=== alu_sequencer ===
===== src/rtl/alu_pkg.sv =====
// rtl/alu_pkg.sv - shared opcodes, widths and sequencer state encoding
package alu_pkg;
   localparam int WIDTH = 5;
   localparam int OPW   = 4;

   localparam logic [OPW-1:0] OP_ADD     = 4'h0;
   localparam logic [OPW-1:0] OP_SUB     = 4'h1;
   localparam logic [OPW-1:0] OP_SHL     = 4'h2;
   localparam logic [OPW-1:0] OP_SHR     = 4'h3;
   localparam logic [OPW-1:0] OP_ROL     = 4'h4;
   localparam logic [OPW-1:0] OP_ROR     = 4'h5;
   localparam logic [OPW-1:0] OP_AND     = 4'h6;
   localparam logic [OPW-1:0] OP_OR      = 4'h7;
   localparam logic [OPW-1:0] OP_XOR     = 4'h8;
   localparam logic [OPW-1:0] OP_NOR     = 4'h9;
   localparam logic [OPW-1:0] OP_NAND    = 4'hA;
   localparam logic [OPW-1:0] OP_XNOR    = 4'hB;
   localparam logic [OPW-1:0] OP_GT      = 4'hC;
   localparam logic [OPW-1:0] OP_LT      = 4'hD;
   localparam logic [OPW-1:0] OP_EQ      = 4'hE;
   localparam logic [OPW-1:0] OP_ILLEGAL = 4'hF;

   typedef enum logic [2:0] {
      IDLE,
      SETUP,
      EXEC,
      CAPTURE,
      RESP
   } state_t;

   // Only add and shift-left produce a carry worth reporting.
   function automatic logic has_carry(input logic [OPW-1:0] op);
      return (op == OP_ADD) || (op == OP_SHL);
   endfunction
endpackage


===== src/rtl/alu_sequencer.sv =====
// rtl/alu_sequencer.sv - drives an external combinational ALU with operands settled
// before the opcode leaves the park code, and returns result/carry over valid/ready.
module alu_sequencer
   import alu_pkg::*;
#(
   parameter int                 WIDTH   = alu_pkg::WIDTH,
   parameter int                 OPW     = alu_pkg::OPW,
   parameter logic [OPW-1:0]     PARK_OP = 4'hF
) (
   input  logic             clk,
   input  logic             rst,
   input  logic             cmd_valid,
   output logic             cmd_ready,
   input  logic [OPW-1:0]   cmd_op,
   input  logic [WIDTH-1:0] cmd_a,
   input  logic [WIDTH-1:0] cmd_b,
   input  logic             cmd_use_acc,
   output logic             rsp_valid,
   input  logic             rsp_ready,
   output logic [WIDTH-1:0] rsp_y,
   output logic             rsp_cout,
   output logic             rsp_err,
   output logic [WIDTH-1:0] acc,
   output logic [OPW-1:0]   alu_S,
   output logic [WIDTH-1:0] alu_A,
   output logic [WIDTH-1:0] alu_B,
   input  logic [WIDTH-1:0] alu_Y,
   input  logic             alu_Cout
);

   state_t           state;
   logic [OPW-1:0]   op_q;
   logic [WIDTH-1:0] a_q;
   logic [WIDTH-1:0] b_q;

   always_ff @(posedge clk or posedge rst) begin
      if (rst) begin
         state     <= IDLE;
         cmd_ready <= 1'b1;
         rsp_valid <= 1'b0;
         rsp_y     <= '0;
         rsp_cout  <= 1'b0;
         rsp_err   <= 1'b0;
         acc       <= '0;
         alu_S     <= PARK_OP;
         alu_A     <= '0;
         alu_B     <= '0;
         op_q      <= '0;
         a_q       <= '0;
         b_q       <= '0;
      end else begin
         case (state)
            IDLE: begin
               if (cmd_valid) begin
                  op_q      <= cmd_op;
                  b_q       <= cmd_b;
                  a_q       <= cmd_use_acc ? acc : cmd_a;
                  cmd_ready <= 1'b0;
                  // Illegal ops answer straight away; the ALU never sees them.
                  if (cmd_op == OP_ILLEGAL) begin
                     rsp_y     <= '0;
                     rsp_cout  <= 1'b0;
                     rsp_err   <= 1'b1;
                     rsp_valid <= 1'b1;
                     state     <= RESP;
                  end else begin
                     state <= SETUP;
                  end
               end
            end
            SETUP: begin
               alu_A <= a_q;
               alu_B <= b_q;
               alu_S <= PARK_OP;
               state <= EXEC;
            end
            EXEC: begin
               alu_S <= op_q;
               state <= CAPTURE;
            end
            CAPTURE: begin
               rsp_y     <= alu_Y;
               rsp_cout  <= has_carry(op_q) ? alu_Cout : 1'b0;
               rsp_err   <= 1'b0;
               acc       <= alu_Y;
               alu_S     <= PARK_OP;
               rsp_valid <= 1'b1;
               state     <= RESP;
            end
            RESP: begin
               if (rsp_ready) begin
                  rsp_valid <= 1'b0;
                  cmd_ready <= 1'b1;
                  state     <= IDLE;
               end
            end
            default: begin
               state     <= IDLE;
               cmd_ready <= 1'b1;
               rsp_valid <= 1'b0;
               alu_S     <= PARK_OP;
            end
         endcase
      end
   end

endmodule

===== config.mk =====
export PLATFORM = sky130hd
export DESIGN_NAME = alu_sequencer
export DESIGN_NICKNAME = d
export VERILOG_FILES = /design/src/rtl/alu_pkg.sv /design/src/rtl/alu_sequencer.sv
export SDC_FILE = /design/constraint.sdc
export NUM_CORES = 1
export LEC_CHECK = 0
export CAP_MARGIN = 20
export CELL_PAD_IN_SITES_DETAIL_PLACEMENT = 0
export CELL_PAD_IN_SITES_GLOBAL_PLACEMENT = 1
export CORE_MARGIN = 8
export CORE_UTILIZATION = 32
export CTS_BUF_LIST = sky130_fd_sc_hd__clkbuf_16
export DETAILED_ROUTE_END_ITERATION = 10
export GPL_TIMING_DRIVEN = 0
export PLACE_DENSITY_LB_ADDON = 0.05
export SYNTH_ARGS = -nofsm -noshare
export SYNTH_HDL_FRONTEND = slang
export SYNTH_SLANG_ARGS = --single-unit

===== constraint.sdc =====
create_clock -name clk -period 1.8 [get_ports clk]
set_input_delay 0.18 -clock clk [delete_from_list [all_inputs] [get_ports clk]]
set_output_delay 0.18 -clock clk [all_outputs]
set_load 0.01 [all_outputs]

alu_sequencer, gate families picked out:
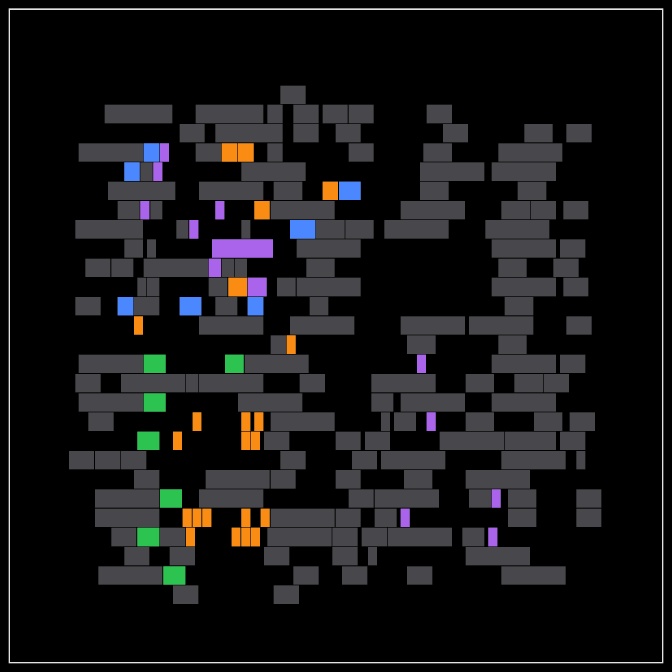
- blue: and/or cells (cells 7)
- green: non-inverting ao/oa cells (cells 7)
- purple: nor cells (cells 13)
- orange: nand cells (cells 22)

==> Slide: Implementation Results <==
Synthesis and Place & Route Summary

Power
  – Static Leak: 1.12 nW
  – Seq pwr share: 39.2%
  – Max power group: combinational cells

Logic synthesis
  – Top cells by area, synth: dfrtp_1 (54%), mux2_2 (12%), dfstp_2 (7.1%)
  – Post-Syn Instances: 145
  – Xor/xnor share: 0.471%
  – Yosys Chip Area: 1860 um^2
  – Ys async rst share: 100%

Die
  – # IOs: 53
  – Die Ht: 92.2 um

Layout
  – Share of layout cells above drive strength 1: 23.5%
  – Area Overhead vs Synth: 40.5%

Routing
  – WL final: 4270 um
  – DRT antenna net count: 0

Outcome
  – Run status: complete, no violations

Setup path
  – Crit path capture: cmd_ready
  – Crit. path cell count: 1
alu_sequencer, congestion heat map:
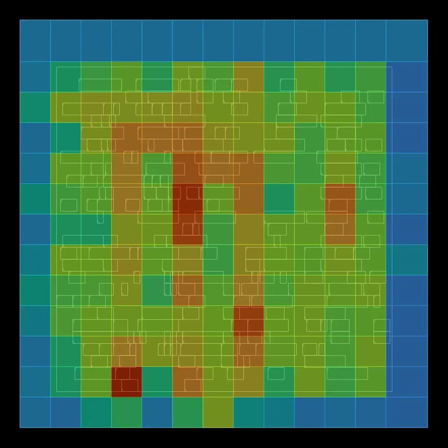
GRT Util Overall: 10.9%
met3 usage: 4.24%
GRT busiest layer: met2
Final Core Density: 46.9%
M1 GR Usage: 12.0%

area by class of cell:
cell class                      instances  area share [%]
Clock buffer                            5            4.79
Clock inverter                          2           0.287
Inverter                                3           0.431
Multi-Input combinational cell         89            25.4
Tap cell                               72            3.45
Sequential cell                        45            43.3
Buffer                                  8            2.01
Timing Repair Buffer                   52            20.3
per-layer routing:
layer | GRT usage, % | up-vias | share of wire, %
li1 | - | 624 | -
met1 | 12.0 | 626 | 43
met2 | 18.2 | 30 | 50
met3 | 4.24 | 8 | 5.4
met4 | 4.43 | 0 | 1.9
met5 | 0 | - | 0
stage by stage:
| step | utilization (%) | setup TNS, ns | hold slack (ns) | setup WS [ns] |
|---|---|---|---|---|
| after CTS | 46.9 | 0 | 0.208 | 0.245 |
| after detailed placement | 44.5 | 0 | 0.479 | 0.0748 |
| after global routing | 46.9 | 0 | 0.233 | 0.181 |
| final | 46.9 | 0 | 0.198 | 0.264 |
| after floorplan | - | 0 | 0.285 | 0.428 |
| after global placement | 44.1 | -11.66 | 0.464 | -0.293 |
worst reg2reg max path: stages, from the launching register on:
cell and delay, ns:
dfrtp_1 0.47, nor4b_4 0.31, buf_4 0.26, mux2_2 0.36

=== regfile_wr_arbiter ===
regfile_wr_arbiter, congestion heat map:
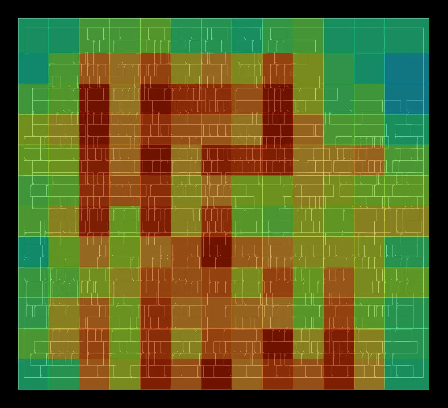
<file path="config.mk">
export PLATFORM = sky130hd
export DESIGN_NAME = regfile_wr_arbiter
export DESIGN_NICKNAME = d
export VERILOG_FILES = /design/src/rtl/regfile_wr_arbiter.sv
export SDC_FILE = /design/constraint.sdc
export NUM_CORES = 1
export LEC_CHECK = 0
export ABC_AREA = 1
export CAP_MARGIN = 20
export CORE_ASPECT_RATIO = 0.9
export CORE_UTILIZATION = 44
export CTS_CLUSTER_DIAMETER = 120
export DETAILED_ROUTE_END_ITERATION = 7
export GPL_TIMING_DRIVEN = 0
export PLACE_DENSITY = 0.86
export SLEW_MARGIN = 0
export SYNTH_ARGS = -nofsm -noshare
export SYNTH_HDL_FRONTEND = slang
export SYNTH_SLANG_ARGS = --single-unit
export TNS_END_PERCENT = 20
</file>
<file path="constraint.sdc">
create_clock -name clk -period 4.04 [get_ports clk]
set_clock_uncertainty 0.05 [all_clocks]
set_input_delay 0.606 -clock clk [delete_from_list [all_inputs] [get_ports clk]]
set_output_delay 0.606 -clock clk [all_outputs]
set_load 0.02 [all_outputs]
</file>
<file path="src/rtl/regfile_wr_arbiter.sv">
// ============================================================================
// regfile_wr_arbiter
// ----------------------------------------------------------------------------
// Purpose:
//   Shares the register file's single write port between two writeback
//   requesters: A (ALU) and B (load/store unit). Arbitration is round-robin
//   with a valid/ready handshake on each side. The register file write port
//   is driven from flops, so an accepted write reaches the register file one
//   cycle after the handshake. A pending-write scoreboard (one bit per
//   architectural register) is set by the issue stage and cleared by
//   writeback so decode can stall on RAW hazards.
//
// Parameters:
//   XLEN  data width of the write value
//   RA_W  register-name width; the scoreboard has 2**RA_W bits
//
// Ports:
//   clk           clock, all state updates on the rising edge
//   rst           synchronous active-high reset
//   a_valid       requester A has a write
//   a_ready       A's write is accepted this cycle (combinational)
//   a_rd, a_data  A destination register and write value
//   b_valid       requester B has a write
//   b_ready       B's write is accepted this cycle (combinational)
//   b_rd, b_data  B destination register and write value
//   rsv_valid     issue stage reserves a destination register
//   rsv_rd        register being reserved
//   w_enable      register file write enable (registered)
//   w_reg_name    register file write address (registered)
//   w_reg_val     register file write data (registered)
//   pending       scoreboard, bit i set = register i has an outstanding write
//
// Optional feature (macro REGFILE_WR_ARBITER_STATS_EN):
//   conflict_cnt  saturating count of cycles where both requesters are valid
//   drop_cnt      saturating count of accepted transfers targeting register 0
//   With the macro undefined neither port nor counter exists.
// ============================================================================
module regfile_wr_arbiter #(
   parameter int XLEN = 32,
   parameter int RA_W = 5
) (
   input  logic                 clk,
   input  logic                 rst,
   input  logic                 a_valid,
   output logic                 a_ready,
   input  logic [RA_W-1:0]      a_rd,
   input  logic [XLEN-1:0]      a_data,
   input  logic                 b_valid,
   output logic                 b_ready,
   input  logic [RA_W-1:0]      b_rd,
   input  logic [XLEN-1:0]      b_data,
   input  logic                 rsv_valid,
   input  logic [RA_W-1:0]      rsv_rd,
   output logic                 w_enable,
   output logic [RA_W-1:0]      w_reg_name,
   output logic [XLEN-1:0]      w_reg_val,
   output logic [(2**RA_W)-1:0] pending
`ifdef REGFILE_WR_ARBITER_STATS_EN
   ,
   output logic [15:0]          conflict_cnt,
   output logic [15:0]          drop_cnt
`endif
);

   localparam int NREG = 2**RA_W;

   typedef enum logic {
      GRANT_A = 1'b0,
      GRANT_B = 1'b1
   } grant_e;

   grant_e            last_grant_q, last_grant_d;
   logic              w_enable_q,   w_enable_d;
   logic [RA_W-1:0]   w_reg_name_q, w_reg_name_d;
   logic [XLEN-1:0]   w_reg_val_q,  w_reg_val_d;
   logic [NREG-1:0]   pending_q,    pending_d;

   logic              grant_a;
   logic              grant_b;
   logic              accept;
   logic [RA_W-1:0]   acc_rd;
   logic [XLEN-1:0]   acc_data;
   logic              acc_writes;

   // Round-robin grant. A side that is alone always wins; on a tie the side
   // that did not win last time gets the port, which gives strict A,B,A,B
   // alternation under continuous contention. Nothing is granted while reset
   // is asserted so no requester believes its write was taken.
   always_comb begin
      grant_a = 1'b0;
      grant_b = 1'b0;
      if (!rst) begin
         if (a_valid && b_valid) begin
            grant_a = (last_grant_q == GRANT_B);
            grant_b = (last_grant_q == GRANT_A);
         end else begin
            grant_a = a_valid;
            grant_b = b_valid;
         end
      end
   end

   // The handshake is simply the grant; valid is already folded into it.
   always_comb begin
      a_ready = grant_a;
      b_ready = grant_b;
   end

   // Select the winning transfer. A write to register 0 is still accepted
   // (the requester is released and fairness advances) but never reaches the
   // register file and never touches the scoreboard.
   always_comb begin
      accept     = grant_a | grant_b;
      acc_rd     = grant_a ? a_rd   : b_rd;
      acc_data   = grant_a ? a_data : b_data;
      acc_writes = accept && (acc_rd != '0);
   end

   // Next-state for the fairness pointer and the registered write port.
   // Address and data hold their previous values whenever no real write is
   // issued, so the register file sees a quiet bus between writes.
   always_comb begin
      last_grant_d = last_grant_q;
      w_enable_d   = 1'b0;
      w_reg_name_d = w_reg_name_q;
      w_reg_val_d  = w_reg_val_q;
      if (accept) begin
         last_grant_d = grant_a ? GRANT_A : GRANT_B;
      end
      if (acc_writes) begin
         w_enable_d   = 1'b1;
         w_reg_name_d = acc_rd;
         w_reg_val_d  = acc_data;
      end
   end

   // Scoreboard next-state. The retiring write clears its bit at the accept
   // edge (not when the register file is written) because the value is
   // already committed to the write pipeline. The reservation is applied
   // after the clear so a new reservation to the same register supersedes
   // the one retiring. Bit 0 is forced low as register 0 is never written.
   always_comb begin
      pending_d = pending_q;
      if (acc_writes) begin
         pending_d[acc_rd] = 1'b0;
      end
      if (rsv_valid && (rsv_rd != '0)) begin
         pending_d[rsv_rd] = 1'b1;
      end
      pending_d[0] = 1'b0;
   end

   // State registers. Reset cancels any in-flight registered write, clears
   // the scoreboard and points the fairness pointer at B so A wins the
   // first tie.
   always_ff @(posedge clk) begin
      if (rst) begin
         last_grant_q <= GRANT_B;
         w_enable_q   <= 1'b0;
         w_reg_name_q <= '0;
         w_reg_val_q  <= '0;
         pending_q    <= '0;
      end else begin
         last_grant_q <= last_grant_d;
         w_enable_q   <= w_enable_d;
         w_reg_name_q <= w_reg_name_d;
         w_reg_val_q  <= w_reg_val_d;
         pending_q    <= pending_d;
      end
   end

   // Register file write port and scoreboard come straight from flops.
   always_comb begin
      w_enable   = w_enable_q;
      w_reg_name = w_reg_name_q;
      w_reg_val  = w_reg_val_q;
      pending    = pending_q;
   end

`ifdef REGFILE_WR_ARBITER_STATS_EN
   logic [15:0] conflict_cnt_q, conflict_cnt_d;
   logic [15:0] drop_cnt_q,     drop_cnt_d;

   // Statistics next-state. Conflicts count every contended cycle; drops
   // count accepted writes to register 0. Both saturate instead of wrapping
   // so a long run never reports a misleadingly small value.
   always_comb begin
      conflict_cnt_d = conflict_cnt_q;
      drop_cnt_d     = drop_cnt_q;
      if (a_valid && b_valid && (conflict_cnt_q != 16'hFFFF)) begin
         conflict_cnt_d = conflict_cnt_q + 16'd1;
      end
      if (accept && (acc_rd == '0) && (drop_cnt_q != 16'hFFFF)) begin
         drop_cnt_d = drop_cnt_q + 16'd1;
      end
   end

   // Statistics registers; reset has priority so contention seen while rst
   // is high is never counted.
   always_ff @(posedge clk) begin
      if (rst) begin
         conflict_cnt_q <= '0;
         drop_cnt_q     <= '0;
      end else begin
         conflict_cnt_q <= conflict_cnt_d;
         drop_cnt_q     <= drop_cnt_d;
      end
   end

   // Expose the counters.
   always_comb begin
      conflict_cnt = conflict_cnt_q;
      drop_cnt     = drop_cnt_q;
   end
`endif

endmodule

</file>
==> Slide: Implementation Results <==
Synthesis and Place & Route Summary

Outcome
  – Run status: complete, no violations

CTS
  – Root Buffer: clkbuf_8
  – Cts hold-fix bufs: 0
  – Post-CTS setup buffers: 0
  – Number of buffers created by CTS: 9

Setup path
  – R2r worst-path depth: 11
  – Worst EP required: 3.38 ns

Layout
  – # diodes: 0
  – Area Overhead vs Synth: 57.4%
  – Max FFs per register: 32

Die
  – Die width: 92.9 um
  – FP Rows: 29

Logic synthesis
  – Main logic family: simple AND/OR/NAND/NOR gates
  – Ys async rst share: 0%
  – Post-synth mux share: 0%
  – Yosys Chip Area: 3270 um^2
  – Synthesis Warnings: 0
  – Synth flops: 70
  – EDFF count, synth: 0

Routing
  – WL final: 10900 um

Placement
  – RePlAce Congestion: 0.839
  – Dpl cells: 747

Flow run
  – Max-cap viol count: 0

Final timing
  – Setup violators final: 0
  – Total negative slack: 0 ns
About 'congestion heat map' of regfile_wr_arbiter:
M1 GR Usage: 31.9%
met2 usage: 50.5%
GRT Util Overall: 28.4%
met3 usage: 7.01%
WL/cell: 14.2 um

[where the power goes]
group	switching (mW)	total, mW	internal [mW]
Combinational	0.212	0.403	0.191
Clock	0.283	0.632	0.349
Sequential	0.0178	0.743	0.725
Total	0.513	1.78	1.27
[final timing paths]
| kind | startpoint | endpoint | slack, ns |
|---|---|---|---|
| setup / recovery | a_valid | a_ready | 0.66 |
| hold / removal | pending[13] | pending[13] | 0.42 |
| setup reg to reg | last_grant_q | pending[1] | 1.83 |
| hold reg to reg | pending[13] | pending[13] | 0.42 |
[cell type report]
| cell class | instances | area [um^2] | share of cell area (%) |
|---|---|---|---|
| well taps | 93 | 116 | 2.26 |
| multi-input cells | 392 | 1670 | 32.5 |
| plain buffers | 23 | 139 | 2.70 |
| clock inverters | 7 | 97.6 | 1.89 |
| flip-flops and latches | 70 | 1400 | 27.2 |
| inverters | 15 | 58.8 | 1.14 |
| clock buffers | 9 | 124 | 2.40 |
| repair buffers | 154 | 1540 | 29.9 |
[layer usage]
metal,vias to the layer above,track usage [%],share of wire [%]
met2,156,50.5,51
li1,1911,-,-
met3,26,7.01,6.3
met1,1767,31.9,40
met5,-,0,0
met4,0,12.4,3.1

=== fifo_n ===
fifo_n, sequential cells grouped by signal name:
The bar under the picture is 20 um long.
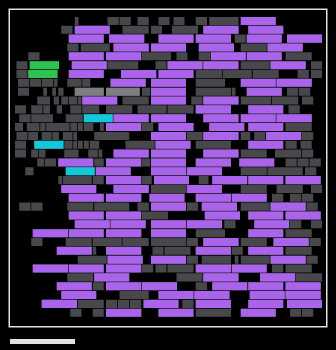
fifo_n, placement by cell class:
The bar under the picture is 20 um long.
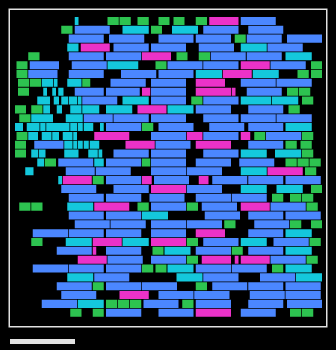
File: src/rtl/fifo_pkg.sv
// +------------------------------------------------------------------+
// | fifo_pkg : shared defaults and helper function for fifo_n        |
// | Rev 1.0                                                          |
// +------------------------------------------------------------------+
`default_nettype none

package fifo_pkg;

  localparam int FIFO_DEFAULT_WIDTH = 32;
  localparam int FIFO_DEFAULT_DEPTH = 4;

  // Ceiling log2, usable in constant expressions for pointer widths.
  function automatic int clog2(input int value);
    int r;
    r = 0;
    while ((1 << r) < value) begin
      r = r + 1;
    end
    return r;
  endfunction

endpackage : fifo_pkg

`default_nettype wire

File: src/rtl/fifo_n_mem.sv
// +------------------------------------------------------------------+
// | fifo_n_mem : DEPTH x WIDTH storage, one write port, async read   |
// | Rev 1.0                                                          |
// +------------------------------------------------------------------+
`default_nettype none

module fifo_n_mem
  import fifo_pkg::*;
#(
  parameter int WIDTH = FIFO_DEFAULT_WIDTH,
  parameter int DEPTH = FIFO_DEFAULT_DEPTH,
  parameter int AW    = clog2(DEPTH)
) (
  input  logic             clk,
  input  logic             i_we,
  input  logic [AW-1:0]    i_waddr,
  input  logic [WIDTH-1:0] i_wdata,
  input  logic [AW-1:0]    i_raddr,
  output logic [WIDTH-1:0] o_rdata
);

  // Storage is intentionally not reset; occupancy tracking makes stale data invisible.
  logic [WIDTH-1:0] mem_q [DEPTH];

  always_ff @(posedge clk) begin
    if (i_we) begin
      mem_q[i_waddr] <= i_wdata;
    end
  end

  assign o_rdata = mem_q[i_raddr];

endmodule : fifo_n_mem

`default_nettype wire

File: src/rtl/fifo_n.sv
// +------------------------------------------------------------------+
// | fifo_n : N-deep synchronous FIFO with enq/deq/first/clear methods|
// | Rev 1.0                                                          |
// +------------------------------------------------------------------+
`default_nettype none

module fifo_n
  import fifo_pkg::*;
#(
  parameter int WIDTH = FIFO_DEFAULT_WIDTH,
  parameter int DEPTH = FIFO_DEFAULT_DEPTH
) (
  input  logic                     CLK,
  input  logic                     nRST,
  input  logic                     enq__ENA,
  input  logic [WIDTH-1:0]         enq_v,
  output logic                     enq__RDY,
  input  logic                     deq__ENA,
  output logic                     deq__RDY,
  input  logic                     clear__ENA,
  output logic                     clear__RDY,
  output logic                     first__RDY,
  output logic [WIDTH-1:0]         first,
  output logic                     notEmpty,
  output logic                     notFull,
  output logic [clog2(DEPTH):0]    count
);

  localparam int AW = clog2(DEPTH);
  localparam logic [AW:0] c_full_count = (AW+1)'(DEPTH);

  logic [AW-1:0] rd_ptr_q, rd_ptr_d;
  logic [AW-1:0] wr_ptr_q, wr_ptr_d;
  logic [AW:0]   count_q,  count_d;
  logic          w_enq_fire;
  logic          w_deq_fire;
  logic          w_mem_we;

  // Handshake outputs depend only on registered occupancy, never on an ENA input.
  assign notEmpty   = (count_q != '0);
  assign notFull    = (count_q != c_full_count);
  assign enq__RDY   = notFull;
  assign deq__RDY   = notEmpty;
  assign first__RDY = notEmpty;
  assign clear__RDY = 1'b1;
  assign count      = count_q;

  assign w_enq_fire = enq__ENA & notFull;
  assign w_deq_fire = deq__ENA & notEmpty;
  assign w_mem_we   = w_enq_fire & ~clear__ENA;

  always_comb begin
    rd_ptr_d = rd_ptr_q;
    wr_ptr_d = wr_ptr_q;
    count_d  = count_q;
    if (clear__ENA) begin
      rd_ptr_d = '0;
      wr_ptr_d = '0;
      count_d  = '0;
    end else begin
      if (w_enq_fire) begin
        wr_ptr_d = wr_ptr_q + 1'b1;
      end
      if (w_deq_fire) begin
        rd_ptr_d = rd_ptr_q + 1'b1;
      end
      case ({w_enq_fire, w_deq_fire})
        2'b10:   count_d = count_q + 1'b1;
        2'b01:   count_d = count_q - 1'b1;
        default: count_d = count_q;
      endcase
    end
  end

  always_ff @(posedge CLK or negedge nRST) begin
    if (!nRST) begin
      rd_ptr_q <= '0;
      wr_ptr_q <= '0;
      count_q  <= '0;
    end else begin
      rd_ptr_q <= rd_ptr_d;
      wr_ptr_q <= wr_ptr_d;
      count_q  <= count_d;
    end
  end

  fifo_n_mem #(
    .WIDTH (WIDTH),
    .DEPTH (DEPTH),
    .AW    (AW)
  ) u_mem (
    .clk     (CLK),
    .i_we    (w_mem_we),
    .i_waddr (wr_ptr_q),
    .i_wdata (enq_v),
    .i_raddr (rd_ptr_q),
    .o_rdata (first)
  );

endmodule : fifo_n

`default_nettype wire

File: config.mk
export PLATFORM = sky130hd
export DESIGN_NAME = fifo_n
export DESIGN_NICKNAME = d
export VERILOG_FILES = /design/src/rtl/fifo_pkg.sv /design/src/rtl/fifo_n_mem.sv /design/src/rtl/fifo_n.sv
export SDC_FILE = /design/constraint.sdc
export NUM_CORES = 1
export LEC_CHECK = 0
export CAP_MARGIN = 10
export CORE_UTILIZATION = 58
export CTS_BUF_LIST = sky130_fd_sc_hd__clkbuf_8 sky130_fd_sc_hd__clkbuf_16
export CTS_CLUSTER_DIAMETER = 150
export DETAILED_ROUTE_END_ITERATION = 6
export PLACE_DENSITY = 0.94
export SLEW_MARGIN = 20
export SYNTH_ARGS = -nofsm -noshare
export SYNTH_HDL_FRONTEND = slang
export SYNTH_HIERARCHICAL = 1
export SYNTH_SLANG_ARGS = --single-unit
File: constraint.sdc
create_clock -name CLK -period 5.6 [get_ports CLK]
set_input_delay 1.12 -clock CLK [delete_from_list [all_inputs] [get_ports CLK]]
set_output_delay 1.12 -clock CLK [all_outputs]
set_load 0.02 [all_outputs]
==> Slide: Implementation Results <==
Synthesis and Place & Route Summary

Outcome
  – Run status: complete, no violations

Layout
  – Final cell count without fillers: 431
  – Leading cell kind: flip-flops and latches
  – Fin area: 6720 um^2
  – Nets: 348
  – Final Core Density: 76.6%

CTS
  – Longest Clk Path Bufs: 2
  – Clk latency of the worst-skew pair: 0.51 ns

Global routing
  – Pin count of the biggest net entering global routing: 35

Setup path
  – CP max FO: 34
  – Worst reg2reg setup slack: 3.34 ns
  – Cell class contributing the biggest share of worst-path delay: flip-flops
  – R2r worst-path depth: 3
  – Crit path capture: first[31]

Logic synthesis
  – Ys async rst share: 5.19%
  – Post-synth mux share: 14.6%
  – Main synth FF type: edfxtp_1

Flow run
  – Max-cap viol count: 0

Power
  – Pwr Total: 2.86 mW

Placement
  – RePlAce Congestion: 0.749
  – Placed cell area: 6010 um^2

Final timing
  – Hold WS: 0.668 ns
  – Setup violators final: 0
  – Skew final: 0.00731 ns

Die
  – Core region area: 8760 um^2

Routing
  – Pre-antenna DRT Iters: 5

Hold path
  – Hold Crit Depth: 2
Notes on 'sequential cells grouped by signal name' of fifo_n above:
- green: wr_ptr_q (placed flops 2)
- cyan: count (placed flops 3)
- purple: u_mem/mem_q (placed flops 128; where spread over the die)
- not coloured: 2
Sequential Power: 1.19 mW
flop share of the area: 59.9%

Notes on 'placement by cell class' of fifo_n above:
- green: remaining buffers and delay cells (cells 78; share of their area 12%)
- cyan: remaining logic cells (cells 78; share of their area 16%)
- magenta: clock drivers and dummy loads (cells 32; share of their area 11%)
- blue: registers (cells 135; share of their area 61%)

-- cells by family (layout without fill, tap and decap cells) --
kind of cell	count (synthesis)	count (layout)
flops	135	135
mux	35	35
simple gates	21	21
buf+inv	20	114
compound gates	13	13
xor+xnor	3	3
fa+ha+maj	1	1
other cells	1	1
-- synthesized netlist by cell type (2+ instances only) --
cell type / instances
nor2_1: 4
dfrtp_1: 7
mux4_1: 2
edfxtp_1: 128
buf_6: 4
inv_1: 3
mux4_2: 30
nor2b_1: 2
xor2_1: 2
buf_2: 3
buf_12: 3
a21oi_1: 2
nand3_1: 2
buf_4: 6
nand2b_1: 2
and3b_1: 2
-- routing by layer --
metal	vias up	global-route usage, %
li1	1117	-
met5	-	0
met2	105	38.6
met1	1305	28.7
met4	0	8.37
met3	12	5.61
-- power breakdown --
part | switching, mW | leakage (nW) | internal [mW]
clock | 0.391 | 0.346 | 0.899
combinational | 0.168 | 0.610 | 0.204
sequential | 0.0495 | 1.25 | 1.14
total | 0.609 | 2.21 | 2.25
-- flip-flops by register name, summed over array words and instances (netlist names) --
signal	flops
rd_ptr_q	2
u_mem/mem_q	128
count	3
wr_ptr_q	2

=== boton_cmd_scheduler ===
boton_cmd_scheduler, gate families picked out:
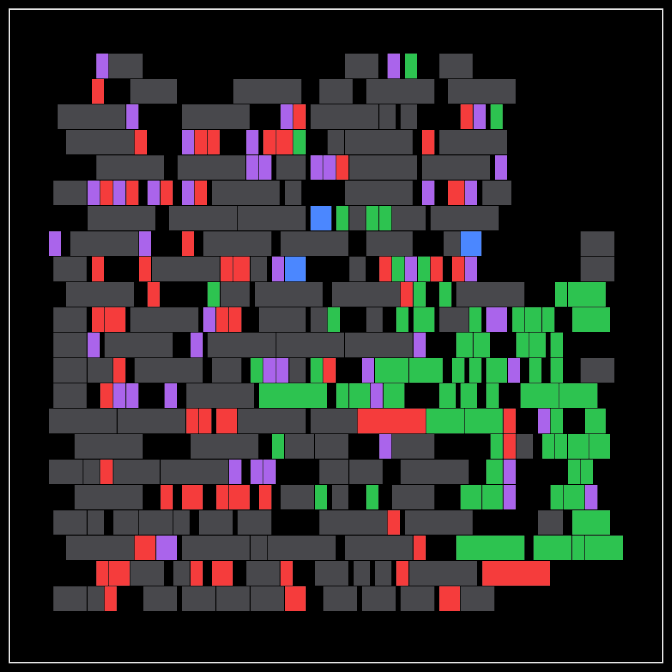
boton_cmd_scheduler, sequential cells grouped by signal name:
The bar under the picture is 20 um long.
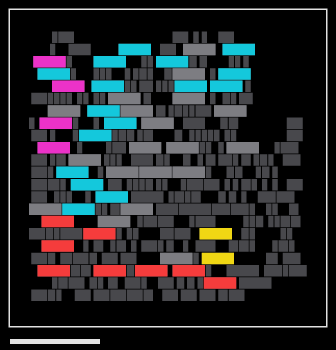
`src/rtl/boton_cmd_scheduler.sv`:
```
// boton_cmd_scheduler: debounces front-panel buttons and round-robin schedules one command channel
//   clk       : single clock, all logic on posedge
//   reset     : synchronous, active-high
//   botones   : raw asynchronous button levels
//   switches  : operand/opcode switches, captured when a button is granted
//   cmd_ready : consumer accepts the command on the current edge
//   ovr_clr   : clears all overrun flags
//   cmd_valid : command available
//   cmd_id    : index of the granted button
//   cmd_data  : switches captured at grant
//   pending   : registered pending-request flags
//   overrun   : sticky, a press was lost while its request was still pending
module boton_cmd_scheduler #(
   parameter int N_BTN      = 4,
   parameter int DEB_CYCLES = 4,
   parameter int DATA_W     = 8,
   parameter int ID_W       = 2
) (
   input  logic              clk,
   input  logic              reset,
   input  logic [N_BTN-1:0]  botones,
   input  logic [DATA_W-1:0] switches,
   input  logic              cmd_ready,
   input  logic              ovr_clr,
   output logic              cmd_valid,
   output logic [ID_W-1:0]   cmd_id,
   output logic [DATA_W-1:0] cmd_data,
   output logic [N_BTN-1:0]  pending,
   output logic [N_BTN-1:0]  overrun
);
   typedef enum logic {IDLE, VALID} state_t;
   localparam logic [ID_W-1:0] LAST = ID_W'(N_BTN - 1);
   state_t state, stateNext;
   logic [N_BTN-1:0] rise, grantVec;
   logic [ID_W-1:0] ptr, grantIdx, cand;
   logic found, grant;
   genvar i;
   for (i = 0; i < N_BTN; i++) begin : gDeb
      logic s1, s2, lvl;
      logic [DEB_CYCLES-1:0] hist;
      // level only changes on a full run of equal samples, so short bounces hold the old level
      always_ff @(posedge clk) begin
         if (reset) begin
            s1   <= 1'b0;
            s2   <= 1'b0;
            hist <= '0;
            lvl  <= 1'b0;
         end else begin
            s1   <= botones[i];
            s2   <= s1;
            hist <= {hist[DEB_CYCLES-2:0], s2};
            lvl  <= (&hist) ? 1'b1 : (~|hist) ? 1'b0 : lvl;
         end
      end
      // fires combinationally so pending is set on the same edge lvl rises
      assign rise[i] = ~lvl & (&hist);
   end
   // first pending index after the last grant, wrapping around
   always_comb begin
      found    = 1'b0;
      grantIdx = '0;
      cand     = '0;
      for (int k = 1; k <= N_BTN; k++) begin
         cand = ID_W'((int'(ptr) + k) % N_BTN);
         if (!found && pending[cand]) begin
            found    = 1'b1;
            grantIdx = cand;
         end
      end
   end
   always_ff @(posedge clk) begin
      if (reset) begin
         state    <= IDLE;
         ptr      <= LAST;
         cmd_id   <= '0;
         cmd_data <= '0;
         pending  <= '0;
         overrun  <= '0;
      end else begin
         state <= stateNext;
         if (grant) begin
            ptr      <= grantIdx;
            cmd_id   <= grantIdx;
            cmd_data <= switches;
         end
         // an event coinciding with its own grant re-arms the request without loss
         pending <= (pending & ~grantVec) | rise;
         overrun <= (overrun & ~{N_BTN{ovr_clr}}) | (rise & pending & ~grantVec);
      end
   end
   always_comb begin
      stateNext = state == IDLE ? (found ? VALID : IDLE) : (cmd_ready ? IDLE : VALID);
   end
   always_comb begin
      cmd_valid = state == VALID;
      grant     = state == IDLE && found;
      grantVec  = grant ? N_BTN'(1) << grantIdx : '0;
   end
endmodule

```
`config.mk`:
```
export PLATFORM = sky130hd
export DESIGN_NAME = boton_cmd_scheduler
export DESIGN_NICKNAME = d
export VERILOG_FILES = /design/src/rtl/boton_cmd_scheduler.sv
export SDC_FILE = /design/constraint.sdc
export NUM_CORES = 1
export LEC_CHECK = 0
export ABC_AREA = 1
export CORE_MARGIN = 4
export CORE_UTILIZATION = 55
export DETAILED_ROUTE_END_ITERATION = 7
export HOLD_SLACK_MARGIN = 0.05
export PLACE_DENSITY = 0.82
export SYNTH_ARGS = -nofsm -noshare
export SYNTH_HDL_FRONTEND = slang
export SYNTH_SLANG_ARGS = --single-unit
```
`constraint.sdc`:
```
create_clock -name clk -period 3.4 [get_ports clk]
set_input_delay 0.85 -clock clk [delete_from_list [all_inputs] [get_ports clk]]
set_output_delay 0.85 -clock clk [all_outputs]
set_load 0.02 [all_outputs]
```
==> Slide: Implementation Results <==
Synthesis and Place & Route Summary

Outcome
  – Run status: complete, no violations

Setup path
  – Endpoint class of the critical path: primary output
  – Cell class contributing the biggest share of worst-path delay: buffers and inverters

Routing
  – Via count: 1590
  – Routed length on met2: 1880 um

Layout
  – Mi-comb count: 157
  – Logic gate fraction of the total cell area: 34.7%
  – Most numerous logic cells after layout: dfxtp_1 (49), nor2_1 (43), inv_1 (39)

Global routing
  – M1 GR Usage: 19.7%
  – GRT busiest layer: met2

CTS
  – Sink Count: 49
  – Clk latency of the worst-skew pair: 0.30 ns

Die
  – FP Rows: 22

Logic synthesis
  – Synth cell types: 30

Power
  – Pwr Total: 1.58 mW
Notes on 'gate families picked out' of boton_cmd_scheduler above:
- blue: and/or cells (cells 3)
- green: nand cells (cells 68)
- red: nor cells (cells 57)
- purple: inv cells (cells 45)

Notes on 'sequential cells grouped by signal name' of boton_cmd_scheduler above:
- cyan: gDeb.hist (placed flops 16)
- magenta: gDeb.s1 (placed flops 4)
- red: cmd_data (placed flops 8)
- yellow: ptr (placed flops 2)

==> worst paths after layout <==
check	to	startpoint	cells past startpoint
max	pending[3]	pending[3]	1
min	gDeb[2].hist[0]	gDeb[2].s2	2
max reg2reg	overrun[2]	ptr[0]	11
min reg2reg	gDeb[2].hist[0]	gDeb[2].s2	2
==> registers in the layout (all words and copies together), names as in the netlist <==
register   flops
gDeb.hist     16
cmd_data       8
gDeb.lvl       4
gDeb.s1        4
gDeb.s2        4
overrun        4
pending        4
cmd_id         2
ptr            2
cmd_valid      1
==> synth_stat cells, types with 2 or more instances <==
library cell,n
a21oi_1,12
a21oi_2,2
buf_1,3
buf_8,2
dfxtp_1,49
inv_1,39
inv_2,4
inv_4,2
nand2_1,38
nand2_2,8
nand2_4,9
nand3_1,7
nand3_2,2
nand4_1,2
nor2_1,43
nor2_2,8
nor2_8,2
nor3_1,3
o211ai_2,2
o21ai_1,8
o41ai_1,3
or2_2,3
==> cell families after synthesis <==
kind of cell           count (synthesis)
AND-OR/OR-AND                         29
AND/OR/NAND/NOR                      128
flip-flops                            49
buffers and inverters                 53

=== reg_writeback_ctrl ===
reg_writeback_ctrl, sequential cells grouped by signal name:
The bar under the picture is 50 um long.
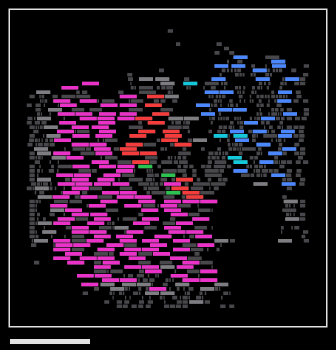
reg_writeback_ctrl, routed clock nets over the placement:
The bar under the picture is 50 um long.
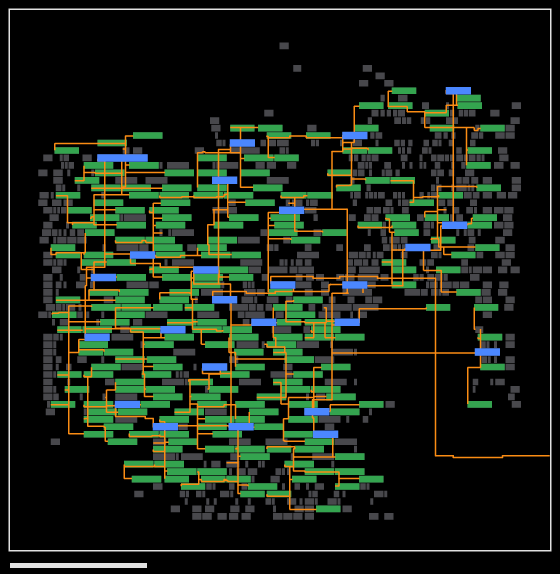
reg_writeback_ctrl, placement by cell class:
The bar under the picture is 50 um long.
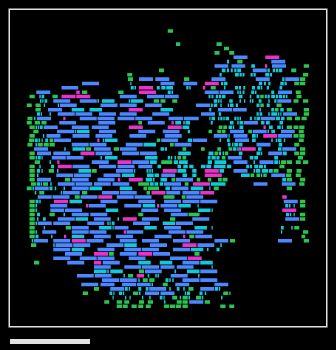
<file path="config.mk">
export PLATFORM = sky130hd
export DESIGN_NAME = reg_writeback_ctrl
export DESIGN_NICKNAME = d
export VERILOG_FILES = /design/src/rtl/reg_writeback_ctrl.sv
export SDC_FILE = /design/constraint.sdc
export NUM_CORES = 1
export LEC_CHECK = 0
export CAP_MARGIN = 20
export CORE_MARGIN = 10
export CORE_UTILIZATION = 30
export CTS_CLUSTER_SIZE = 12
export DETAILED_ROUTE_END_ITERATION = 16
export PLACE_DENSITY = 0.59
export SLEW_MARGIN = 20
export SYNTH_ARGS = -nofsm -noshare
export SYNTH_HDL_FRONTEND = slang
export SYNTH_SLANG_ARGS = --single-unit
</file>
<file path="constraint.sdc">
create_clock -name CLK -period 2.7 [get_ports CLK]
set_input_delay 0.405 -clock CLK [delete_from_list [all_inputs] [get_ports CLK]]
set_output_delay 0.405 -clock CLK [all_outputs]
set_load 0.03 [all_outputs]
</file>
<file path="src/rtl/reg_writeback_ctrl.sv">
// Register-file write-port owner: ALU/LSU merge, LSU FIFO, busy scoreboard.
// Optional LSU_BYPASS_EN lets an LSU result skip an empty FIFO.
module reg_writeback_ctrl #(
   parameter int DEPTH      = 4,
   parameter int STARVE_MAX = 3
) (
   input  logic        CLK,
   input  logic        RSTn,
   input  logic        alu_valid,
   input  logic [4:0]  alu_rd,
   input  logic [31:0] alu_data,
   output logic        alu_stall,
   input  logic        lsu_valid,
   output logic        lsu_ready,
   input  logic [4:0]  lsu_rd,
   input  logic [31:0] lsu_data,
   input  logic        issue_valid,
   input  logic [4:0]  issue_rd,
   output logic [31:0] busy,
   output logic        WE,
   output logic [4:0]  Rw,
   output logic [31:0] busW
);

   localparam int AW = $clog2(DEPTH);
   localparam int CW = $clog2(STARVE_MAX + 1);

   logic [31:0]   r_fifo_data [DEPTH];
   logic [4:0]    r_fifo_rd   [DEPTH];
   logic [AW:0]   r_wptr;
   logic [AW:0]   r_rptr;
   logic [CW-1:0] r_starve;
   logic          r_stall;
   logic          r_we;
   logic [4:0]    r_rw;
   logic [31:0]   r_busw;
   logic [31:0]   r_busy;

   logic          w_empty;
   logic          w_full;
   logic          w_lsu_acc;
   logic          w_alu_win;
   logic          w_pop;
   logic          w_byp;
   logic          w_push;
   logic          w_we_nxt;
   logic [4:0]    w_rw_nxt;
   logic [31:0]   w_busw_nxt;
   logic          w_starve_hit;
   logic [31:0]   w_set;
   logic [31:0]   w_clr;

   assign w_empty   = (r_wptr == r_rptr);
   assign w_full    = (r_wptr[AW] != r_rptr[AW]) &&
                      (r_wptr[AW-1:0] == r_rptr[AW-1:0]);
   assign w_lsu_acc = lsu_valid && !w_full;
   // ALU keeps the port even during a stall so a misbehaving upstream loses nothing
   assign w_alu_win = alu_valid && (alu_rd != 5'd0);
   assign w_pop     = !w_alu_win && !w_empty;

`ifdef LSU_BYPASS_EN
   assign w_byp = w_empty && !w_alu_win && w_lsu_acc && (lsu_rd != 5'd0);
`else
   assign w_byp = 1'b0;
`endif

   assign w_push   = w_lsu_acc && (lsu_rd != 5'd0) && !w_byp;
   assign w_we_nxt = w_alu_win || w_pop || w_byp;

   always_comb begin
      w_rw_nxt   = r_rw;
      w_busw_nxt = r_busw;
      unique case (1'b1)
         w_alu_win: begin
            w_rw_nxt   = alu_rd;
            w_busw_nxt = alu_data;
         end
         w_pop: begin
            w_rw_nxt   = r_fifo_rd[r_rptr[AW-1:0]];
            w_busw_nxt = r_fifo_data[r_rptr[AW-1:0]];
         end
         w_byp: begin
            w_rw_nxt   = lsu_rd;
            w_busw_nxt = lsu_data;
         end
         default: ;
      endcase
   end

   assign w_starve_hit = !w_empty && w_alu_win && !r_stall &&
                         (r_starve == CW'(STARVE_MAX - 1));

   assign w_set = (issue_valid && (issue_rd != 5'd0)) ?
                  (32'd1 << issue_rd) : 32'd0;
   assign w_clr = w_we_nxt ? (32'd1 << w_rw_nxt) : 32'd0;

   always_ff @(posedge CLK) begin
      if (w_push) begin
         r_fifo_data[r_wptr[AW-1:0]] <= lsu_data;
         r_fifo_rd[r_wptr[AW-1:0]]   <= lsu_rd;
      end
   end

   always_ff @(posedge CLK or negedge RSTn) begin
      if (!RSTn) begin
         r_wptr   <= '0;
         r_rptr   <= '0;
         r_starve <= '0;
         r_stall  <= 1'b0;
         r_we     <= 1'b0;
         r_rw     <= 5'd0;
         r_busw   <= 32'd0;
         r_busy   <= 32'd0;
      end else begin
         if (w_push) r_wptr <= r_wptr + (AW+1)'(1);
         if (w_pop)  r_rptr <= r_rptr + (AW+1)'(1);
         if (w_pop || w_empty || r_stall)
            r_starve <= '0;
         else if (w_alu_win)
            r_starve <= r_starve + CW'(1);
         r_stall <= w_starve_hit;
         r_we    <= w_we_nxt;
         r_rw    <= w_rw_nxt;
         r_busw  <= w_busw_nxt;
         // set after clear: a same-edge reissue keeps the register busy
         r_busy  <= (r_busy & ~w_clr) | w_set;
      end
   end

   assign alu_stall = r_stall;
   assign lsu_ready = !w_full;
   assign busy      = r_busy;
   assign WE        = r_we;
   assign Rw        = r_rw;
   assign busW      = r_busw;

endmodule

</file>
==> Slide: Implementation Results <==
Synthesis and Place & Route Summary

Power
  – Int Pwr: 9.37 mW
  – Peak VDD IR: 0.589 mV

Routing
  – DRT antenna net count: 0
  – DRC Markers: 0

Logic synthesis
  – Simple-Gate Area Share: 9.04%
  – Main synth FF type: edfxtp_1
  – Mapped Area: 9370 um^2
  – Synth flops: 227
  – Synth cell types: 47
  – Seq share, synth: 68.6%

Setup path
  – Crit. path cell count: 4
  – Worst EP required: 2.30 ns
  – Cell class contributing the biggest share of worst-path delay: flip-flops
  – Critical path arrival: 2.07 ns
  – R2r worst-path depth: 7

Placement
  – Placed cell area: 11600 um^2
  – Dpl ws: 0.0775 ns

Die
  – Chip Area: 38700 um^2

Final timing
  – Unrepaired setup endpoints after global routing: false

Layout
  – Share of layout cells above drive strength 1: 15.5%
  – Logic area: 2690 um^2
  – Non-Clock Buffer Count: 194
  – Flop share of the area: 51.5%

Global routing
  – Pin count of the biggest net entering global routing: 44
  – M1 GR Usage: 17.2%
  – Vias in the first global route: 6442

Outcome
  – Run status: complete, no violations

Flow run
  – Max-cap viol count: 0
Notes on 'sequential cells grouped by signal name' of reg_writeback_ctrl above:
- cyan: Rw (placed flops 5)
- green: r_wptr (placed flops 3)
- blue: busy (placed flops 32)
- red: r_fifo_rd (placed flops 20; where centre)
- magenta: r_fifo_data (placed flops 128)

Notes on 'routed clock nets over the placement' of reg_writeback_ctrl above:
- orange: clock wires (length 2950 um)
- blue: clock-net drivers (count 26)
- green: flip-flops (count 227)
- routed clock nets: 27
clk latency of the worst-skew pair: 0.54 ns
Clk power: 3.50 mW
clock share of power: 23.4%
skew final: 0.00997 ns

Notes on 'placement by cell class' of reg_writeback_ctrl above:
- cyan: remaining logic cells (cells 378; share of their area 23%)
- blue: registers (cells 227; share of their area 54%)
- green: remaining buffers and delay cells (cells 194; share of their area 16%)
- magenta: clock drivers and dummy loads (cells 48; share of their area 7.2%)

## worst min-delay path by stage
stage                     cells past startpoint          from     endpoint  slack (ns)
final                                         2          RSTn      busW[7]        0.44
after global routing                          3  alu_data[15]     busW[15]        0.43
after CTS                                     3  alu_data[29]     busW[29]        0.43
after detailed placement                      1   r_starve[0]  r_starve[0]        0.43
after global placement                        1   r_starve[0]  r_starve[0]        0.43
after floorplan                               0          RSTn        Rw[0]        0.11
## cell usage in the layout, fill, tap and decap left out, types with 3 or more instances in the layout
master / Yosys / final
a31oi_1: 32 / 32
clkbuf_1: 21 / 11
nor2b_1: 7 / 7
inv_1: 22 / 22
buf_12: 0 / 5
inv_2: 3 / 3
clkbuf_16: 0 / 27
nand4_1: 5 / 5
o31ai_1: 30 / 30
nor2_1: 38 / 38
edfxtp_1: 148 / 148
and2_2: 0 / 4
o21ai_0: 18 / 18
clkdlybuf4s50_1: 0 / 153
mux4_2: 37 / 37
xor2_1: 4 / 3
ha_1: 6 / 6
xnor2_1: 6 / 6
nand2_1: 86 / 86
buf_4: 0 / 34
o211ai_1: 17 / 17
dfrtp_1: 79 / 77
nand3_1: 27 / 26

=== fib_hash_arbiter ===
fib_hash_arbiter, placement by cell class:
The bar under the picture is 50 um long.
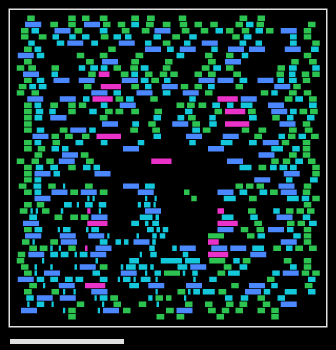
fib_hash_arbiter, gate families picked out:
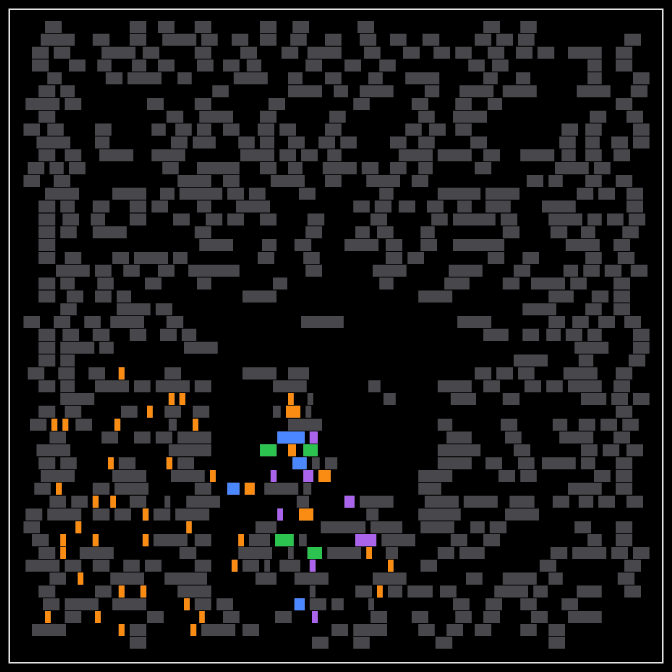
### src/rtl/fib_hash_arbiter.sv
// fib_hash_arbiter: shares one prefix-hash unit between the FIB insert path
// and the LPM lookup path. Round-robin on ties, one transaction at a time:
// IDLE (grant) -> ISSUE (hash_start) -> WAIT (latency) -> RESP (ack).
module fib_hash_arbiter #(
  parameter int HASH_LATENCY = 2,
  parameter int PREFIX_W     = 64,
  parameter int LEN_W        = 6,
  parameter int HASH_W       = 10
) (
  input  logic                clk,
  input  logic                rst,
  input  logic                ins_req,
  input  logic [PREFIX_W-1:0] ins_prefix,
  input  logic [LEN_W-1:0]    ins_len,
  output logic                ins_ack,
  output logic [HASH_W-1:0]   ins_hash,
  input  logic                lkp_req,
  input  logic [PREFIX_W-1:0] lkp_prefix,
  input  logic [LEN_W-1:0]    lkp_len,
  output logic                lkp_ack,
  output logic [HASH_W-1:0]   lkp_hash,
  output logic [PREFIX_W-1:0] hash_prefix_in,
  output logic [LEN_W-1:0]    hash_len_in,
  output logic                hash_start,
  input  logic [HASH_W-1:0]   hash,
  output logic                busy,
  output logic                grant_lkp
);

  localparam int CNT_W = 4;

  typedef enum logic [1:0] {
    IDLE  = 2'd0,
    ISSUE = 2'd1,
    WAIT  = 2'd2,
    RESP  = 2'd3
  } state_t;

  state_t             state;
  state_t             next_state;
  logic [CNT_W-1:0]   cnt;
  logic               last_grant;
  logic               any_req;
  logic               pick_lkp;

  // Arbitration: a lone requester wins; on a tie the one not served last wins.
  always_comb begin
    any_req  = ins_req | lkp_req;
    pick_lkp = lkp_req & (~ins_req | ~last_grant);
  end

  // State register with synchronous active-low reset.
  always_ff @(posedge clk) begin
    if (!rst) state <= IDLE;
    else      state <= next_state;
  end

  // Next-state logic; every latency (including 1) passes through WAIT so the
  // hash is always sampled at the end of cycle ISSUE+HASH_LATENCY.
  always_comb begin
    next_state = state;
    case (state)
      IDLE:    if (any_req) next_state = ISSUE;
      ISSUE:   next_state = WAIT;
      WAIT:    if (cnt == '0) next_state = RESP;
      RESP:    next_state = IDLE;
      default: next_state = IDLE;
    endcase
  end

  // Output decode from the current state and the latched owner.
  always_comb begin
    hash_start = (state == ISSUE);
    busy       = (state != IDLE);
    ins_ack    = (state == RESP) && !grant_lkp;
    lkp_ack    = (state == RESP) &&  grant_lkp;
  end

  // Datapath: operand latch at grant, latency counter, per-requester results.
  always_ff @(posedge clk) begin
    if (!rst) begin
      hash_prefix_in <= '0;
      hash_len_in    <= '0;
      grant_lkp      <= 1'b0;
      last_grant     <= 1'b1;
      cnt            <= '0;
      ins_hash       <= '0;
      lkp_hash       <= '0;
    end else begin
      case (state)
        IDLE: begin
          if (any_req) begin
            hash_prefix_in <= pick_lkp ? lkp_prefix : ins_prefix;
            hash_len_in    <= pick_lkp ? lkp_len    : ins_len;
            grant_lkp      <= pick_lkp;
            last_grant     <= pick_lkp;
          end
        end
        ISSUE: begin
          cnt <= CNT_W'(HASH_LATENCY - 1);
        end
        WAIT: begin
          if (cnt == '0) begin
            if (grant_lkp) lkp_hash <= hash;
            else           ins_hash <= hash;
          end else begin
            cnt <= cnt - CNT_W'(1);
          end
        end
        RESP: begin
          hash_prefix_in <= '0;
          hash_len_in    <= '0;
        end
        default: ;
      endcase
    end
  end

endmodule

### config.mk
export PLATFORM = sky130hd
export DESIGN_NAME = fib_hash_arbiter
export DESIGN_NICKNAME = d
export VERILOG_FILES = /design/src/rtl/fib_hash_arbiter.sv
export SDC_FILE = /design/constraint.sdc
export NUM_CORES = 1
export LEC_CHECK = 0
export ABC_CLOCK_PERIOD_IN_PS = 3250
export CAP_MARGIN = 20
export CELL_PAD_IN_SITES_DETAIL_PLACEMENT = 1
export CELL_PAD_IN_SITES_GLOBAL_PLACEMENT = 2
export CORE_MARGIN = 2
export CORE_UTILIZATION = 24
export DETAILED_ROUTE_END_ITERATION = 8
export PLACE_DENSITY_LB_ADDON = 0.1
export SYNTH_ARGS = -nofsm -noshare
export SYNTH_HDL_FRONTEND = slang
export SYNTH_SLANG_ARGS = --single-unit
### constraint.sdc
create_clock -name clk -period 3.25 [get_ports clk]
set_input_delay 0.65 -clock clk [delete_from_list [all_inputs] [get_ports clk]]
set_output_delay 0.65 -clock clk [all_outputs]
set_load 0.005 [all_outputs]
==> Slide: Implementation Results <==
Synthesis and Place & Route Summary

Outcome
  – Run status: complete, no violations

Final timing
  – Skew final: 0.00577 ns
  – Hold WS: 0.463 ns
  – PnR worst setup slack: 0.883 ns
  – Setup violators final: 0
  – Unrepaired setup endpoints after global routing: false

Logic synthesis
  – Synth flops: 98
  – Ys async rst share: 0%
  – Avg Inst Size Synth: 11.8 um^2

Setup path
  – R2r worst-path depth: 5
  – Crit path capture: busy
  – R2r endpoint: ins_hash[7]
  – CP Class: register to primary output
  – Slowest stage delay, CP: 0.49 ns

Layout
  – Area Overhead vs Synth: 66.7%
  – Nets: 761

Global routing
  – Met3 usage: 5.72%
  – GRT busiest layer: met2

Power
  – Peak VDD IR: 0.279 mV

Die
  – Die width: 138 um
  – FP Rows: 49

Placement
  – Dpl ws: 0.850 ns
  – Dpl cells: 820

Routing
  – Starting DRT DRC Count: 71

CTS
  – Sink Count: 98
  – Post-CTS setup buffers: 0
## Picture notes: 'placement by cell class' of fib_hash_arbiter
- cyan: remaining logic cells (cells 239; share of their area 30%)
- magenta: clock drivers and dummy loads (cells 16; share of their area 4.8%)
- green: remaining buffers and delay cells (cells 254; share of their area 37%)
- blue: registers (cells 98; share of their area 28%)

## Picture notes: 'gate families picked out' of fib_hash_arbiter
- purple: nor cells (cells 8; where south)
- blue: and/or cells (cells 4)
- green: non-inverting ao/oa cells (cells 4; where south)
- orange: nand cells (cells 41; where south-west)

kinds of logic (layout without fill, tap and decap cells):
kind of cell | after synthesis | after routing | share of synthesized area (%)
compound gates | 84 | 84 | 18.4
fa+ha+maj | 5 | 5 | 1.45
buf+inv | 37 | 276 | 7.84
flops | 98 | 98 | 45.4
mux | 91 | 91 | 21.1
simple gates | 53 | 53 | 5.90
area by class of cell:
class,instances,area [um^2]
clock buffers,12,256
flip-flops and latches,98,1960
fillers,1934,10600
inverters,6,22.5
repair buffers,254,2560
multi-input cells,233,2040
well taps,229,287
clock inverters,4,73.8
state kept, by name, indices dropped and copies added, names as in the netlist:
name and cells:
hash_len_in 6, grant_lkp 1, hash_prefix_in 64, lkp_hash 10, state 2, ins_hash 10, last_grant 1, cnt 4
power by group through the flow:
stage / combinational (mW) / sequential, mW / clock [mW]
2_1_floorplan: 0.878 / 1.72 / 0
3_3_place_gp: 1.79 / 1.71 / 0
3_5_place_dp: 1.81 / 1.72 / 0
4_1_cts: 1.81 / 1.70 / 1.25
5_1_grt: 1.93 / 1.74 / 1.30
6_report: 1.77 / 1.69 / 1.19

=== matrix_buf_flat ===
### src/rtl/matrix_buf_if.sv
// Stream and control bundle for matrix_buf: valid/ready load path, valid/ready readout path
// and status flags.
interface matrix_buf_if #(
    parameter int WIDTH = 16
) ();
    logic             wr;
    logic             valid;
    logic [WIDTH-1:0] data;
    logic             in_ready;
    logic             rd;
    logic             trans;
    logic             out_valid;
    logic             out_ready;
    logic [WIDTH-1:0] out_data;
    logic             out_last;
    logic             full;
    logic             busy;

    modport master (
        output wr, valid, data, rd, trans, out_ready,
        input  in_ready, out_valid, out_data, out_last, full, busy
    );

    modport slave (
        input  wr, valid, data, rd, trans, out_ready,
        output in_ready, out_valid, out_data, out_last, full, busy
    );
endinterface

### src/rtl/matrix_buf.sv
// ROW x COL matrix buffer: row-major load over a valid/ready stream, then row-major or
// transposed readout with a registered valid/ready output.
module matrix_buf #(
    parameter int ROW   = 5,
    parameter int COL   = 4,
    parameter int WIDTH = 16
) (
    input  logic         clk,
    input  logic         rst_n,
    matrix_buf_if.slave  bus
);
    localparam int N  = ROW * COL;
    localparam int AW = (N   > 1) ? $clog2(N)   : 1;
    localparam int RW = (ROW > 1) ? $clog2(ROW) : 1;
    localparam int CW = (COL > 1) ? $clog2(COL) : 1;

    typedef enum logic [1:0] {
        ST_IDLE = 2'd0,
        ST_LOAD = 2'd1,
        ST_HOLD = 2'd2,
        ST_READ = 2'd3
    } state_t;

    state_t           state_r;
    logic [WIDTH-1:0] mem_r [N];
    logic [AW-1:0]    wr_idx_r;
    logic [AW-1:0]    addr_r;
    logic [AW-1:0]    cnt_r;
    logic [RW-1:0]    row_r;
    logic [CW-1:0]    col_r;
    logic             trans_r;
    logic             in_ready_r;
    logic             out_valid_r;
    logic             out_last_r;
    logic [WIDTH-1:0] out_data_r;
    logic             full_r;
    logic             busy_r;

    logic [AW-1:0]    nxt_addr_s;
    logic [AW-1:0]    nxt_cnt_s;
    logic [RW-1:0]    nxt_row_s;
    logic [CW-1:0]    nxt_col_s;

    // Next readout address: +1 row-major; transposed steps by COL and restarts at column c+1.
    always_comb begin
        nxt_addr_s = addr_r;
        nxt_row_s  = row_r;
        nxt_col_s  = col_r;
        nxt_cnt_s  = cnt_r + AW'(1);
        if (trans_r) begin
            if (row_r == RW'(ROW - 1)) begin
                nxt_row_s  = {RW{1'b0}};
                nxt_col_s  = col_r + CW'(1);
                nxt_addr_s = AW'(col_r) + AW'(1);
            end else begin
                nxt_row_s  = row_r + RW'(1);
                nxt_addr_s = addr_r + AW'(COL);
            end
        end else begin
            nxt_addr_s = addr_r + AW'(1);
        end
    end

    // Element storage; deliberately not reset so contents survive rst_n.
    always_ff @(posedge clk) begin
        if (rst_n && (state_r == ST_LOAD) && bus.valid) begin
            mem_r[wr_idx_r] <= bus.data;
        end
    end

    // Control FSM with registered handshake and status outputs.
    always_ff @(posedge clk) begin
        if (!rst_n) begin
            state_r     <= ST_IDLE;
            wr_idx_r    <= {AW{1'b0}};
            addr_r      <= {AW{1'b0}};
            cnt_r       <= {AW{1'b0}};
            row_r       <= {RW{1'b0}};
            col_r       <= {CW{1'b0}};
            trans_r     <= 1'b0;
            in_ready_r  <= 1'b0;
            out_valid_r <= 1'b0;
            out_last_r  <= 1'b0;
            out_data_r  <= {WIDTH{1'b0}};
            full_r      <= 1'b0;
            busy_r      <= 1'b0;
        end else begin
            case (state_r)
                ST_IDLE: begin
                    if (bus.wr) begin
                        state_r    <= ST_LOAD;
                        wr_idx_r   <= {AW{1'b0}};
                        in_ready_r <= 1'b1;
                        busy_r     <= 1'b1;
                    end
                end
                ST_LOAD: begin
                    if (bus.valid) begin
                        if (wr_idx_r == AW'(N - 1)) begin
                            state_r    <= ST_HOLD;
                            wr_idx_r   <= {AW{1'b0}};
                            in_ready_r <= 1'b0;
                            full_r     <= 1'b1;
                            busy_r     <= 1'b0;
                        end else begin
                            wr_idx_r <= wr_idx_r + AW'(1);
                        end
                    end
                end
                ST_HOLD: begin
                    // rd takes priority over a simultaneous wr
                    if (bus.rd) begin
                        state_r     <= ST_READ;
                        trans_r     <= bus.trans;
                        addr_r      <= {AW{1'b0}};
                        cnt_r       <= {AW{1'b0}};
                        row_r       <= {RW{1'b0}};
                        col_r       <= {CW{1'b0}};
                        out_valid_r <= 1'b1;
                        out_last_r  <= (N == 1);
                        out_data_r  <= mem_r[0];
                        busy_r      <= 1'b1;
                    end else if (bus.wr) begin
                        state_r    <= ST_LOAD;
                        wr_idx_r   <= {AW{1'b0}};
                        in_ready_r <= 1'b1;
                        full_r     <= 1'b0;
                        busy_r     <= 1'b1;
                    end
                end
                ST_READ: begin
                    if (bus.out_ready) begin
                        if (out_last_r) begin
                            state_r     <= ST_HOLD;
                            out_valid_r <= 1'b0;
                            out_last_r  <= 1'b0;
                            busy_r      <= 1'b0;
                            addr_r      <= {AW{1'b0}};
                            cnt_r       <= {AW{1'b0}};
                            row_r       <= {RW{1'b0}};
                            col_r       <= {CW{1'b0}};
                        end else begin
                            addr_r     <= nxt_addr_s;
                            cnt_r      <= nxt_cnt_s;
                            row_r      <= nxt_row_s;
                            col_r      <= nxt_col_s;
                            out_data_r <= mem_r[nxt_addr_s];
                            out_last_r <= (nxt_cnt_s == AW'(N - 1));
                        end
                    end
                end
                default: begin
                    state_r     <= ST_IDLE;
                    in_ready_r  <= 1'b0;
                    out_valid_r <= 1'b0;
                    out_last_r  <= 1'b0;
                    full_r      <= 1'b0;
                    busy_r      <= 1'b0;
                end
            endcase
        end
    end

    assign bus.in_ready  = in_ready_r;
    assign bus.out_valid = out_valid_r;
    assign bus.out_last  = out_last_r;
    assign bus.out_data  = out_data_r;
    assign bus.full      = full_r;
    assign bus.busy      = busy_r;

endmodule
### src/flat_wrapper.sv
// flat-port wrapper written by rule: the top's interface ports become plain ports
module matrix_buf_flat 
#(
    parameter int ROW   = 5,
    parameter int COL   = 4,
    parameter int WIDTH = 16
)
  (clk, rst_n, bus_wr, bus_valid, bus_data, bus_rd, bus_trans, bus_out_ready, bus_in_ready, bus_out_valid, bus_out_data, bus_out_last, bus_full, bus_busy);
  matrix_buf_if #(.WIDTH(WIDTH)) bus_i ();
  input  logic clk;
  input  logic rst_n;
  input wire logic [$bits(bus_i.wr)-1:0] bus_wr;
  input wire logic [$bits(bus_i.valid)-1:0] bus_valid;
  input wire logic [$bits(bus_i.data)-1:0] bus_data;
  input wire logic [$bits(bus_i.rd)-1:0] bus_rd;
  input wire logic [$bits(bus_i.trans)-1:0] bus_trans;
  input wire logic [$bits(bus_i.out_ready)-1:0] bus_out_ready;
  output wire logic [$bits(bus_i.in_ready)-1:0] bus_in_ready;
  output wire logic [$bits(bus_i.out_valid)-1:0] bus_out_valid;
  output wire logic [$bits(bus_i.out_data)-1:0] bus_out_data;
  output wire logic [$bits(bus_i.out_last)-1:0] bus_out_last;
  output wire logic [$bits(bus_i.full)-1:0] bus_full;
  output wire logic [$bits(bus_i.busy)-1:0] bus_busy;
  assign bus_i.wr = bus_wr;
  assign bus_i.valid = bus_valid;
  assign bus_i.data = bus_data;
  assign bus_i.rd = bus_rd;
  assign bus_i.trans = bus_trans;
  assign bus_i.out_ready = bus_out_ready;
  assign bus_in_ready = bus_i.in_ready;
  assign bus_out_valid = bus_i.out_valid;
  assign bus_out_data = bus_i.out_data;
  assign bus_out_last = bus_i.out_last;
  assign bus_full = bus_i.full;
  assign bus_busy = bus_i.busy;
  matrix_buf #(.ROW(ROW), .COL(COL), .WIDTH(WIDTH)) u_core (.clk(clk), .rst_n(rst_n), .bus(bus_i));
endmodule
### config.mk
export PLATFORM = sky130hd
export DESIGN_NAME = matrix_buf_flat
export DESIGN_NICKNAME = d
export VERILOG_FILES = /design/src/rtl/matrix_buf_if.sv /design/src/rtl/matrix_buf.sv /design/src/flat_wrapper.sv
export SDC_FILE = /design/constraint.sdc
export NUM_CORES = 1
export LEC_CHECK = 0
export CELL_PAD_IN_SITES_DETAIL_PLACEMENT = 1
export CELL_PAD_IN_SITES_GLOBAL_PLACEMENT = 1
export CORE_MARGIN = 8
export CORE_UTILIZATION = 55
export DETAILED_ROUTE_END_ITERATION = 7
export PLACE_DENSITY = 0.82
export SLEW_MARGIN = 20
export SYNTH_ARGS = -nofsm -noshare
export SYNTH_HDL_FRONTEND = slang
export SYNTH_SLANG_ARGS = --single-unit
export TNS_END_PERCENT = 20
### constraint.sdc
create_clock -name clk -period 5.1 [get_ports clk]
set_input_delay 1.53 -clock clk [delete_from_list [all_inputs] [get_ports clk]]
set_output_delay 1.53 -clock clk [all_outputs]
set_load 0.005 [all_outputs]
matrix_buf_flat, gate families picked out:
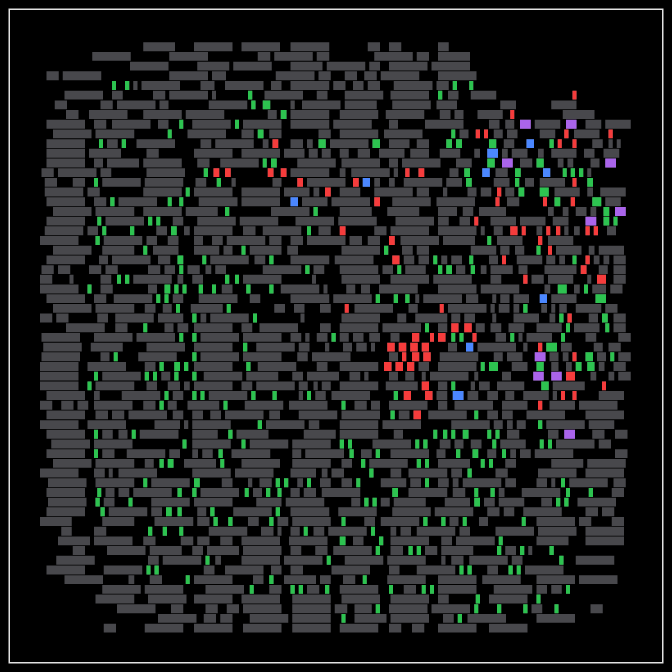
- purple: xor and xnor cells (cells 10)
- red: nor cells (cells 71)
- blue: and/or cells (cells 9)
- green: nand cells (cells 267)
final cell count without fillers: 1600
logic gate fraction of the total cell area: 25.7%
Commonest Layout Cell: edfxtp_1

==> Slide: Implementation Results <==
Synthesis and Place & Route Summary

Logic synthesis
  – Synth flops: 364
  – Synth top cell by count: edfxtp_1
  – Commonest cells post-synth: edfxtp_1 (320), nand2_1 (223), a211o_1 (65)
  – Area share, top type: 62.6%

Outcome
  – Run status: complete, no violations

Layout
  – Logic area: 4470 um^2
  – Share of layout cells above drive strength 1: 10.6%
  – Most numerous logic cells after layout: edfxtp_1 (320), nand2_1 (223), a211o_1 (65)

Flow run
  – Tool Warnings: 31

Final timing
  – FMAX: 270 MHz
  – Final Hold Viols: 0

Die
  – FP Rows: 61

Setup path
  – Worst reg2reg setup slack: 1.40 ns
  – CP max FO: 41

Power
  – Sequential Power: 3.25 mW

Routing
  – Routed length on met2: 21800 um

CTS
  – Clk latency of the worst-skew pair: 0.53 ns
matrix_buf_flat, placement by cell class:
The bar under the picture is 50 um long.
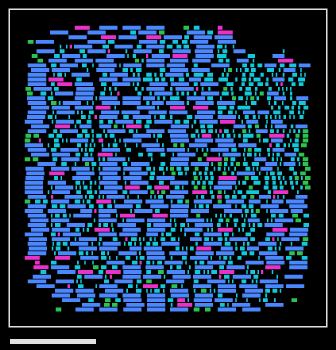
- cyan: remaining logic cells (cells 709; share of their area 27%)
- green: remaining buffers and delay cells (cells 82; share of their area 4.3%)
- magenta: clock drivers and dummy loads (cells 67; share of their area 6.7%)
- blue: registers (cells 364; share of their area 62%)

worst max path at each step:
stage	startpoint	to	slack [ns]	cells after the start
6_report	u_core.row_r[0]	u_core.bus.out_data[10]	1.40	9
3_3_place_gp	bus_valid	u_core.mem_r[12][12]	1.17	5
3_5_place_dp	bus_valid	u_core.mem_r[12][14]	1.10	5
5_1_grt	u_core.row_r[0]	u_core.bus.out_data[4]	1.22	9
2_1_floorplan	bus_valid	u_core.mem_r[19][0]	2.08	4
4_1_cts	u_core.row_r[0]	u_core.bus.out_data[10]	1.42	9
through the flow:
step / instance area [um^2] / hold WS [ns] / worst slack, ns / utilization [%]
finish: 17400 / 0.472 / 1.40 / 62.9
global placement: 16200 / 0.451 / 1.17 / 58.7
global route: 17400 / 0.503 / 1.22 / 62.9
floorplan: 15300 / 0.436 / 2.08 / -
CTS: 17400 / 0.471 / 1.42 / 62.9
detailed placement: 16200 / 0.463 / 1.10 / 58.8

=== msg_loader_flat ===
File: src/rtl/msg_loader_if.sv
// Handshake and read-port bundle between a character source, the message loader and the scroller.
interface msg_loader_if #(
    parameter int MAX_LEN    = 32,
    parameter int CHAR_WIDTH = 8
);
    logic [CHAR_WIDTH-1:0]          in_char;
    logic                           in_valid;
    logic                           in_ready;
    logic [$clog2(MAX_LEN)-1:0]     rd_index;
    logic [CHAR_WIDTH-1:0]          rd_char;
    logic [$clog2(MAX_LEN+1)-1:0]   msg_len;
    logic                           msg_update;
    logic                           overflow;
    logic                           busy;

    modport master (
        output in_char, in_valid, rd_index,
        input  in_ready, rd_char, msg_len, msg_update, overflow, busy
    );

    modport slave (
        input  in_char, in_valid, rd_index,
        output in_ready, rd_char, msg_len, msg_update, overflow, busy
    );
endinterface

File: src/rtl/msg_loader.sv
// Double-buffered message loader: assembles a character line into the shadow bank
// and swaps banks on a terminator so the scroller only ever sees complete messages.
module msg_loader #(
    parameter int                   MAX_LEN    = 32,
    parameter int                   CHAR_WIDTH = 8,
    parameter logic [CHAR_WIDTH-1:0] TERM_CHAR = 8'h0D
) (
    input  logic          clk,
    input  logic          rst_n,
    msg_loader_if.slave   bus
);
    localparam int IW = $clog2(MAX_LEN);
    localparam int PW = $clog2(MAX_LEN + 1);

    typedef enum logic [1:0] {IDLE, FILL, DROP, COMMIT} state_t;
    typedef enum logic [1:0] {C_PRINT, C_TERM, C_BS, C_ESC} cls_t;

    function automatic cls_t classify(input logic [CHAR_WIDTH-1:0] ch);
        if (ch == TERM_CHAR || ch == CHAR_WIDTH'(8'h0A)) begin
            return C_TERM;
        end else if (ch == CHAR_WIDTH'(8'h08)) begin
            return C_BS;
        end else if (ch == CHAR_WIDTH'(8'h1B)) begin
            return C_ESC;
        end else begin
            return C_PRINT;
        end
    endfunction

    state_t                 state_r, state_s;
    logic [PW-1:0]          wr_ptr_r, wr_ptr_s;
    logic                   overflow_r, overflow_s;
    logic                   active_bank_r;
    logic [PW-1:0]          msg_len_r;
    logic                   msg_update_r;
    logic                   in_ready_r;
    logic                   busy_r;
    logic                   wr_en_s;
    logic                   commit_s;
    logic                   accept_s;
    cls_t                   cls_s;
    logic [CHAR_WIDTH-1:0]  bank0_r [MAX_LEN];
    logic [CHAR_WIDTH-1:0]  bank1_r [MAX_LEN];
    logic [CHAR_WIDTH-1:0]  rd_char_s;

    assign accept_s = bus.in_valid && in_ready_r;
    assign cls_s    = classify(bus.in_char);

    // Next-state, write-pointer and overflow decode for the line-assembly FSM.
    always_comb begin
        state_s    = state_r;
        wr_ptr_s   = wr_ptr_r;
        overflow_s = overflow_r;
        wr_en_s    = 1'b0;
        commit_s   = 1'b0;
        case (state_r)
            IDLE: begin
                if (accept_s && cls_s == C_PRINT) begin
                    wr_en_s    = 1'b1;
                    wr_ptr_s   = PW'(1);
                    overflow_s = 1'b0;
                    state_s    = FILL;
                end else begin
                    state_s = IDLE;
                end
            end
            FILL: begin
                if (accept_s) begin
                    case (cls_s)
                        C_PRINT: begin
                            if (wr_ptr_r < PW'(MAX_LEN)) begin
                                wr_en_s  = 1'b1;
                                wr_ptr_s = wr_ptr_r + PW'(1);
                            end else begin
                                overflow_s = 1'b1;
                                state_s    = DROP;
                            end
                        end
                        C_BS: begin
                            if (wr_ptr_r != PW'(0)) begin
                                wr_ptr_s = wr_ptr_r - PW'(1);
                            end else begin
                                wr_ptr_s = PW'(0);
                            end
                        end
                        C_ESC: begin
                            wr_ptr_s   = PW'(0);
                            overflow_s = 1'b0;
                            state_s    = IDLE;
                        end
                        C_TERM: begin
                            if (wr_ptr_r != PW'(0)) begin
                                state_s = COMMIT;
                            end else begin
                                state_s = IDLE;
                            end
                        end
                        default: state_s = FILL;
                    endcase
                end else begin
                    state_s = FILL;
                end
            end
            DROP: begin
                if (accept_s) begin
                    case (cls_s)
                        C_BS: begin
                            wr_ptr_s = wr_ptr_r - PW'(1);
                            state_s  = FILL;
                        end
                        C_ESC: begin
                            wr_ptr_s   = PW'(0);
                            overflow_s = 1'b0;
                            state_s    = IDLE;
                        end
                        C_TERM:  state_s = COMMIT;
                        default: state_s = DROP;
                    endcase
                end else begin
                    state_s = DROP;
                end
            end
            COMMIT: begin
                commit_s = 1'b1;
                wr_ptr_s = PW'(0);
                state_s  = IDLE;
            end
            default: begin
                wr_ptr_s = PW'(0);
                state_s  = IDLE;
            end
        endcase
    end

    // FSM state plus registered status outputs.
    always_ff @(posedge clk or negedge rst_n) begin
        if (!rst_n) begin
            state_r       <= IDLE;
            wr_ptr_r      <= PW'(0);
            overflow_r    <= 1'b0;
            active_bank_r <= 1'b0;
            msg_len_r     <= PW'(0);
            msg_update_r  <= 1'b0;
            in_ready_r    <= 1'b1;
            busy_r        <= 1'b0;
        end else begin
            state_r       <= state_s;
            wr_ptr_r      <= wr_ptr_s;
            overflow_r    <= overflow_s;
            active_bank_r <= active_bank_r ^ commit_s;
            msg_len_r     <= commit_s ? wr_ptr_r : msg_len_r;
            msg_update_r  <= commit_s;
            in_ready_r    <= (state_s != COMMIT);
            busy_r        <= (state_s == FILL) || (state_s == DROP);
        end
    end

    // Shadow-bank character write; buffer contents are deliberately not reset.
    always_ff @(posedge clk) begin
        if (wr_en_s) begin
            if (active_bank_r) begin
                bank0_r[wr_ptr_r[IW-1:0]] <= bus.in_char;
            end else begin
                bank1_r[wr_ptr_r[IW-1:0]] <= bus.in_char;
            end
        end
    end

    // Scroller read port: indices past the committed length read as space.
    always_comb begin
        rd_char_s = CHAR_WIDTH'(8'h20);
        if (PW'(bus.rd_index) < msg_len_r) begin
            if (active_bank_r) begin
                rd_char_s = bank1_r[bus.rd_index];
            end else begin
                rd_char_s = bank0_r[bus.rd_index];
            end
        end else begin
            rd_char_s = CHAR_WIDTH'(8'h20);
        end
    end

    assign bus.rd_char    = rd_char_s;
    assign bus.in_ready   = in_ready_r;
    assign bus.msg_len    = msg_len_r;
    assign bus.msg_update = msg_update_r;
    assign bus.overflow   = overflow_r;
    assign bus.busy       = busy_r;
endmodule
File: src/flat_wrapper.sv
// flat-port wrapper written by rule: the top's interface ports become plain ports
module msg_loader_flat 
#(
    parameter int                   MAX_LEN    = 32,
    parameter int                   CHAR_WIDTH = 8,
    parameter logic [CHAR_WIDTH-1:0] TERM_CHAR = 8'h0D
)
  (clk, rst_n, bus_in_char, bus_in_valid, bus_rd_index, bus_in_ready, bus_rd_char, bus_msg_len, bus_msg_update, bus_overflow, bus_busy);
  msg_loader_if #(.MAX_LEN(MAX_LEN), .CHAR_WIDTH(CHAR_WIDTH)) bus_i ();
  input  logic clk;
  input  logic rst_n;
  input wire logic [$bits(bus_i.in_char)-1:0] bus_in_char;
  input wire logic [$bits(bus_i.in_valid)-1:0] bus_in_valid;
  input wire logic [$bits(bus_i.rd_index)-1:0] bus_rd_index;
  output wire logic [$bits(bus_i.in_ready)-1:0] bus_in_ready;
  output wire logic [$bits(bus_i.rd_char)-1:0] bus_rd_char;
  output wire logic [$bits(bus_i.msg_len)-1:0] bus_msg_len;
  output wire logic [$bits(bus_i.msg_update)-1:0] bus_msg_update;
  output wire logic [$bits(bus_i.overflow)-1:0] bus_overflow;
  output wire logic [$bits(bus_i.busy)-1:0] bus_busy;
  assign bus_i.in_char = bus_in_char;
  assign bus_i.in_valid = bus_in_valid;
  assign bus_i.rd_index = bus_rd_index;
  assign bus_in_ready = bus_i.in_ready;
  assign bus_rd_char = bus_i.rd_char;
  assign bus_msg_len = bus_i.msg_len;
  assign bus_msg_update = bus_i.msg_update;
  assign bus_overflow = bus_i.overflow;
  assign bus_busy = bus_i.busy;
  msg_loader #(.MAX_LEN(MAX_LEN), .CHAR_WIDTH(CHAR_WIDTH), .TERM_CHAR(TERM_CHAR)) u_core (.clk(clk), .rst_n(rst_n), .bus(bus_i));
endmodule
File: config.mk
export PLATFORM = sky130hd
export DESIGN_NAME = msg_loader_flat
export DESIGN_NICKNAME = d
export VERILOG_FILES = /design/src/rtl/msg_loader_if.sv /design/src/rtl/msg_loader.sv /design/src/flat_wrapper.sv
export SDC_FILE = /design/constraint.sdc
export NUM_CORES = 1
export LEC_CHECK = 0
export ABC_AREA = 0
export CAP_MARGIN = 20
export CORE_ASPECT_RATIO = 0.8
export CORE_UTILIZATION = 35
export CTS_CLUSTER_SIZE = 14
export DETAILED_ROUTE_END_ITERATION = 8
export HOLD_SLACK_MARGIN = 0.06
export PLACE_DENSITY = 0.49
export SKIP_CTS_REPAIR_TIMING = 1
export SYNTH_ARGS = -nofsm -noshare
export SYNTH_HDL_FRONTEND = slang
export SYNTH_SLANG_ARGS = --single-unit
File: constraint.sdc
create_clock -name clk -period 5 [get_ports clk]
set_clock_uncertainty 0.15 [all_clocks]
set_input_delay 1 -clock clk [delete_from_list [all_inputs] [get_ports clk]]
set_output_delay 1 -clock clk [all_outputs]
set_load 0.1 [all_outputs]
==> Slide: Implementation Results <==
Synthesis and Place & Route Summary

Outcome
  – Run status: complete, no violations

Power
  – Int Pwr: 7.98 mW
  – Logic power comb: 1.83 mW
  – Clock share of power: 36.5%
  – Seq pwr share: 46.9%
  – Pwr Total: 11.0 mW

Logic synthesis
  – Area share, top type: 73.0%

CTS
  – Root Buffer: clkbuf_16

Hold path
  – Hold Path Class: register to register

Setup path
  – Crit path cell chain: clkdlybuf4s50_1 > buf_4 > ha_1 > nand2_1 > nor3_1 > a21oi_2 > a22oi_1 > buf_12
  – Endpoint class of the critical path: primary output
  – Critical path arrival: 3.62 ns

Global routing
  – GRT Util Overall: 18.1%
  – Vias in the first global route: 10.9k

Final timing
  – Setup violators final: 0

Routing
  – DRC Markers: 0
  – Met3 routed WL: 3580 um

Layout
  – Inverters: 16
  – Share of layout cells above drive strength 1: 27.4%
worst paths after layout:
path	start	end	slack, ns	depth (start not counted)
hold / removal	u_core.bus.overflow	u_core.bus.overflow	0.36	1
max in group asynchronous	rst_n	u_core.bus.msg_len[3]	3.37	1
min in group asynchronous	rst_n	u_core.wr_ptr_r[2]	0.76	1
setup reg to reg	u_core.bus.in_ready	u_core.bank0_r[8][0]	2.28	6
hold reg to reg	u_core.bus.overflow	u_core.bus.overflow	0.36	1
setup / recovery	bus_rd_index[4]	bus_rd_char[5]	0.23	8
metrics by stage:
step                std cells  worst slack, ns  hold WS (ns)
CTS                      2026            0.271         0.371
global placement         1930            0.308         0.351
global route             2026           0.0575         0.381
detailed placement       1930            0.276         0.358
floorplan                1054            0.296         0.396
finish                   2027            0.234         0.363
flip-flops by register name, summed over array words and instances (netlist names):
name                   count
u_core.state_r             2
u_core.bus.msg_update      1
u_core.bus.msg_len         6
u_core.wr_ptr_r            6
u_core.bank1_r           256
u_core.active_bank_r       1
u_core.bank0_r           256
u_core.bus.busy            1
u_core.bus.in_ready        1
u_core.bus.overflow        1
msg_loader_flat, routed clock nets over the placement:
The bar under the picture is 100 um long.
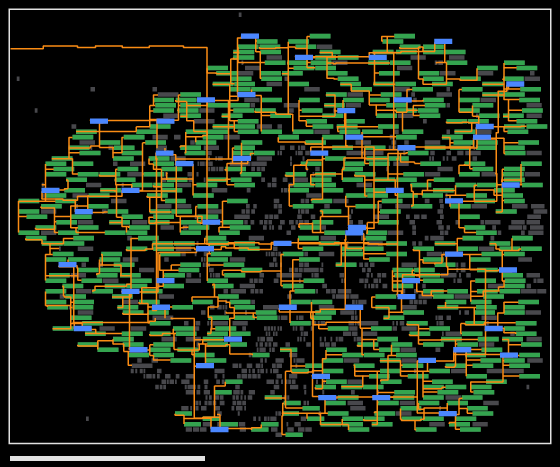
- green: flip-flops (count 531)
- orange: clock wires (length 6550 um)
- blue: clock-net drivers (count 53)
- routed clock nets: 54

msg_loader_flat, gate families picked out:
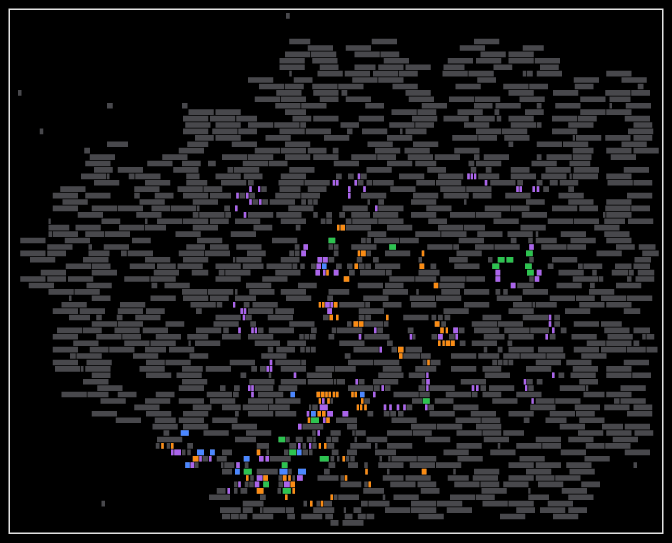
- purple: nor cells (cells 107)
- orange: nand cells (cells 68)
- blue: and/or cells (cells 13; where south)
- green: non-inverting ao/oa cells (cells 17)

msg_loader_flat, sequential cells grouped by signal name:
The bar under the picture is 100 um long.
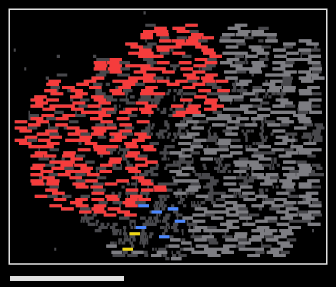
- yellow: u_core.state_r (placed flops 2)
- blue: u_core.wr_ptr_r (placed flops 6; where south)
- red: u_core.bank0_r (placed flops 256)
- not coloured: 267
Sequential Power: 5.18 mW
Final Core Density: 41.6%
Reg area: 15900 um^2
flop share of the area: 64.0%


=== baseband_test_wrapper ===
baseband_test_wrapper, routed clock nets over the placement:
The bar under the picture is 100 um long.
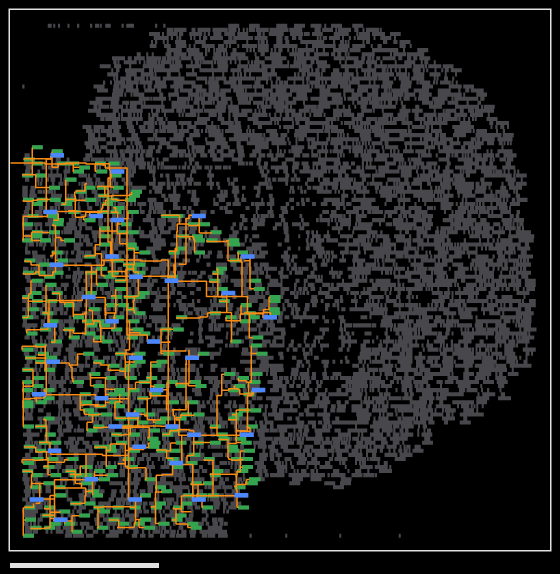
--- src/rtl/baseband_test_wrapper.sv ---
`timescale 1ns/1ps
// baseband_test_wrapper: AXI4-Stream capture through a framing aligner
// into a single-beat DMA write engine, both configured over AXI4-Lite.
module baseband_test_wrapper (
    input  logic        clk,
    input  logic        aresetn,
    input  logic [31:0] s_axil_awaddr,
    input  logic [2:0]  s_axil_awprot,
    input  logic        s_axil_awvalid,
    output logic        s_axil_awready,
    input  logic [31:0] s_axil_wdata,
    input  logic [3:0]  s_axil_wstrb,
    input  logic        s_axil_wvalid,
    output logic        s_axil_wready,
    output logic [1:0]  s_axil_bresp,
    output logic        s_axil_bvalid,
    input  logic        s_axil_bready,
    input  logic [31:0] s_axil_araddr,
    input  logic [2:0]  s_axil_arprot,
    input  logic        s_axil_arvalid,
    output logic        s_axil_arready,
    output logic [31:0] s_axil_rdata,
    output logic [1:0]  s_axil_rresp,
    output logic        s_axil_rvalid,
    input  logic        s_axil_rready,
    input  logic [31:0] s_axis_tdata,
    input  logic        s_axis_tvalid,
    output logic        s_axis_tready,
    output logic [31:0] m_axi_awaddr,
    output logic [7:0]  m_axi_awlen,
    output logic [2:0]  m_axi_awsize,
    output logic [1:0]  m_axi_awburst,
    output logic        m_axi_awvalid,
    input  logic        m_axi_awready,
    output logic [31:0] m_axi_wdata,
    output logic [3:0]  m_axi_wstrb,
    output logic        m_axi_wlast,
    output logic        m_axi_wvalid,
    input  logic        m_axi_wready,
    input  logic [1:0]  m_axi_bresp,
    input  logic        m_axi_bvalid,
    output logic        m_axi_bready
);

    typedef enum logic [1:0] {
        ST_IDLE,
        ST_ACCEPT,
        ST_WRITE,
        ST_RESP
    } dma_state_e;

    // AXI4-Lite channel state
    logic        ready_q, ready_d;
    logic        bvalid_q, bvalid_d;
    logic        rvalid_q, rvalid_d;
    logic [31:0] rdata_q, rdata_d;

    // DMA configuration and progress
    logic        dma_en_q, dma_en_d;
    logic [31:0] base_q, base_d;
    logic [31:0] len_q, len_d;
    logic [31:0] cyc_q, cyc_d;
    logic [63:0] rem_q, rem_d;
    logic [31:0] idx_q, idx_d;
    dma_state_e  state_q, state_d;
    logic        aw_pend_q, aw_pend_d;
    logic        w_pend_q, w_pend_d;
    logic [31:0] addr_q, addr_d;
    logic [31:0] data_q, data_d;

    // Aligner configuration and counters
    logic        al_en_q, al_en_d;
    logic [31:0] al_cnt_q, al_cnt_d;
    logic [31:0] max_q, max_d;
    logic [31:0] beat_q, beat_d;
    logic        al_tlast;

    logic        lite_open;
    logic        wr_fire;
    logic        rd_fire;
    logic        wr_dma;
    logic        wr_al;
    logic [7:0]  waddr;
    logic [7:0]  raddr;
    logic        start;
    logic        dma_ready;
    logic        smp_fire;
    logic [32:0] len_p1;
    logic [32:0] cyc_p1;
    logic [65:0] total_prod;
    logic [63:0] rem_dec;
    logic [31:0] rd_mux;
    logic        unused_bits;

    assign unused_bits = ^{s_axil_awaddr[31:9], s_axil_awprot,
                           s_axil_wstrb, s_axil_araddr[31:9],
                           s_axil_arprot, m_axi_bresp,
                           total_prod[65:64]};

    // AW and W are only taken together, and never while B is pending
    assign lite_open      = ready_q & ~bvalid_q;
    assign s_axil_awready = lite_open &
                            (s_axil_wvalid | ~s_axil_awvalid);
    assign s_axil_wready  = lite_open &
                            (s_axil_awvalid | ~s_axil_wvalid);
    assign wr_fire        = lite_open & s_axil_awvalid & s_axil_wvalid;
    assign s_axil_arready = ready_q & ~rvalid_q;
    assign rd_fire        = s_axil_arvalid & s_axil_arready;
    assign s_axil_bvalid  = bvalid_q;
    assign s_axil_bresp   = 2'b00;
    assign s_axil_rvalid  = rvalid_q;
    assign s_axil_rdata   = rdata_q;
    assign s_axil_rresp   = 2'b00;

    assign waddr  = s_axil_awaddr[7:0];
    assign raddr  = s_axil_araddr[7:0];
    assign wr_dma = wr_fire & ~s_axil_awaddr[8];
    assign wr_al  = wr_fire & s_axil_awaddr[8];
    assign start  = wr_dma & (waddr == 8'h20) & dma_en_q;

    assign len_p1     = {1'b0, len_q} + 33'd1;
    assign cyc_p1     = {1'b0, cyc_q} + 33'd1;
    assign total_prod = len_p1 * cyc_p1;
    assign rem_dec    = rem_q - 64'd1;

    // The aligner is a gated pass-through in front of the DMA
    assign dma_ready     = (state_q == ST_ACCEPT) & dma_en_q;
    assign s_axis_tready = al_en_q & dma_ready;
    assign smp_fire      = s_axis_tvalid & s_axis_tready;

    assign m_axi_awaddr  = addr_q;
    assign m_axi_awlen   = 8'd0;
    assign m_axi_awsize  = 3'd2;
    assign m_axi_awburst = 2'b01;
    assign m_axi_awvalid = aw_pend_q;
    assign m_axi_wdata   = data_q;
    assign m_axi_wstrb   = 4'hF;
    assign m_axi_wlast   = 1'b1;
    assign m_axi_wvalid  = w_pend_q;
    assign m_axi_bready  = (state_q == ST_RESP);

    // Lite handshake tracking and read capture at the AR handshake
    always_comb begin
        ready_d  = 1'b1;
        bvalid_d = bvalid_q;
        rvalid_d = rvalid_q;
        rdata_d  = rdata_q;
        if (wr_fire) begin
            bvalid_d = 1'b1;
        end else if (s_axil_bready) begin
            bvalid_d = 1'b0;
        end
        if (rd_fire) begin
            rvalid_d = 1'b1;
            rdata_d  = rd_mux;
        end else if (s_axil_rready) begin
            rvalid_d = 1'b0;
        end
    end

    // Register read decode; offset bit 8 picks the aligner
    always_comb begin
        rd_mux = 32'd0;
        if (!s_axil_araddr[8]) begin
            case (raddr)
                8'h00:   rd_mux = {31'd0, dma_en_q};
                8'h10:   rd_mux = base_q;
                8'h14:   rd_mux = len_q;
                8'h18:   rd_mux = cyc_q;
                8'h20:   rd_mux = rem_q[31:0];
                8'h24:   rd_mux = rem_q[63:32];
                default: rd_mux = 32'd0;
            endcase
        end else begin
            case (raddr)
                8'h00:   rd_mux = {31'd0, al_en_q};
                8'h04:   rd_mux = al_cnt_q;
                8'h0C:   rd_mux = max_q;
                default: rd_mux = 32'd0;
            endcase
        end
    end

    // Config register writes; unmapped offsets are dropped
    always_comb begin
        dma_en_d = dma_en_q;
        base_d   = base_q;
        len_d    = len_q;
        cyc_d    = cyc_q;
        al_en_d  = al_en_q;
        max_d    = max_q;
        if (wr_dma) begin
            case (waddr)
                8'h00:   dma_en_d = s_axil_wdata[0];
                8'h10:   base_d   = s_axil_wdata;
                8'h14:   len_d    = s_axil_wdata;
                8'h18:   cyc_d    = s_axil_wdata;
                default: ;
            endcase
        end
        if (wr_al) begin
            case (waddr)
                8'h00:   al_en_d = s_axil_wdata[0];
                8'h0C:   max_d   = s_axil_wdata;
                default: ;
            endcase
        end
    end

    // Aligner sample count and frame marker every maxCnt samples
    always_comb begin
        al_cnt_d = al_cnt_q;
        beat_d   = beat_q;
        al_tlast = smp_fire & (max_q != 32'd0) &
                   (beat_q + 32'd1 == max_q);
        if (smp_fire) begin
            al_cnt_d = al_cnt_q + 32'd1;
            beat_d   = al_tlast ? 32'd0 : beat_q + 32'd1;
        end
    end

    // DMA engine: accept one sample, write it, wait for B
    always_comb begin
        state_d   = state_q;
        rem_d     = rem_q;
        idx_d     = idx_q;
        aw_pend_d = aw_pend_q;
        w_pend_d  = w_pend_q;
        addr_d    = addr_q;
        data_d    = data_q;
        unique case (state_q)
            ST_IDLE: begin
            end
            ST_ACCEPT: begin
                if (smp_fire) begin
                    data_d    = s_axis_tdata;
                    addr_d    = base_q + {idx_q[29:0], 2'b00};
                    aw_pend_d = 1'b1;
                    w_pend_d  = 1'b1;
                    state_d   = ST_WRITE;
                end else if (!dma_en_q) begin
                    state_d = ST_IDLE;
                end
            end
            ST_WRITE: begin
                if (aw_pend_q && m_axi_awready) begin
                    aw_pend_d = 1'b0;
                end
                if (w_pend_q && m_axi_wready) begin
                    w_pend_d = 1'b0;
                end
                if (!aw_pend_d && !w_pend_d) begin
                    state_d = ST_RESP;
                end
            end
            ST_RESP: begin
                if (m_axi_bvalid) begin
                    rem_d = rem_dec;
                    idx_d = (idx_q == len_q) ? 32'd0
                                             : idx_q + 32'd1;
                    if (rem_dec != 64'd0 && dma_en_q) begin
                        state_d = ST_ACCEPT;
                    end else begin
                        state_d = ST_IDLE;
                    end
                end
            end
            default: state_d = ST_IDLE;
        endcase
        if (start) begin
            rem_d = total_prod[63:0];
            idx_d = 32'd0;
            if (state_d == ST_IDLE && total_prod[63:0] != 64'd0) begin
                state_d = ST_ACCEPT;
            end
        end
    end

    // State registers with synchronous active-low reset
    always_ff @(posedge clk) begin
        if (!aresetn) begin
            ready_q   <= 1'b0;
            bvalid_q  <= 1'b0;
            rvalid_q  <= 1'b0;
            rdata_q   <= 32'd0;
            dma_en_q  <= 1'b0;
            base_q    <= 32'd0;
            len_q     <= 32'd0;
            cyc_q     <= 32'd0;
            rem_q     <= 64'd0;
            idx_q     <= 32'd0;
            state_q   <= ST_IDLE;
            aw_pend_q <= 1'b0;
            w_pend_q  <= 1'b0;
            addr_q    <= 32'd0;
            data_q    <= 32'd0;
            al_en_q   <= 1'b0;
            al_cnt_q  <= 32'd0;
            max_q     <= 32'd0;
            beat_q    <= 32'd0;
        end else begin
            ready_q   <= ready_d;
            bvalid_q  <= bvalid_d;
            rvalid_q  <= rvalid_d;
            rdata_q   <= rdata_d;
            dma_en_q  <= dma_en_d;
            base_q    <= base_d;
            len_q     <= len_d;
            cyc_q     <= cyc_d;
            rem_q     <= rem_d;
            idx_q     <= idx_d;
            state_q   <= state_d;
            aw_pend_q <= aw_pend_d;
            w_pend_q  <= w_pend_d;
            addr_q    <= addr_d;
            data_q    <= data_d;
            al_en_q   <= al_en_d;
            al_cnt_q  <= al_cnt_d;
            max_q     <= max_d;
            beat_q    <= beat_d;
        end
    end

endmodule

--- config.mk ---
export PLATFORM = sky130hd
export DESIGN_NAME = baseband_test_wrapper
export DESIGN_NICKNAME = d
export VERILOG_FILES = /design/src/rtl/baseband_test_wrapper.sv
export SDC_FILE = /design/constraint.sdc
export NUM_CORES = 2
export LEC_CHECK = 0
export CORE_MARGIN = 8
export CORE_UTILIZATION = 45
export CTS_CLUSTER_SIZE = 24
export DETAILED_ROUTE_END_ITERATION = 16
export PLACE_DENSITY = 0.64
export SYNTH_ARGS = -nofsm -noshare
export SYNTH_HDL_FRONTEND = slang
export SYNTH_SLANG_ARGS = --single-unit
--- constraint.sdc ---
create_clock -name clk -period 13.4 [get_ports clk]
set_input_delay 2.68 -clock clk [delete_from_list [all_inputs] [get_ports clk]]
set_output_delay 2.68 -clock clk [all_outputs]
set_load 0.02 [all_outputs]
==> Slide: Implementation Results <==
Synthesis and Place & Route Summary

Routing
  – Vias per inst: 5.59
  – Wl on met1: 77300 um
  – WL final: 187000 um

Setup path
  – Worst reg2reg setup slack: 0.98 ns
  – Reg2Reg Launch Point: len_q[1]
  – CP max FO: 12

Hold path
  – Hold Path Class: register to register
  – Worst Hold Endpoint: m_axi_awaddr[26]

Final timing
  – Worst-margin pin slew: 1.30 ns

Logic synthesis
  – Synth flops: 361
  – Area share, top type: 35.4%
  – Seq share, synth: 13.3%
  – Main synth FF type: dfxtp_1
  – Post-Syn Instances: 6617
  – Yosys Instances: 6617

Outcome
  – Run status: complete, no violations

Placement
  – Dpl ws: 1.23 ns
About 'routed clock nets over the placement' of baseband_test_wrapper:
- blue: clock-net drivers (count 38)
- orange: clock wires (length 5060 um)
- green: flip-flops (count 361)
- routed clock nets: 39
clock share of power: 48.4%
clk latency of the worst-skew pair: 0.57 ns
skew final: 0.0193 ns

where the power goes:
part           switching (mW)  total [mW]  internal, mW
combinational          0.0633       0.107        0.0433
clock                   0.484        1.11         0.630
sequential            0.00394        1.08          1.08
total                   0.551        2.30          1.75
worst max-delay path: cells and delay by family (launching register included):
kind | cells | cell delay (ns)
AOI/OAI and AO/OA | 5 | 1.42
DFF | 1 | 0.58
and+or+nand+nor | 11 | 3.21
adders and majority gates | 10 | 4.89
xor gates and xnor gates | 2 | 1.33
buffers and inverters | 5 | 0.78
layout make-up:
cell class	instances	area share, %
inverter	1024	6.44
multi-input combinational	4847	70.8
clock inverter	17	0.371
timing repair buffer	341	5.11
antenna	6	0.0251
sequential	361	12.1
tap	1612	3.37
clock buffer	49	1.79
cell usage in the layout (no fill, tap or decap), drive strengths merged, types with 74 or more instances in the layout:
master and instances:
a211oi 103, xor2 179, inv 1025, nand3 74
buf 144, nor3 75, xnor2 177, nor2 780
dfxtp 361, nand2 1127, ha 285, fa 958
and2 79, a21oi 339, clkdlybuf4s50 197

=== param_code_lock ===
==> src/rtl/code_lock_pkg.sv <==
// Shared types and width helper for the parametrised keypad code lock.
package code_lock_pkg;

    typedef enum logic [1:0] {
        ENTRY   = 2'd0,
        OPEN    = 2'd1,
        PROG    = 2'd2,
        LOCKOUT = 2'd3
    } lock_state_e;

    // Counter width for values 0..n-1, never narrower than one bit.
    function automatic int cnt_w(input int n);
        return (n <= 2) ? 1 : $clog2(n);
    endfunction

endpackage

==> src/rtl/lock_timer.sv <==
// Loadable down-counter that saturates at zero; serves both the unlock window and the lockout.
module lock_timer #(
    parameter int W = 8
) (
    input  logic         clk,
    input  logic         rst,
    input  logic         load,
    input  logic [W-1:0] load_val,
    output logic         zero
);

    logic [W-1:0] count;

    always_ff @(posedge clk or posedge rst) begin
        if (rst)               count <= '0;
        else if (load)         count <= load_val;
        else if (count != '0)  count <= count - 1'b1;
    end

    assign zero = (count == '0);

endmodule

==> src/rtl/param_code_lock.sv <==
// Keypad code lock: full-length code entry, timed unlock window, reprogramming, and failure lockout.
module param_code_lock
    import code_lock_pkg::*;
#(
    parameter int SYM_W        = 2,
    parameter int CODE_LEN     = 5,
    parameter     DEFAULT_CODE = 10'b01_01_00_01_00,
    parameter int UNLOCK_CYC   = 256,
    parameter int MAX_FAIL     = 3,
    parameter int LOCKOUT_CYC  = 1024
) (
    input  logic                          clk,
    input  logic                          rst,
    input  logic                          sym_valid,
    input  logic [SYM_W-1:0]              sym,
    input  logic                          prog_req,
    output logic                          unlock,
    output logic                          lockout,
    output logic                          prog_active,
    output logic [$clog2(MAX_FAIL+1)-1:0] fail_cnt
);

    localparam int IW   = cnt_w(CODE_LEN);
    localparam int TMAX = (UNLOCK_CYC > LOCKOUT_CYC) ? UNLOCK_CYC : LOCKOUT_CYC;
    localparam int TW   = cnt_w(TMAX);
    localparam logic [CODE_LEN-1:0][SYM_W-1:0] RST_CODE = DEFAULT_CODE;

    if ($bits(DEFAULT_CODE) != SYM_W * CODE_LEN) begin : g_bad_code
        $error("DEFAULT_CODE width must equal SYM_W*CODE_LEN");
    end
    if (UNLOCK_CYC < 1 || LOCKOUT_CYC < 1) begin : g_bad_cyc
        $error("UNLOCK_CYC and LOCKOUT_CYC must be at least 1");
    end
    if (CODE_LEN < 1 || MAX_FAIL < 1) begin : g_bad_len
        $error("CODE_LEN and MAX_FAIL must be at least 1");
    end

    lock_state_e                    state, state_n;
    logic [CODE_LEN-1:0][SYM_W-1:0] code_reg;
    logic [IW-1:0]                  idx;
    logic                           mismatch;
    logic                           sym_miss, last, entry_done, go_open, go_lock;
    logic                           tmr_load, tmr_zero;
    logic [TW-1:0]                  tmr_val;

    lock_timer #(.W(TW)) u_timer (
        .clk      (clk),
        .rst      (rst),
        .load     (tmr_load),
        .load_val (tmr_val),
        .zero     (tmr_zero)
    );

    // A wrong symbol only marks the attempt; the verdict comes on the last symbol.
    always_comb begin
        sym_miss   = mismatch | (sym != code_reg[idx]);
        last       = (idx == IW'(CODE_LEN - 1));
        entry_done = (state == ENTRY) && sym_valid && last;
        go_open    = entry_done && !sym_miss;
        go_lock    = entry_done && sym_miss && (int'(fail_cnt) + 1 >= MAX_FAIL);
        tmr_load   = go_open | go_lock;
        tmr_val    = go_open ? TW'(UNLOCK_CYC - 1) : TW'(LOCKOUT_CYC - 1);

        state_n = state;
        case (state)
            ENTRY:   if (go_open) state_n = OPEN;
                     else if (go_lock) state_n = LOCKOUT;
            OPEN:    if (tmr_zero) state_n = ENTRY;
                     else if (prog_req) state_n = PROG;
            PROG:    if (sym_valid && last) state_n = ENTRY;
            LOCKOUT: if (tmr_zero) state_n = ENTRY;
            default: state_n = ENTRY;
        endcase
    end

    always_ff @(posedge clk or posedge rst) begin
        if (rst) begin
            state       <= ENTRY;
            code_reg    <= RST_CODE;
            idx         <= '0;
            mismatch    <= 1'b0;
            fail_cnt    <= '0;
            unlock      <= 1'b0;
            lockout     <= 1'b0;
            prog_active <= 1'b0;
        end else begin
            state       <= state_n;
            unlock      <= (state_n == OPEN);
            lockout     <= (state_n == LOCKOUT);
            prog_active <= (state_n == PROG);
            case (state)
                ENTRY: if (sym_valid) begin
                    if (last) begin
                        idx      <= '0;
                        mismatch <= 1'b0;
                        if (go_open)      fail_cnt <= '0;
                        else if (go_lock) fail_cnt <= ($clog2(MAX_FAIL+1))'(MAX_FAIL);
                        else              fail_cnt <= fail_cnt + 1'b1;
                    end else begin
                        idx      <= idx + 1'b1;
                        mismatch <= sym_miss;
                    end
                end
                OPEN: if (!tmr_zero && prog_req) idx <= '0;
                PROG: if (sym_valid) begin
                    code_reg[idx] <= sym;
                    idx           <= last ? '0 : idx + 1'b1;
                end
                LOCKOUT: if (tmr_zero) begin
                    fail_cnt <= '0;
                    idx      <= '0;
                end
                default: ;
            endcase
        end
    end

endmodule

==> config.mk <==
export PLATFORM = sky130hd
export DESIGN_NAME = param_code_lock
export DESIGN_NICKNAME = d
export VERILOG_FILES = /design/src/rtl/code_lock_pkg.sv /design/src/rtl/lock_timer.sv /design/src/rtl/param_code_lock.sv
export SDC_FILE = /design/constraint.sdc
export NUM_CORES = 1
export LEC_CHECK = 0
export CAP_MARGIN = 25
export CORE_MARGIN = 3
export CORE_UTILIZATION = 35
export CTS_BUF_LIST = sky130_fd_sc_hd__clkbuf_8
export DETAILED_ROUTE_END_ITERATION = 16
export HOLD_SLACK_MARGIN = 0.03
export MAX_ROUTING_LAYER = met4
export PLACE_DENSITY = 0.57
export SYNTH_ARGS = -nofsm -noshare
export SYNTH_HDL_FRONTEND = slang
export SYNTH_SLANG_ARGS = --single-unit
==> constraint.sdc <==
create_clock -name clk -period 2.24 [get_ports clk]
set_input_delay 0.448 -clock clk [delete_from_list [all_inputs] [get_ports clk]]
set_output_delay 0.448 -clock clk [all_outputs]
set_load 0.1 [all_outputs]
param_code_lock, routed clock nets over the placement:
The bar under the picture is 20 um long.
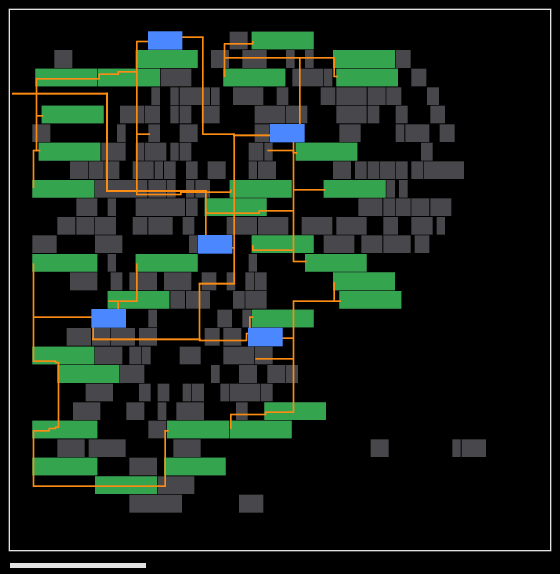
- orange: clock wires (length 461 um)
- blue: clock-net drivers (count 5)
- green: flip-flops (count 31)
- routed clock nets: 6
clock share of power: 14.8%
clk latency of the worst-skew pair: 0.28 ns
Clk power: 423 uW
skew final: 0.00720 ns

param_code_lock, gate families picked out:
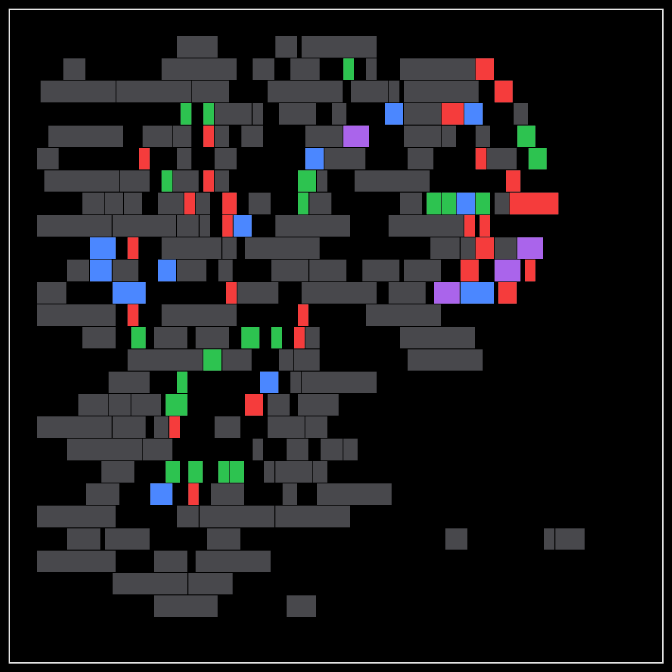
- blue: and/or cells (cells 12)
- purple: xor and xnor cells (cells 4)
- green: nand cells (cells 21)
- red: nor cells (cells 26)

param_code_lock, congestion heat map:
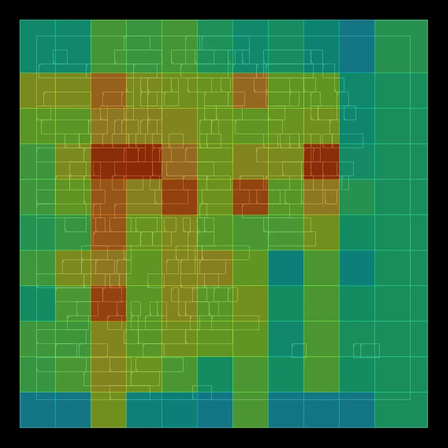
met3 usage: 4.65%
Final Core Density: 41.9%

==> Slide: Implementation Results <==
Synthesis and Place & Route Summary

CTS
  – TritonCTS clock tree: done
  – Reg clk slew, reported paths: 0.07 ns

Routing
  – Starting DRT DRC Count: 65

Logic synthesis
  – Seq share, synth: 41.5%
  – Xor/xnor share: 1.86%
  – Synth cell types: 50
  – Avg Inst Size Synth: 10.5 um^2
  – Post-Syn Instances: 179
  – Ys async rst share: 100%

Setup path
  – Slowest cell on the critical path: nor3b_1
  – CP startpoint: u_timer.count[0]
  – CP Class: register to register
  – R2r endpoint: fail_cnt[1]
  – Crit. path cell count: 6
  – Critical path arrival: 2.16 ns

Die
  – Core region area: 5140 um^2

Hold path
  – Hold_sp: code_reg[3]

Outcome
  – Run status: complete, no violations

Final timing
  – Final slew viol count: 0
  – PnR worst setup slack: 0.250 ns

Layout
  – Flop share of the area: 36.2%
-- power groups by stage --
stage / logic [mW] / registers [mW] / clock network (mW)
4_1_cts: 1.38 / 1.06 / 0.444
3_3_place_gp: 1.36 / 1.07 / 0
6_report: 1.36 / 1.07 / 0.423
5_1_grt: 1.51 / 1.11 / 0.476
2_1_floorplan: 0.982 / 1.17 / 0
3_5_place_dp: 1.36 / 1.07 / 0
-- routing by layer --
layer | wire [um] | GRT usage (%) | up-vias | share of wire [%]
met5 | 0 | - | - | 0
met4 | 49 | 6.01 | 0 | 1.3
met3 | 122 | 4.65 | 6 | 3.2
met2 | 1800 | 21.9 | 27 | 47
met1 | 1880 | 17.7 | 671 | 49
li1 | - | - | 684 | -
-- cells in the mapped netlist (all sizes together) (4+ instances only) --
cell type   n  area [um^2]
nand2       8         30.0
and3        4         30.0
o21ai      10         50.1
nor2       16         60.1
buf         5         43.8
a21oi       8         43.8
xnor2       4         35.0
mux2i       4         40.0
nand3       7         35.0
inv         8         30.0
o211ai     12          149
nand2b      4         25.0
mux2       12          143
dfrtp      28          701
ha          5         62.6

=== dbus_demux2 ===
## config.mk

```make
export PLATFORM = sky130hd
export DESIGN_NAME = dbus_demux2
export DESIGN_NICKNAME = d
export VERILOG_FILES = /design/src/rtl/dbus_demux2.sv
export SDC_FILE = /design/constraint.sdc
export NUM_CORES = 1
export LEC_CHECK = 0
export ABC_CLOCK_PERIOD_IN_PS = 3500
export CORE_MARGIN = 2
export CORE_UTILIZATION = 37
export CTS_CLUSTER_SIZE = 20
export DETAILED_ROUTE_END_ITERATION = 7
export PLACE_DENSITY = 0.87
export SYNTH_ARGS = -nofsm -noshare
export SYNTH_HDL_FRONTEND = slang
export SYNTH_SLANG_ARGS = --single-unit
```

## constraint.sdc

```tcl
create_clock -name i_clk -period 3.5 [get_ports i_clk]
set_input_delay 0.35 -clock i_clk [delete_from_list [all_inputs] [get_ports i_clk]]
set_output_delay 0.35 -clock i_clk [all_outputs]
set_load 0.02 [all_outputs]
```

## src/rtl/dbus_demux2.sv

```systemverilog
// dbus_demux2 - steers one data-bus master to one of two slaves.
//
// Slave 0 is the data RAM and slave 1 is memory-mapped IO. Address bit
// SEL_BIT picks the slave. A request is latched in IDLE, and the selected
// slave's request is held in BUSY until that slave acks. DONE then returns
// a one-cycle ack, with read data, to the master.
//
// Optional feature: define DBUS_DEMUX_TIMEOUT_EN to enable a BUSY-cycle
// watchdog. After TIMEOUT BUSY cycles without an ack, the block completes
// with o_m_err=1 and o_m_rdat=32'hDEADBEEF.
//
// Ports:
//   i_clk, i_rst                 clock, async active-high reset
//   i_m_req/we/addr/wdat         master request side
//   o_m_ack/rdat/err             master completion side
//   o_s0_*, o_s1_*               per-slave req/we/addr/wdat
//   i_s0_ack/rdat, i_s1_ack/rdat per-slave acknowledge and read data
//
// state | meaning
// IDLE  | waiting for master request
// BUSY  | request held on selected slave until its ack
// DONE  | one-cycle ack to master
module dbus_demux2 #(
    parameter int SEL_BIT = 31,
    parameter int TIMEOUT = 15
) (
    input  logic        i_clk,
    input  logic        i_rst,
    input  logic        i_m_req,
    input  logic        i_m_we,
    input  logic [31:0] i_m_addr,
    input  logic [31:0] i_m_wdat,
    output logic        o_m_ack,
    output logic [31:0] o_m_rdat,
    output logic        o_m_err,
    output logic        o_s0_req,
    output logic        o_s0_we,
    output logic [31:0] o_s0_addr,
    output logic [31:0] o_s0_wdat,
    input  logic        i_s0_ack,
    input  logic [31:0] i_s0_rdat,
    output logic        o_s1_req,
    output logic        o_s1_we,
    output logic [31:0] o_s1_addr,
    output logic [31:0] o_s1_wdat,
    input  logic        i_s1_ack,
    input  logic [31:0] i_s1_rdat
);

    typedef enum logic [1:0] {
        IDLE = 2'd0,
        BUSY = 2'd1,
        DONE = 2'd2
    } state_t;

    state_t      r_state;
    state_t      w_next;
    logic        r_we;
    logic        r_sel;
    logic [31:0] r_addr;
    logic [31:0] r_wdat;
    logic [31:0] r_rdat;
    logic        w_busy;
    logic        w_sel_ack;
    logic [31:0] w_sel_rdat;
    logic        w_timeout;

    assign w_busy     = (r_state == BUSY);
    // Only the selected slave's ack counts; the other slave is ignored.
    assign w_sel_ack  = r_sel ? i_s1_ack : i_s0_ack;
    assign w_sel_rdat = r_sel ? i_s1_rdat : i_s0_rdat;

`ifdef DBUS_DEMUX_TIMEOUT_EN
    localparam logic [7:0] TO_LAST = 8'(TIMEOUT - 1);
    logic [7:0] r_cnt;
    logic       r_err;

    // r_cnt counts completed BUSY cycles, so this fires in the TIMEOUT-th one.
    assign w_timeout = w_busy && (r_cnt == TO_LAST);
    assign o_m_err   = r_err;
`else
    assign w_timeout = 1'b0;
    assign o_m_err   = 1'b0;
`endif

    always_ff @(posedge i_clk or posedge i_rst) begin
        if (i_rst) begin
            r_state <= IDLE;
        end else begin
            r_state <= w_next;
        end
    end

    always_comb begin
        w_next = r_state;
        case (r_state)
            IDLE: if (i_m_req) w_next = BUSY;
            BUSY: if (w_sel_ack || w_timeout) w_next = DONE;
            DONE: w_next = IDLE;
            default: w_next = IDLE;
        endcase
    end

    always_ff @(posedge i_clk or posedge i_rst) begin
        if (i_rst) begin
            r_we   <= 1'b0;
            r_sel  <= 1'b0;
            r_addr <= '0;
            r_wdat <= '0;
            r_rdat <= '0;
        end else begin
            if (r_state == IDLE && i_m_req) begin
                r_we   <= i_m_we;
                r_sel  <= i_m_addr[SEL_BIT];
                r_addr <= i_m_addr;
                r_wdat <= i_m_wdat;
            end
            // Ack wins over a coincident timeout; writes leave rdat untouched.
            if (w_busy && w_sel_ack) begin
                if (!r_we) r_rdat <= w_sel_rdat;
            end else if (w_timeout) begin
                r_rdat <= 32'hDEAD_BEEF;
            end
        end
    end

`ifdef DBUS_DEMUX_TIMEOUT_EN
    always_ff @(posedge i_clk or posedge i_rst) begin
        if (i_rst) begin
            r_cnt <= '0;
            r_err <= 1'b0;
        end else begin
            if (r_state == IDLE && i_m_req) r_cnt <= '0;
            else if (w_busy)                r_cnt <= r_cnt + 8'd1;
            r_err <= w_busy && !w_sel_ack && w_timeout;
        end
    end
`endif

    assign o_m_ack   = (r_state == DONE);
    assign o_m_rdat  = r_rdat;
    assign o_s0_req  = w_busy && !r_sel;
    assign o_s1_req  = w_busy && r_sel;
    assign o_s0_we   = r_we && o_s0_req;
    assign o_s1_we   = r_we && o_s1_req;
    assign o_s0_addr = r_addr;
    assign o_s1_addr = r_addr;
    assign o_s0_wdat = r_wdat;
    assign o_s1_wdat = r_wdat;

endmodule

```

dbus_demux2, congestion heat map:
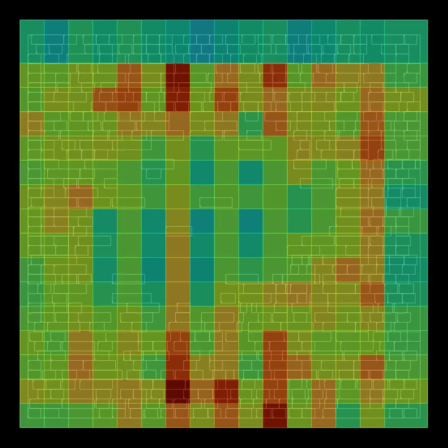
Final Core Density: 62.7%
GRT busiest layer: met2
met3 usage: 4.92%
WL/cell: 16.5 um
M1 GR Usage: 18.8%

dbus_demux2, gate families picked out:
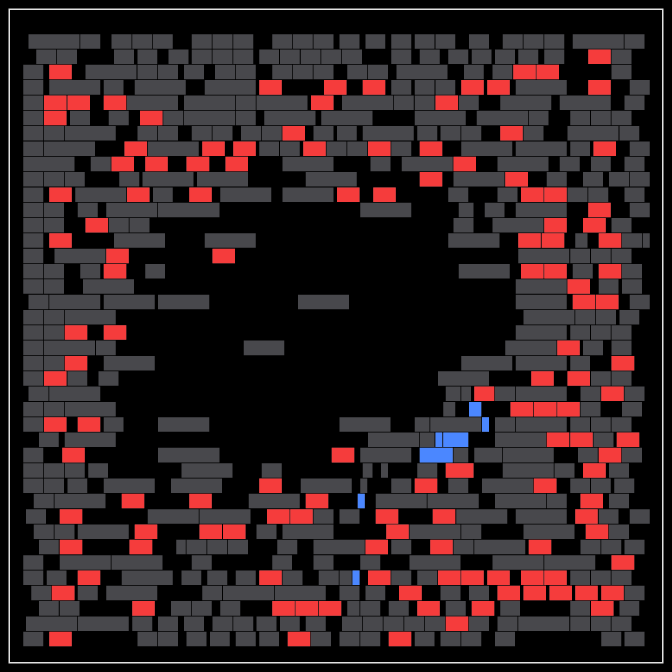
- red: mux cells (cells 130; where spread over the die)
- blue: nor cells (cells 7)
final cell count without fillers: 730
Commonest Layout Cell: clkdlybuf4s50_1
logic gate fraction of the total cell area: 20.4%

dbus_demux2, routed clock nets over the placement:
The bar under the picture is 20 um long.
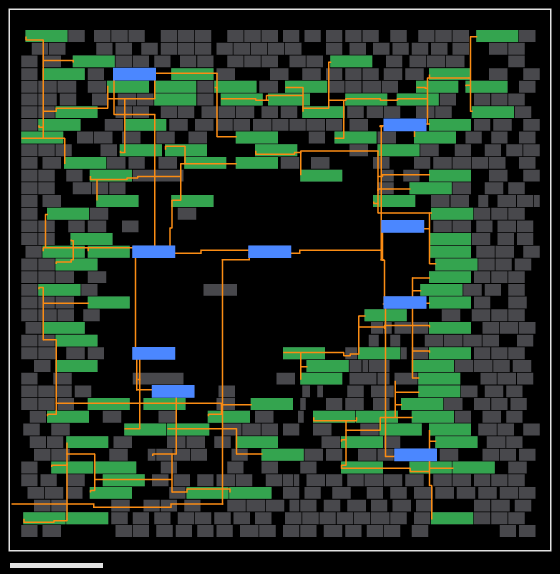
- green: flip-flops (count 99)
- blue: clock-net drivers (count 9)
- orange: clock wires (length 1200 um)
- routed clock nets: 10
- flops lie: spread over the die
Clk power: 1.04 mW
skew final: 0.00802 ns

==> Slide: Implementation Results <==
Synthesis and Place & Route Summary

Logic synthesis
  – Post-Syn Instances: 324
  – Area leader, netlist: dfrtp_1
  – Yosys Instances: 324
  – Commonest cells post-synth: mux2_2 (126), dfrtp_1 (99), buf_4 (71)

Setup path
  – R2r endpoint: o_m_rdat[13]
  – Cell class contributing the biggest share of worst-path delay: buffers and inverters
  – Crit path cell chain: buf_4 > nor2_1 > and2_1 > clkdlybuf4s50_1
  – CP Class: register to primary output
  – CP bufs+invs: 2
  – Worst reg2reg setup slack: 1.81 ns

CTS
  – Number of buffers created by CTS: 9
  – Reg clk slew, reported paths: 0.06 ns

Power
  – Seq pwr share: 27.9%
  – Switching fraction of total power: 38.1%
  – Clock share of power: 13.4%
  – Peak VDD IR: 0.584 mV

Final timing
  – Worst-margin pin slew: 0.692 ns
  – Setup violators final: 0

Hold path
  – Hold Path Class: input port to async pin

Placement
  – Port bufs: 298

Outcome
  – Run status: complete, no violations

Global routing
  – Global-route wire length before repair: 18000 um
  – Pin count of the biggest net entering global routing: 56
  – GRT Util Overall: 17.6%

Routing
  – Routed length on met2: 6380 um

Die
  – FP Rows: 40
worst min-delay path by stage:
| stage | startpoint | endpoint | slack [ns] | cells after the start |
|---|---|---|---|---|
| 5_1_grt | o_m_rdat[4] | o_m_rdat[4] | 0.52 | 1 |
| 3_5_place_dp | r_state[1] | r_state[0] | 0.48 | 1 |
| 2_1_floorplan | r_state[1] | r_state[0] | 0.43 | 1 |
| 6_report | i_rst | o_s0_wdat[20] | 0.49 | 2 |
| 4_1_cts | r_state[1] | r_state[0] | 0.50 | 1 |
| 3_3_place_gp | r_state[1] | r_state[0] | 0.47 | 1 |
final cells by class:
type / instances / area, um^2 / area share [%]
Tap cell: 168 / 210 / 2.77
Inverter: 2 / 10.0 / 0.132
Sequential cell: 99 / 2480 / 32.6
Timing Repair Buffer: 303 / 3030 / 39.9
Multi-Input combinational cell: 143 / 1550 / 20.4
Clock inverter: 5 / 77.6 / 1.02
Clock buffer: 10 / 239 / 3.15
logic make-up after synthesis:
logic type | Yosys count
AOI/OAI and AO/OA | 1
buffers and inverters | 82
DFF | 99
muxes | 130
other | 1
and+or+nand+nor | 11


==> screenshots <==
Placement by cell class.
panel A
The bar under the picture is 20 um long.
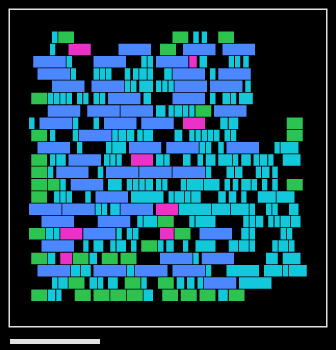
panel B
The bar under the picture is 20 um long.
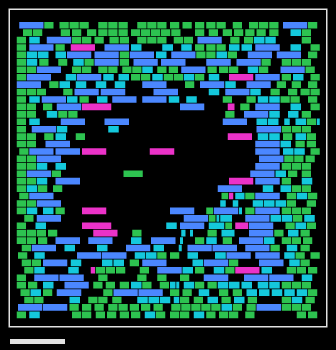
panel C
The bar under the picture is 20 um long.
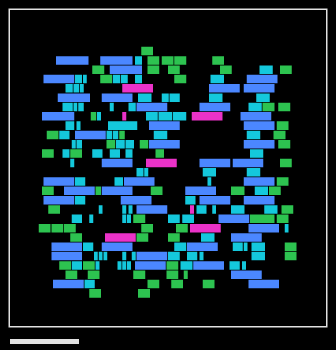
panel D
The bar under the picture is 100 um long.
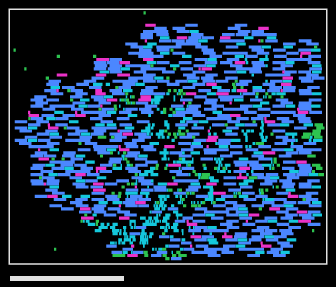
panel E
The bar under the picture is 20 um long.
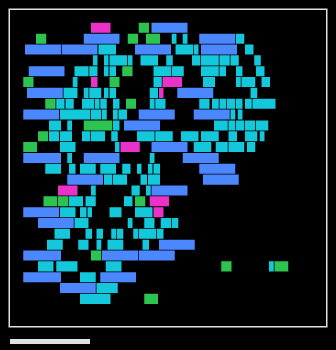
panel F
The bar under the picture is 20 um long.
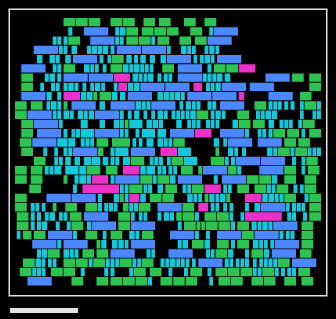
The one with the smallest die is panel A.
The one with the most sequential cells is panel D.
msg_loader_flat is panel D.
regfile_wr_arbiter is panel F.
param_code_lock is panel E.
alu_sequencer is panel C.
dbus_demux2 is panel B.
boton_cmd_scheduler is panel A.


==> notes/layouts.md <==
Pictures saved along the way, in no particular order.

Routed clock nets over the placement.
Plate I
The bar under the picture is 20 um long.
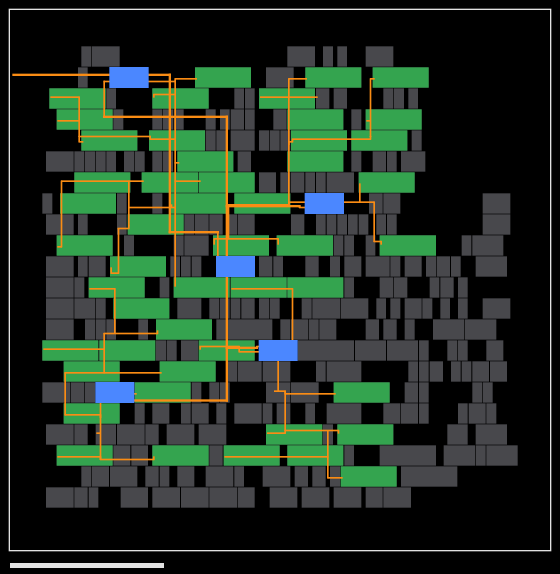
Plate II
The bar under the picture is 20 um long.
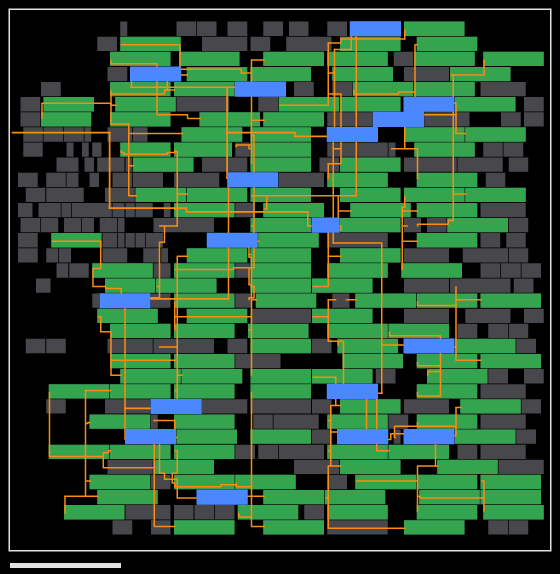
Plate III
The bar under the picture is 20 um long.
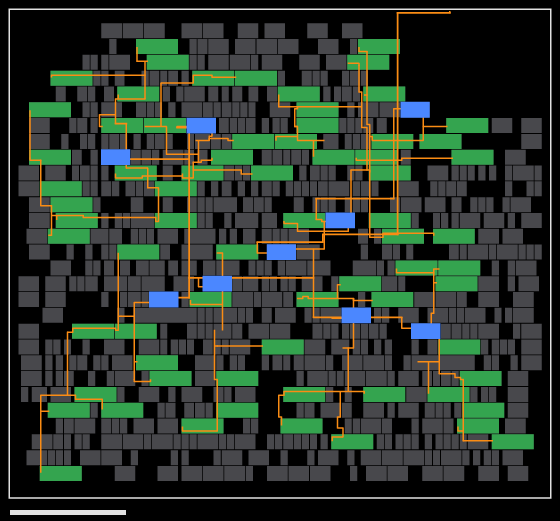
Plate IV
The bar under the picture is 50 um long.
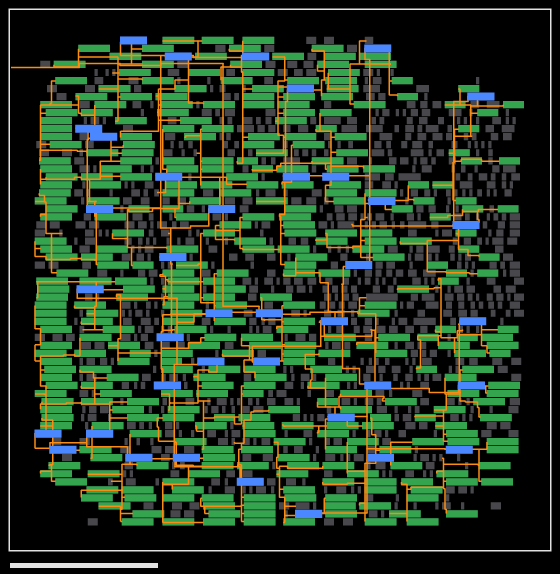
Plate V
The bar under the picture is 20 um long.
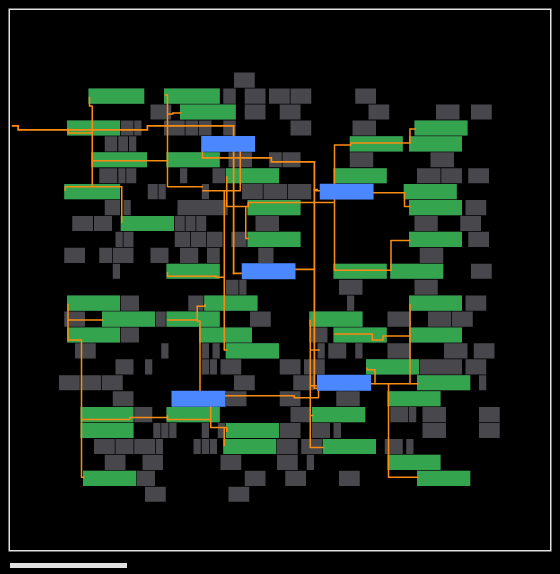
Plate VI
The bar under the picture is 50 um long.
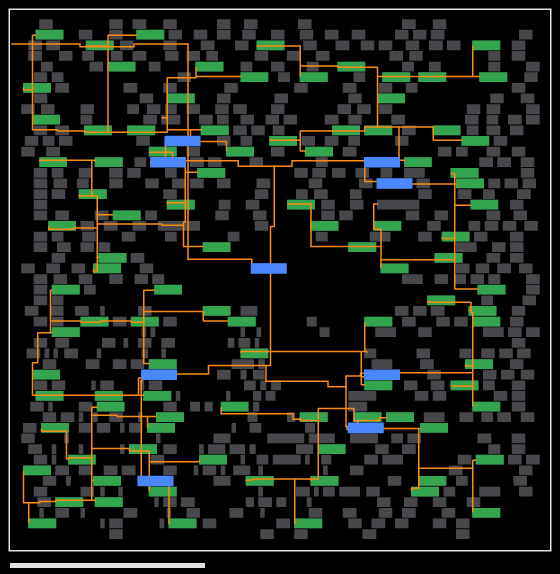
For alu_sequencer, see Plate V.
For matrix_buf_flat, see Plate IV.
For regfile_wr_arbiter, see Plate III.
For fifo_n, see Plate II.
For fib_hash_arbiter, see Plate VI.
For boton_cmd_scheduler, see Plate I.

Key to Plate IV:
- blue: clock-net drivers (count 38)
- orange: clock wires (length 4120 um)
- green: flip-flops (count 364)
- flops lie: spread over the die
- routed clock nets: 39

Power figures rest on the tool's default switching activity, not on a simulated workload.
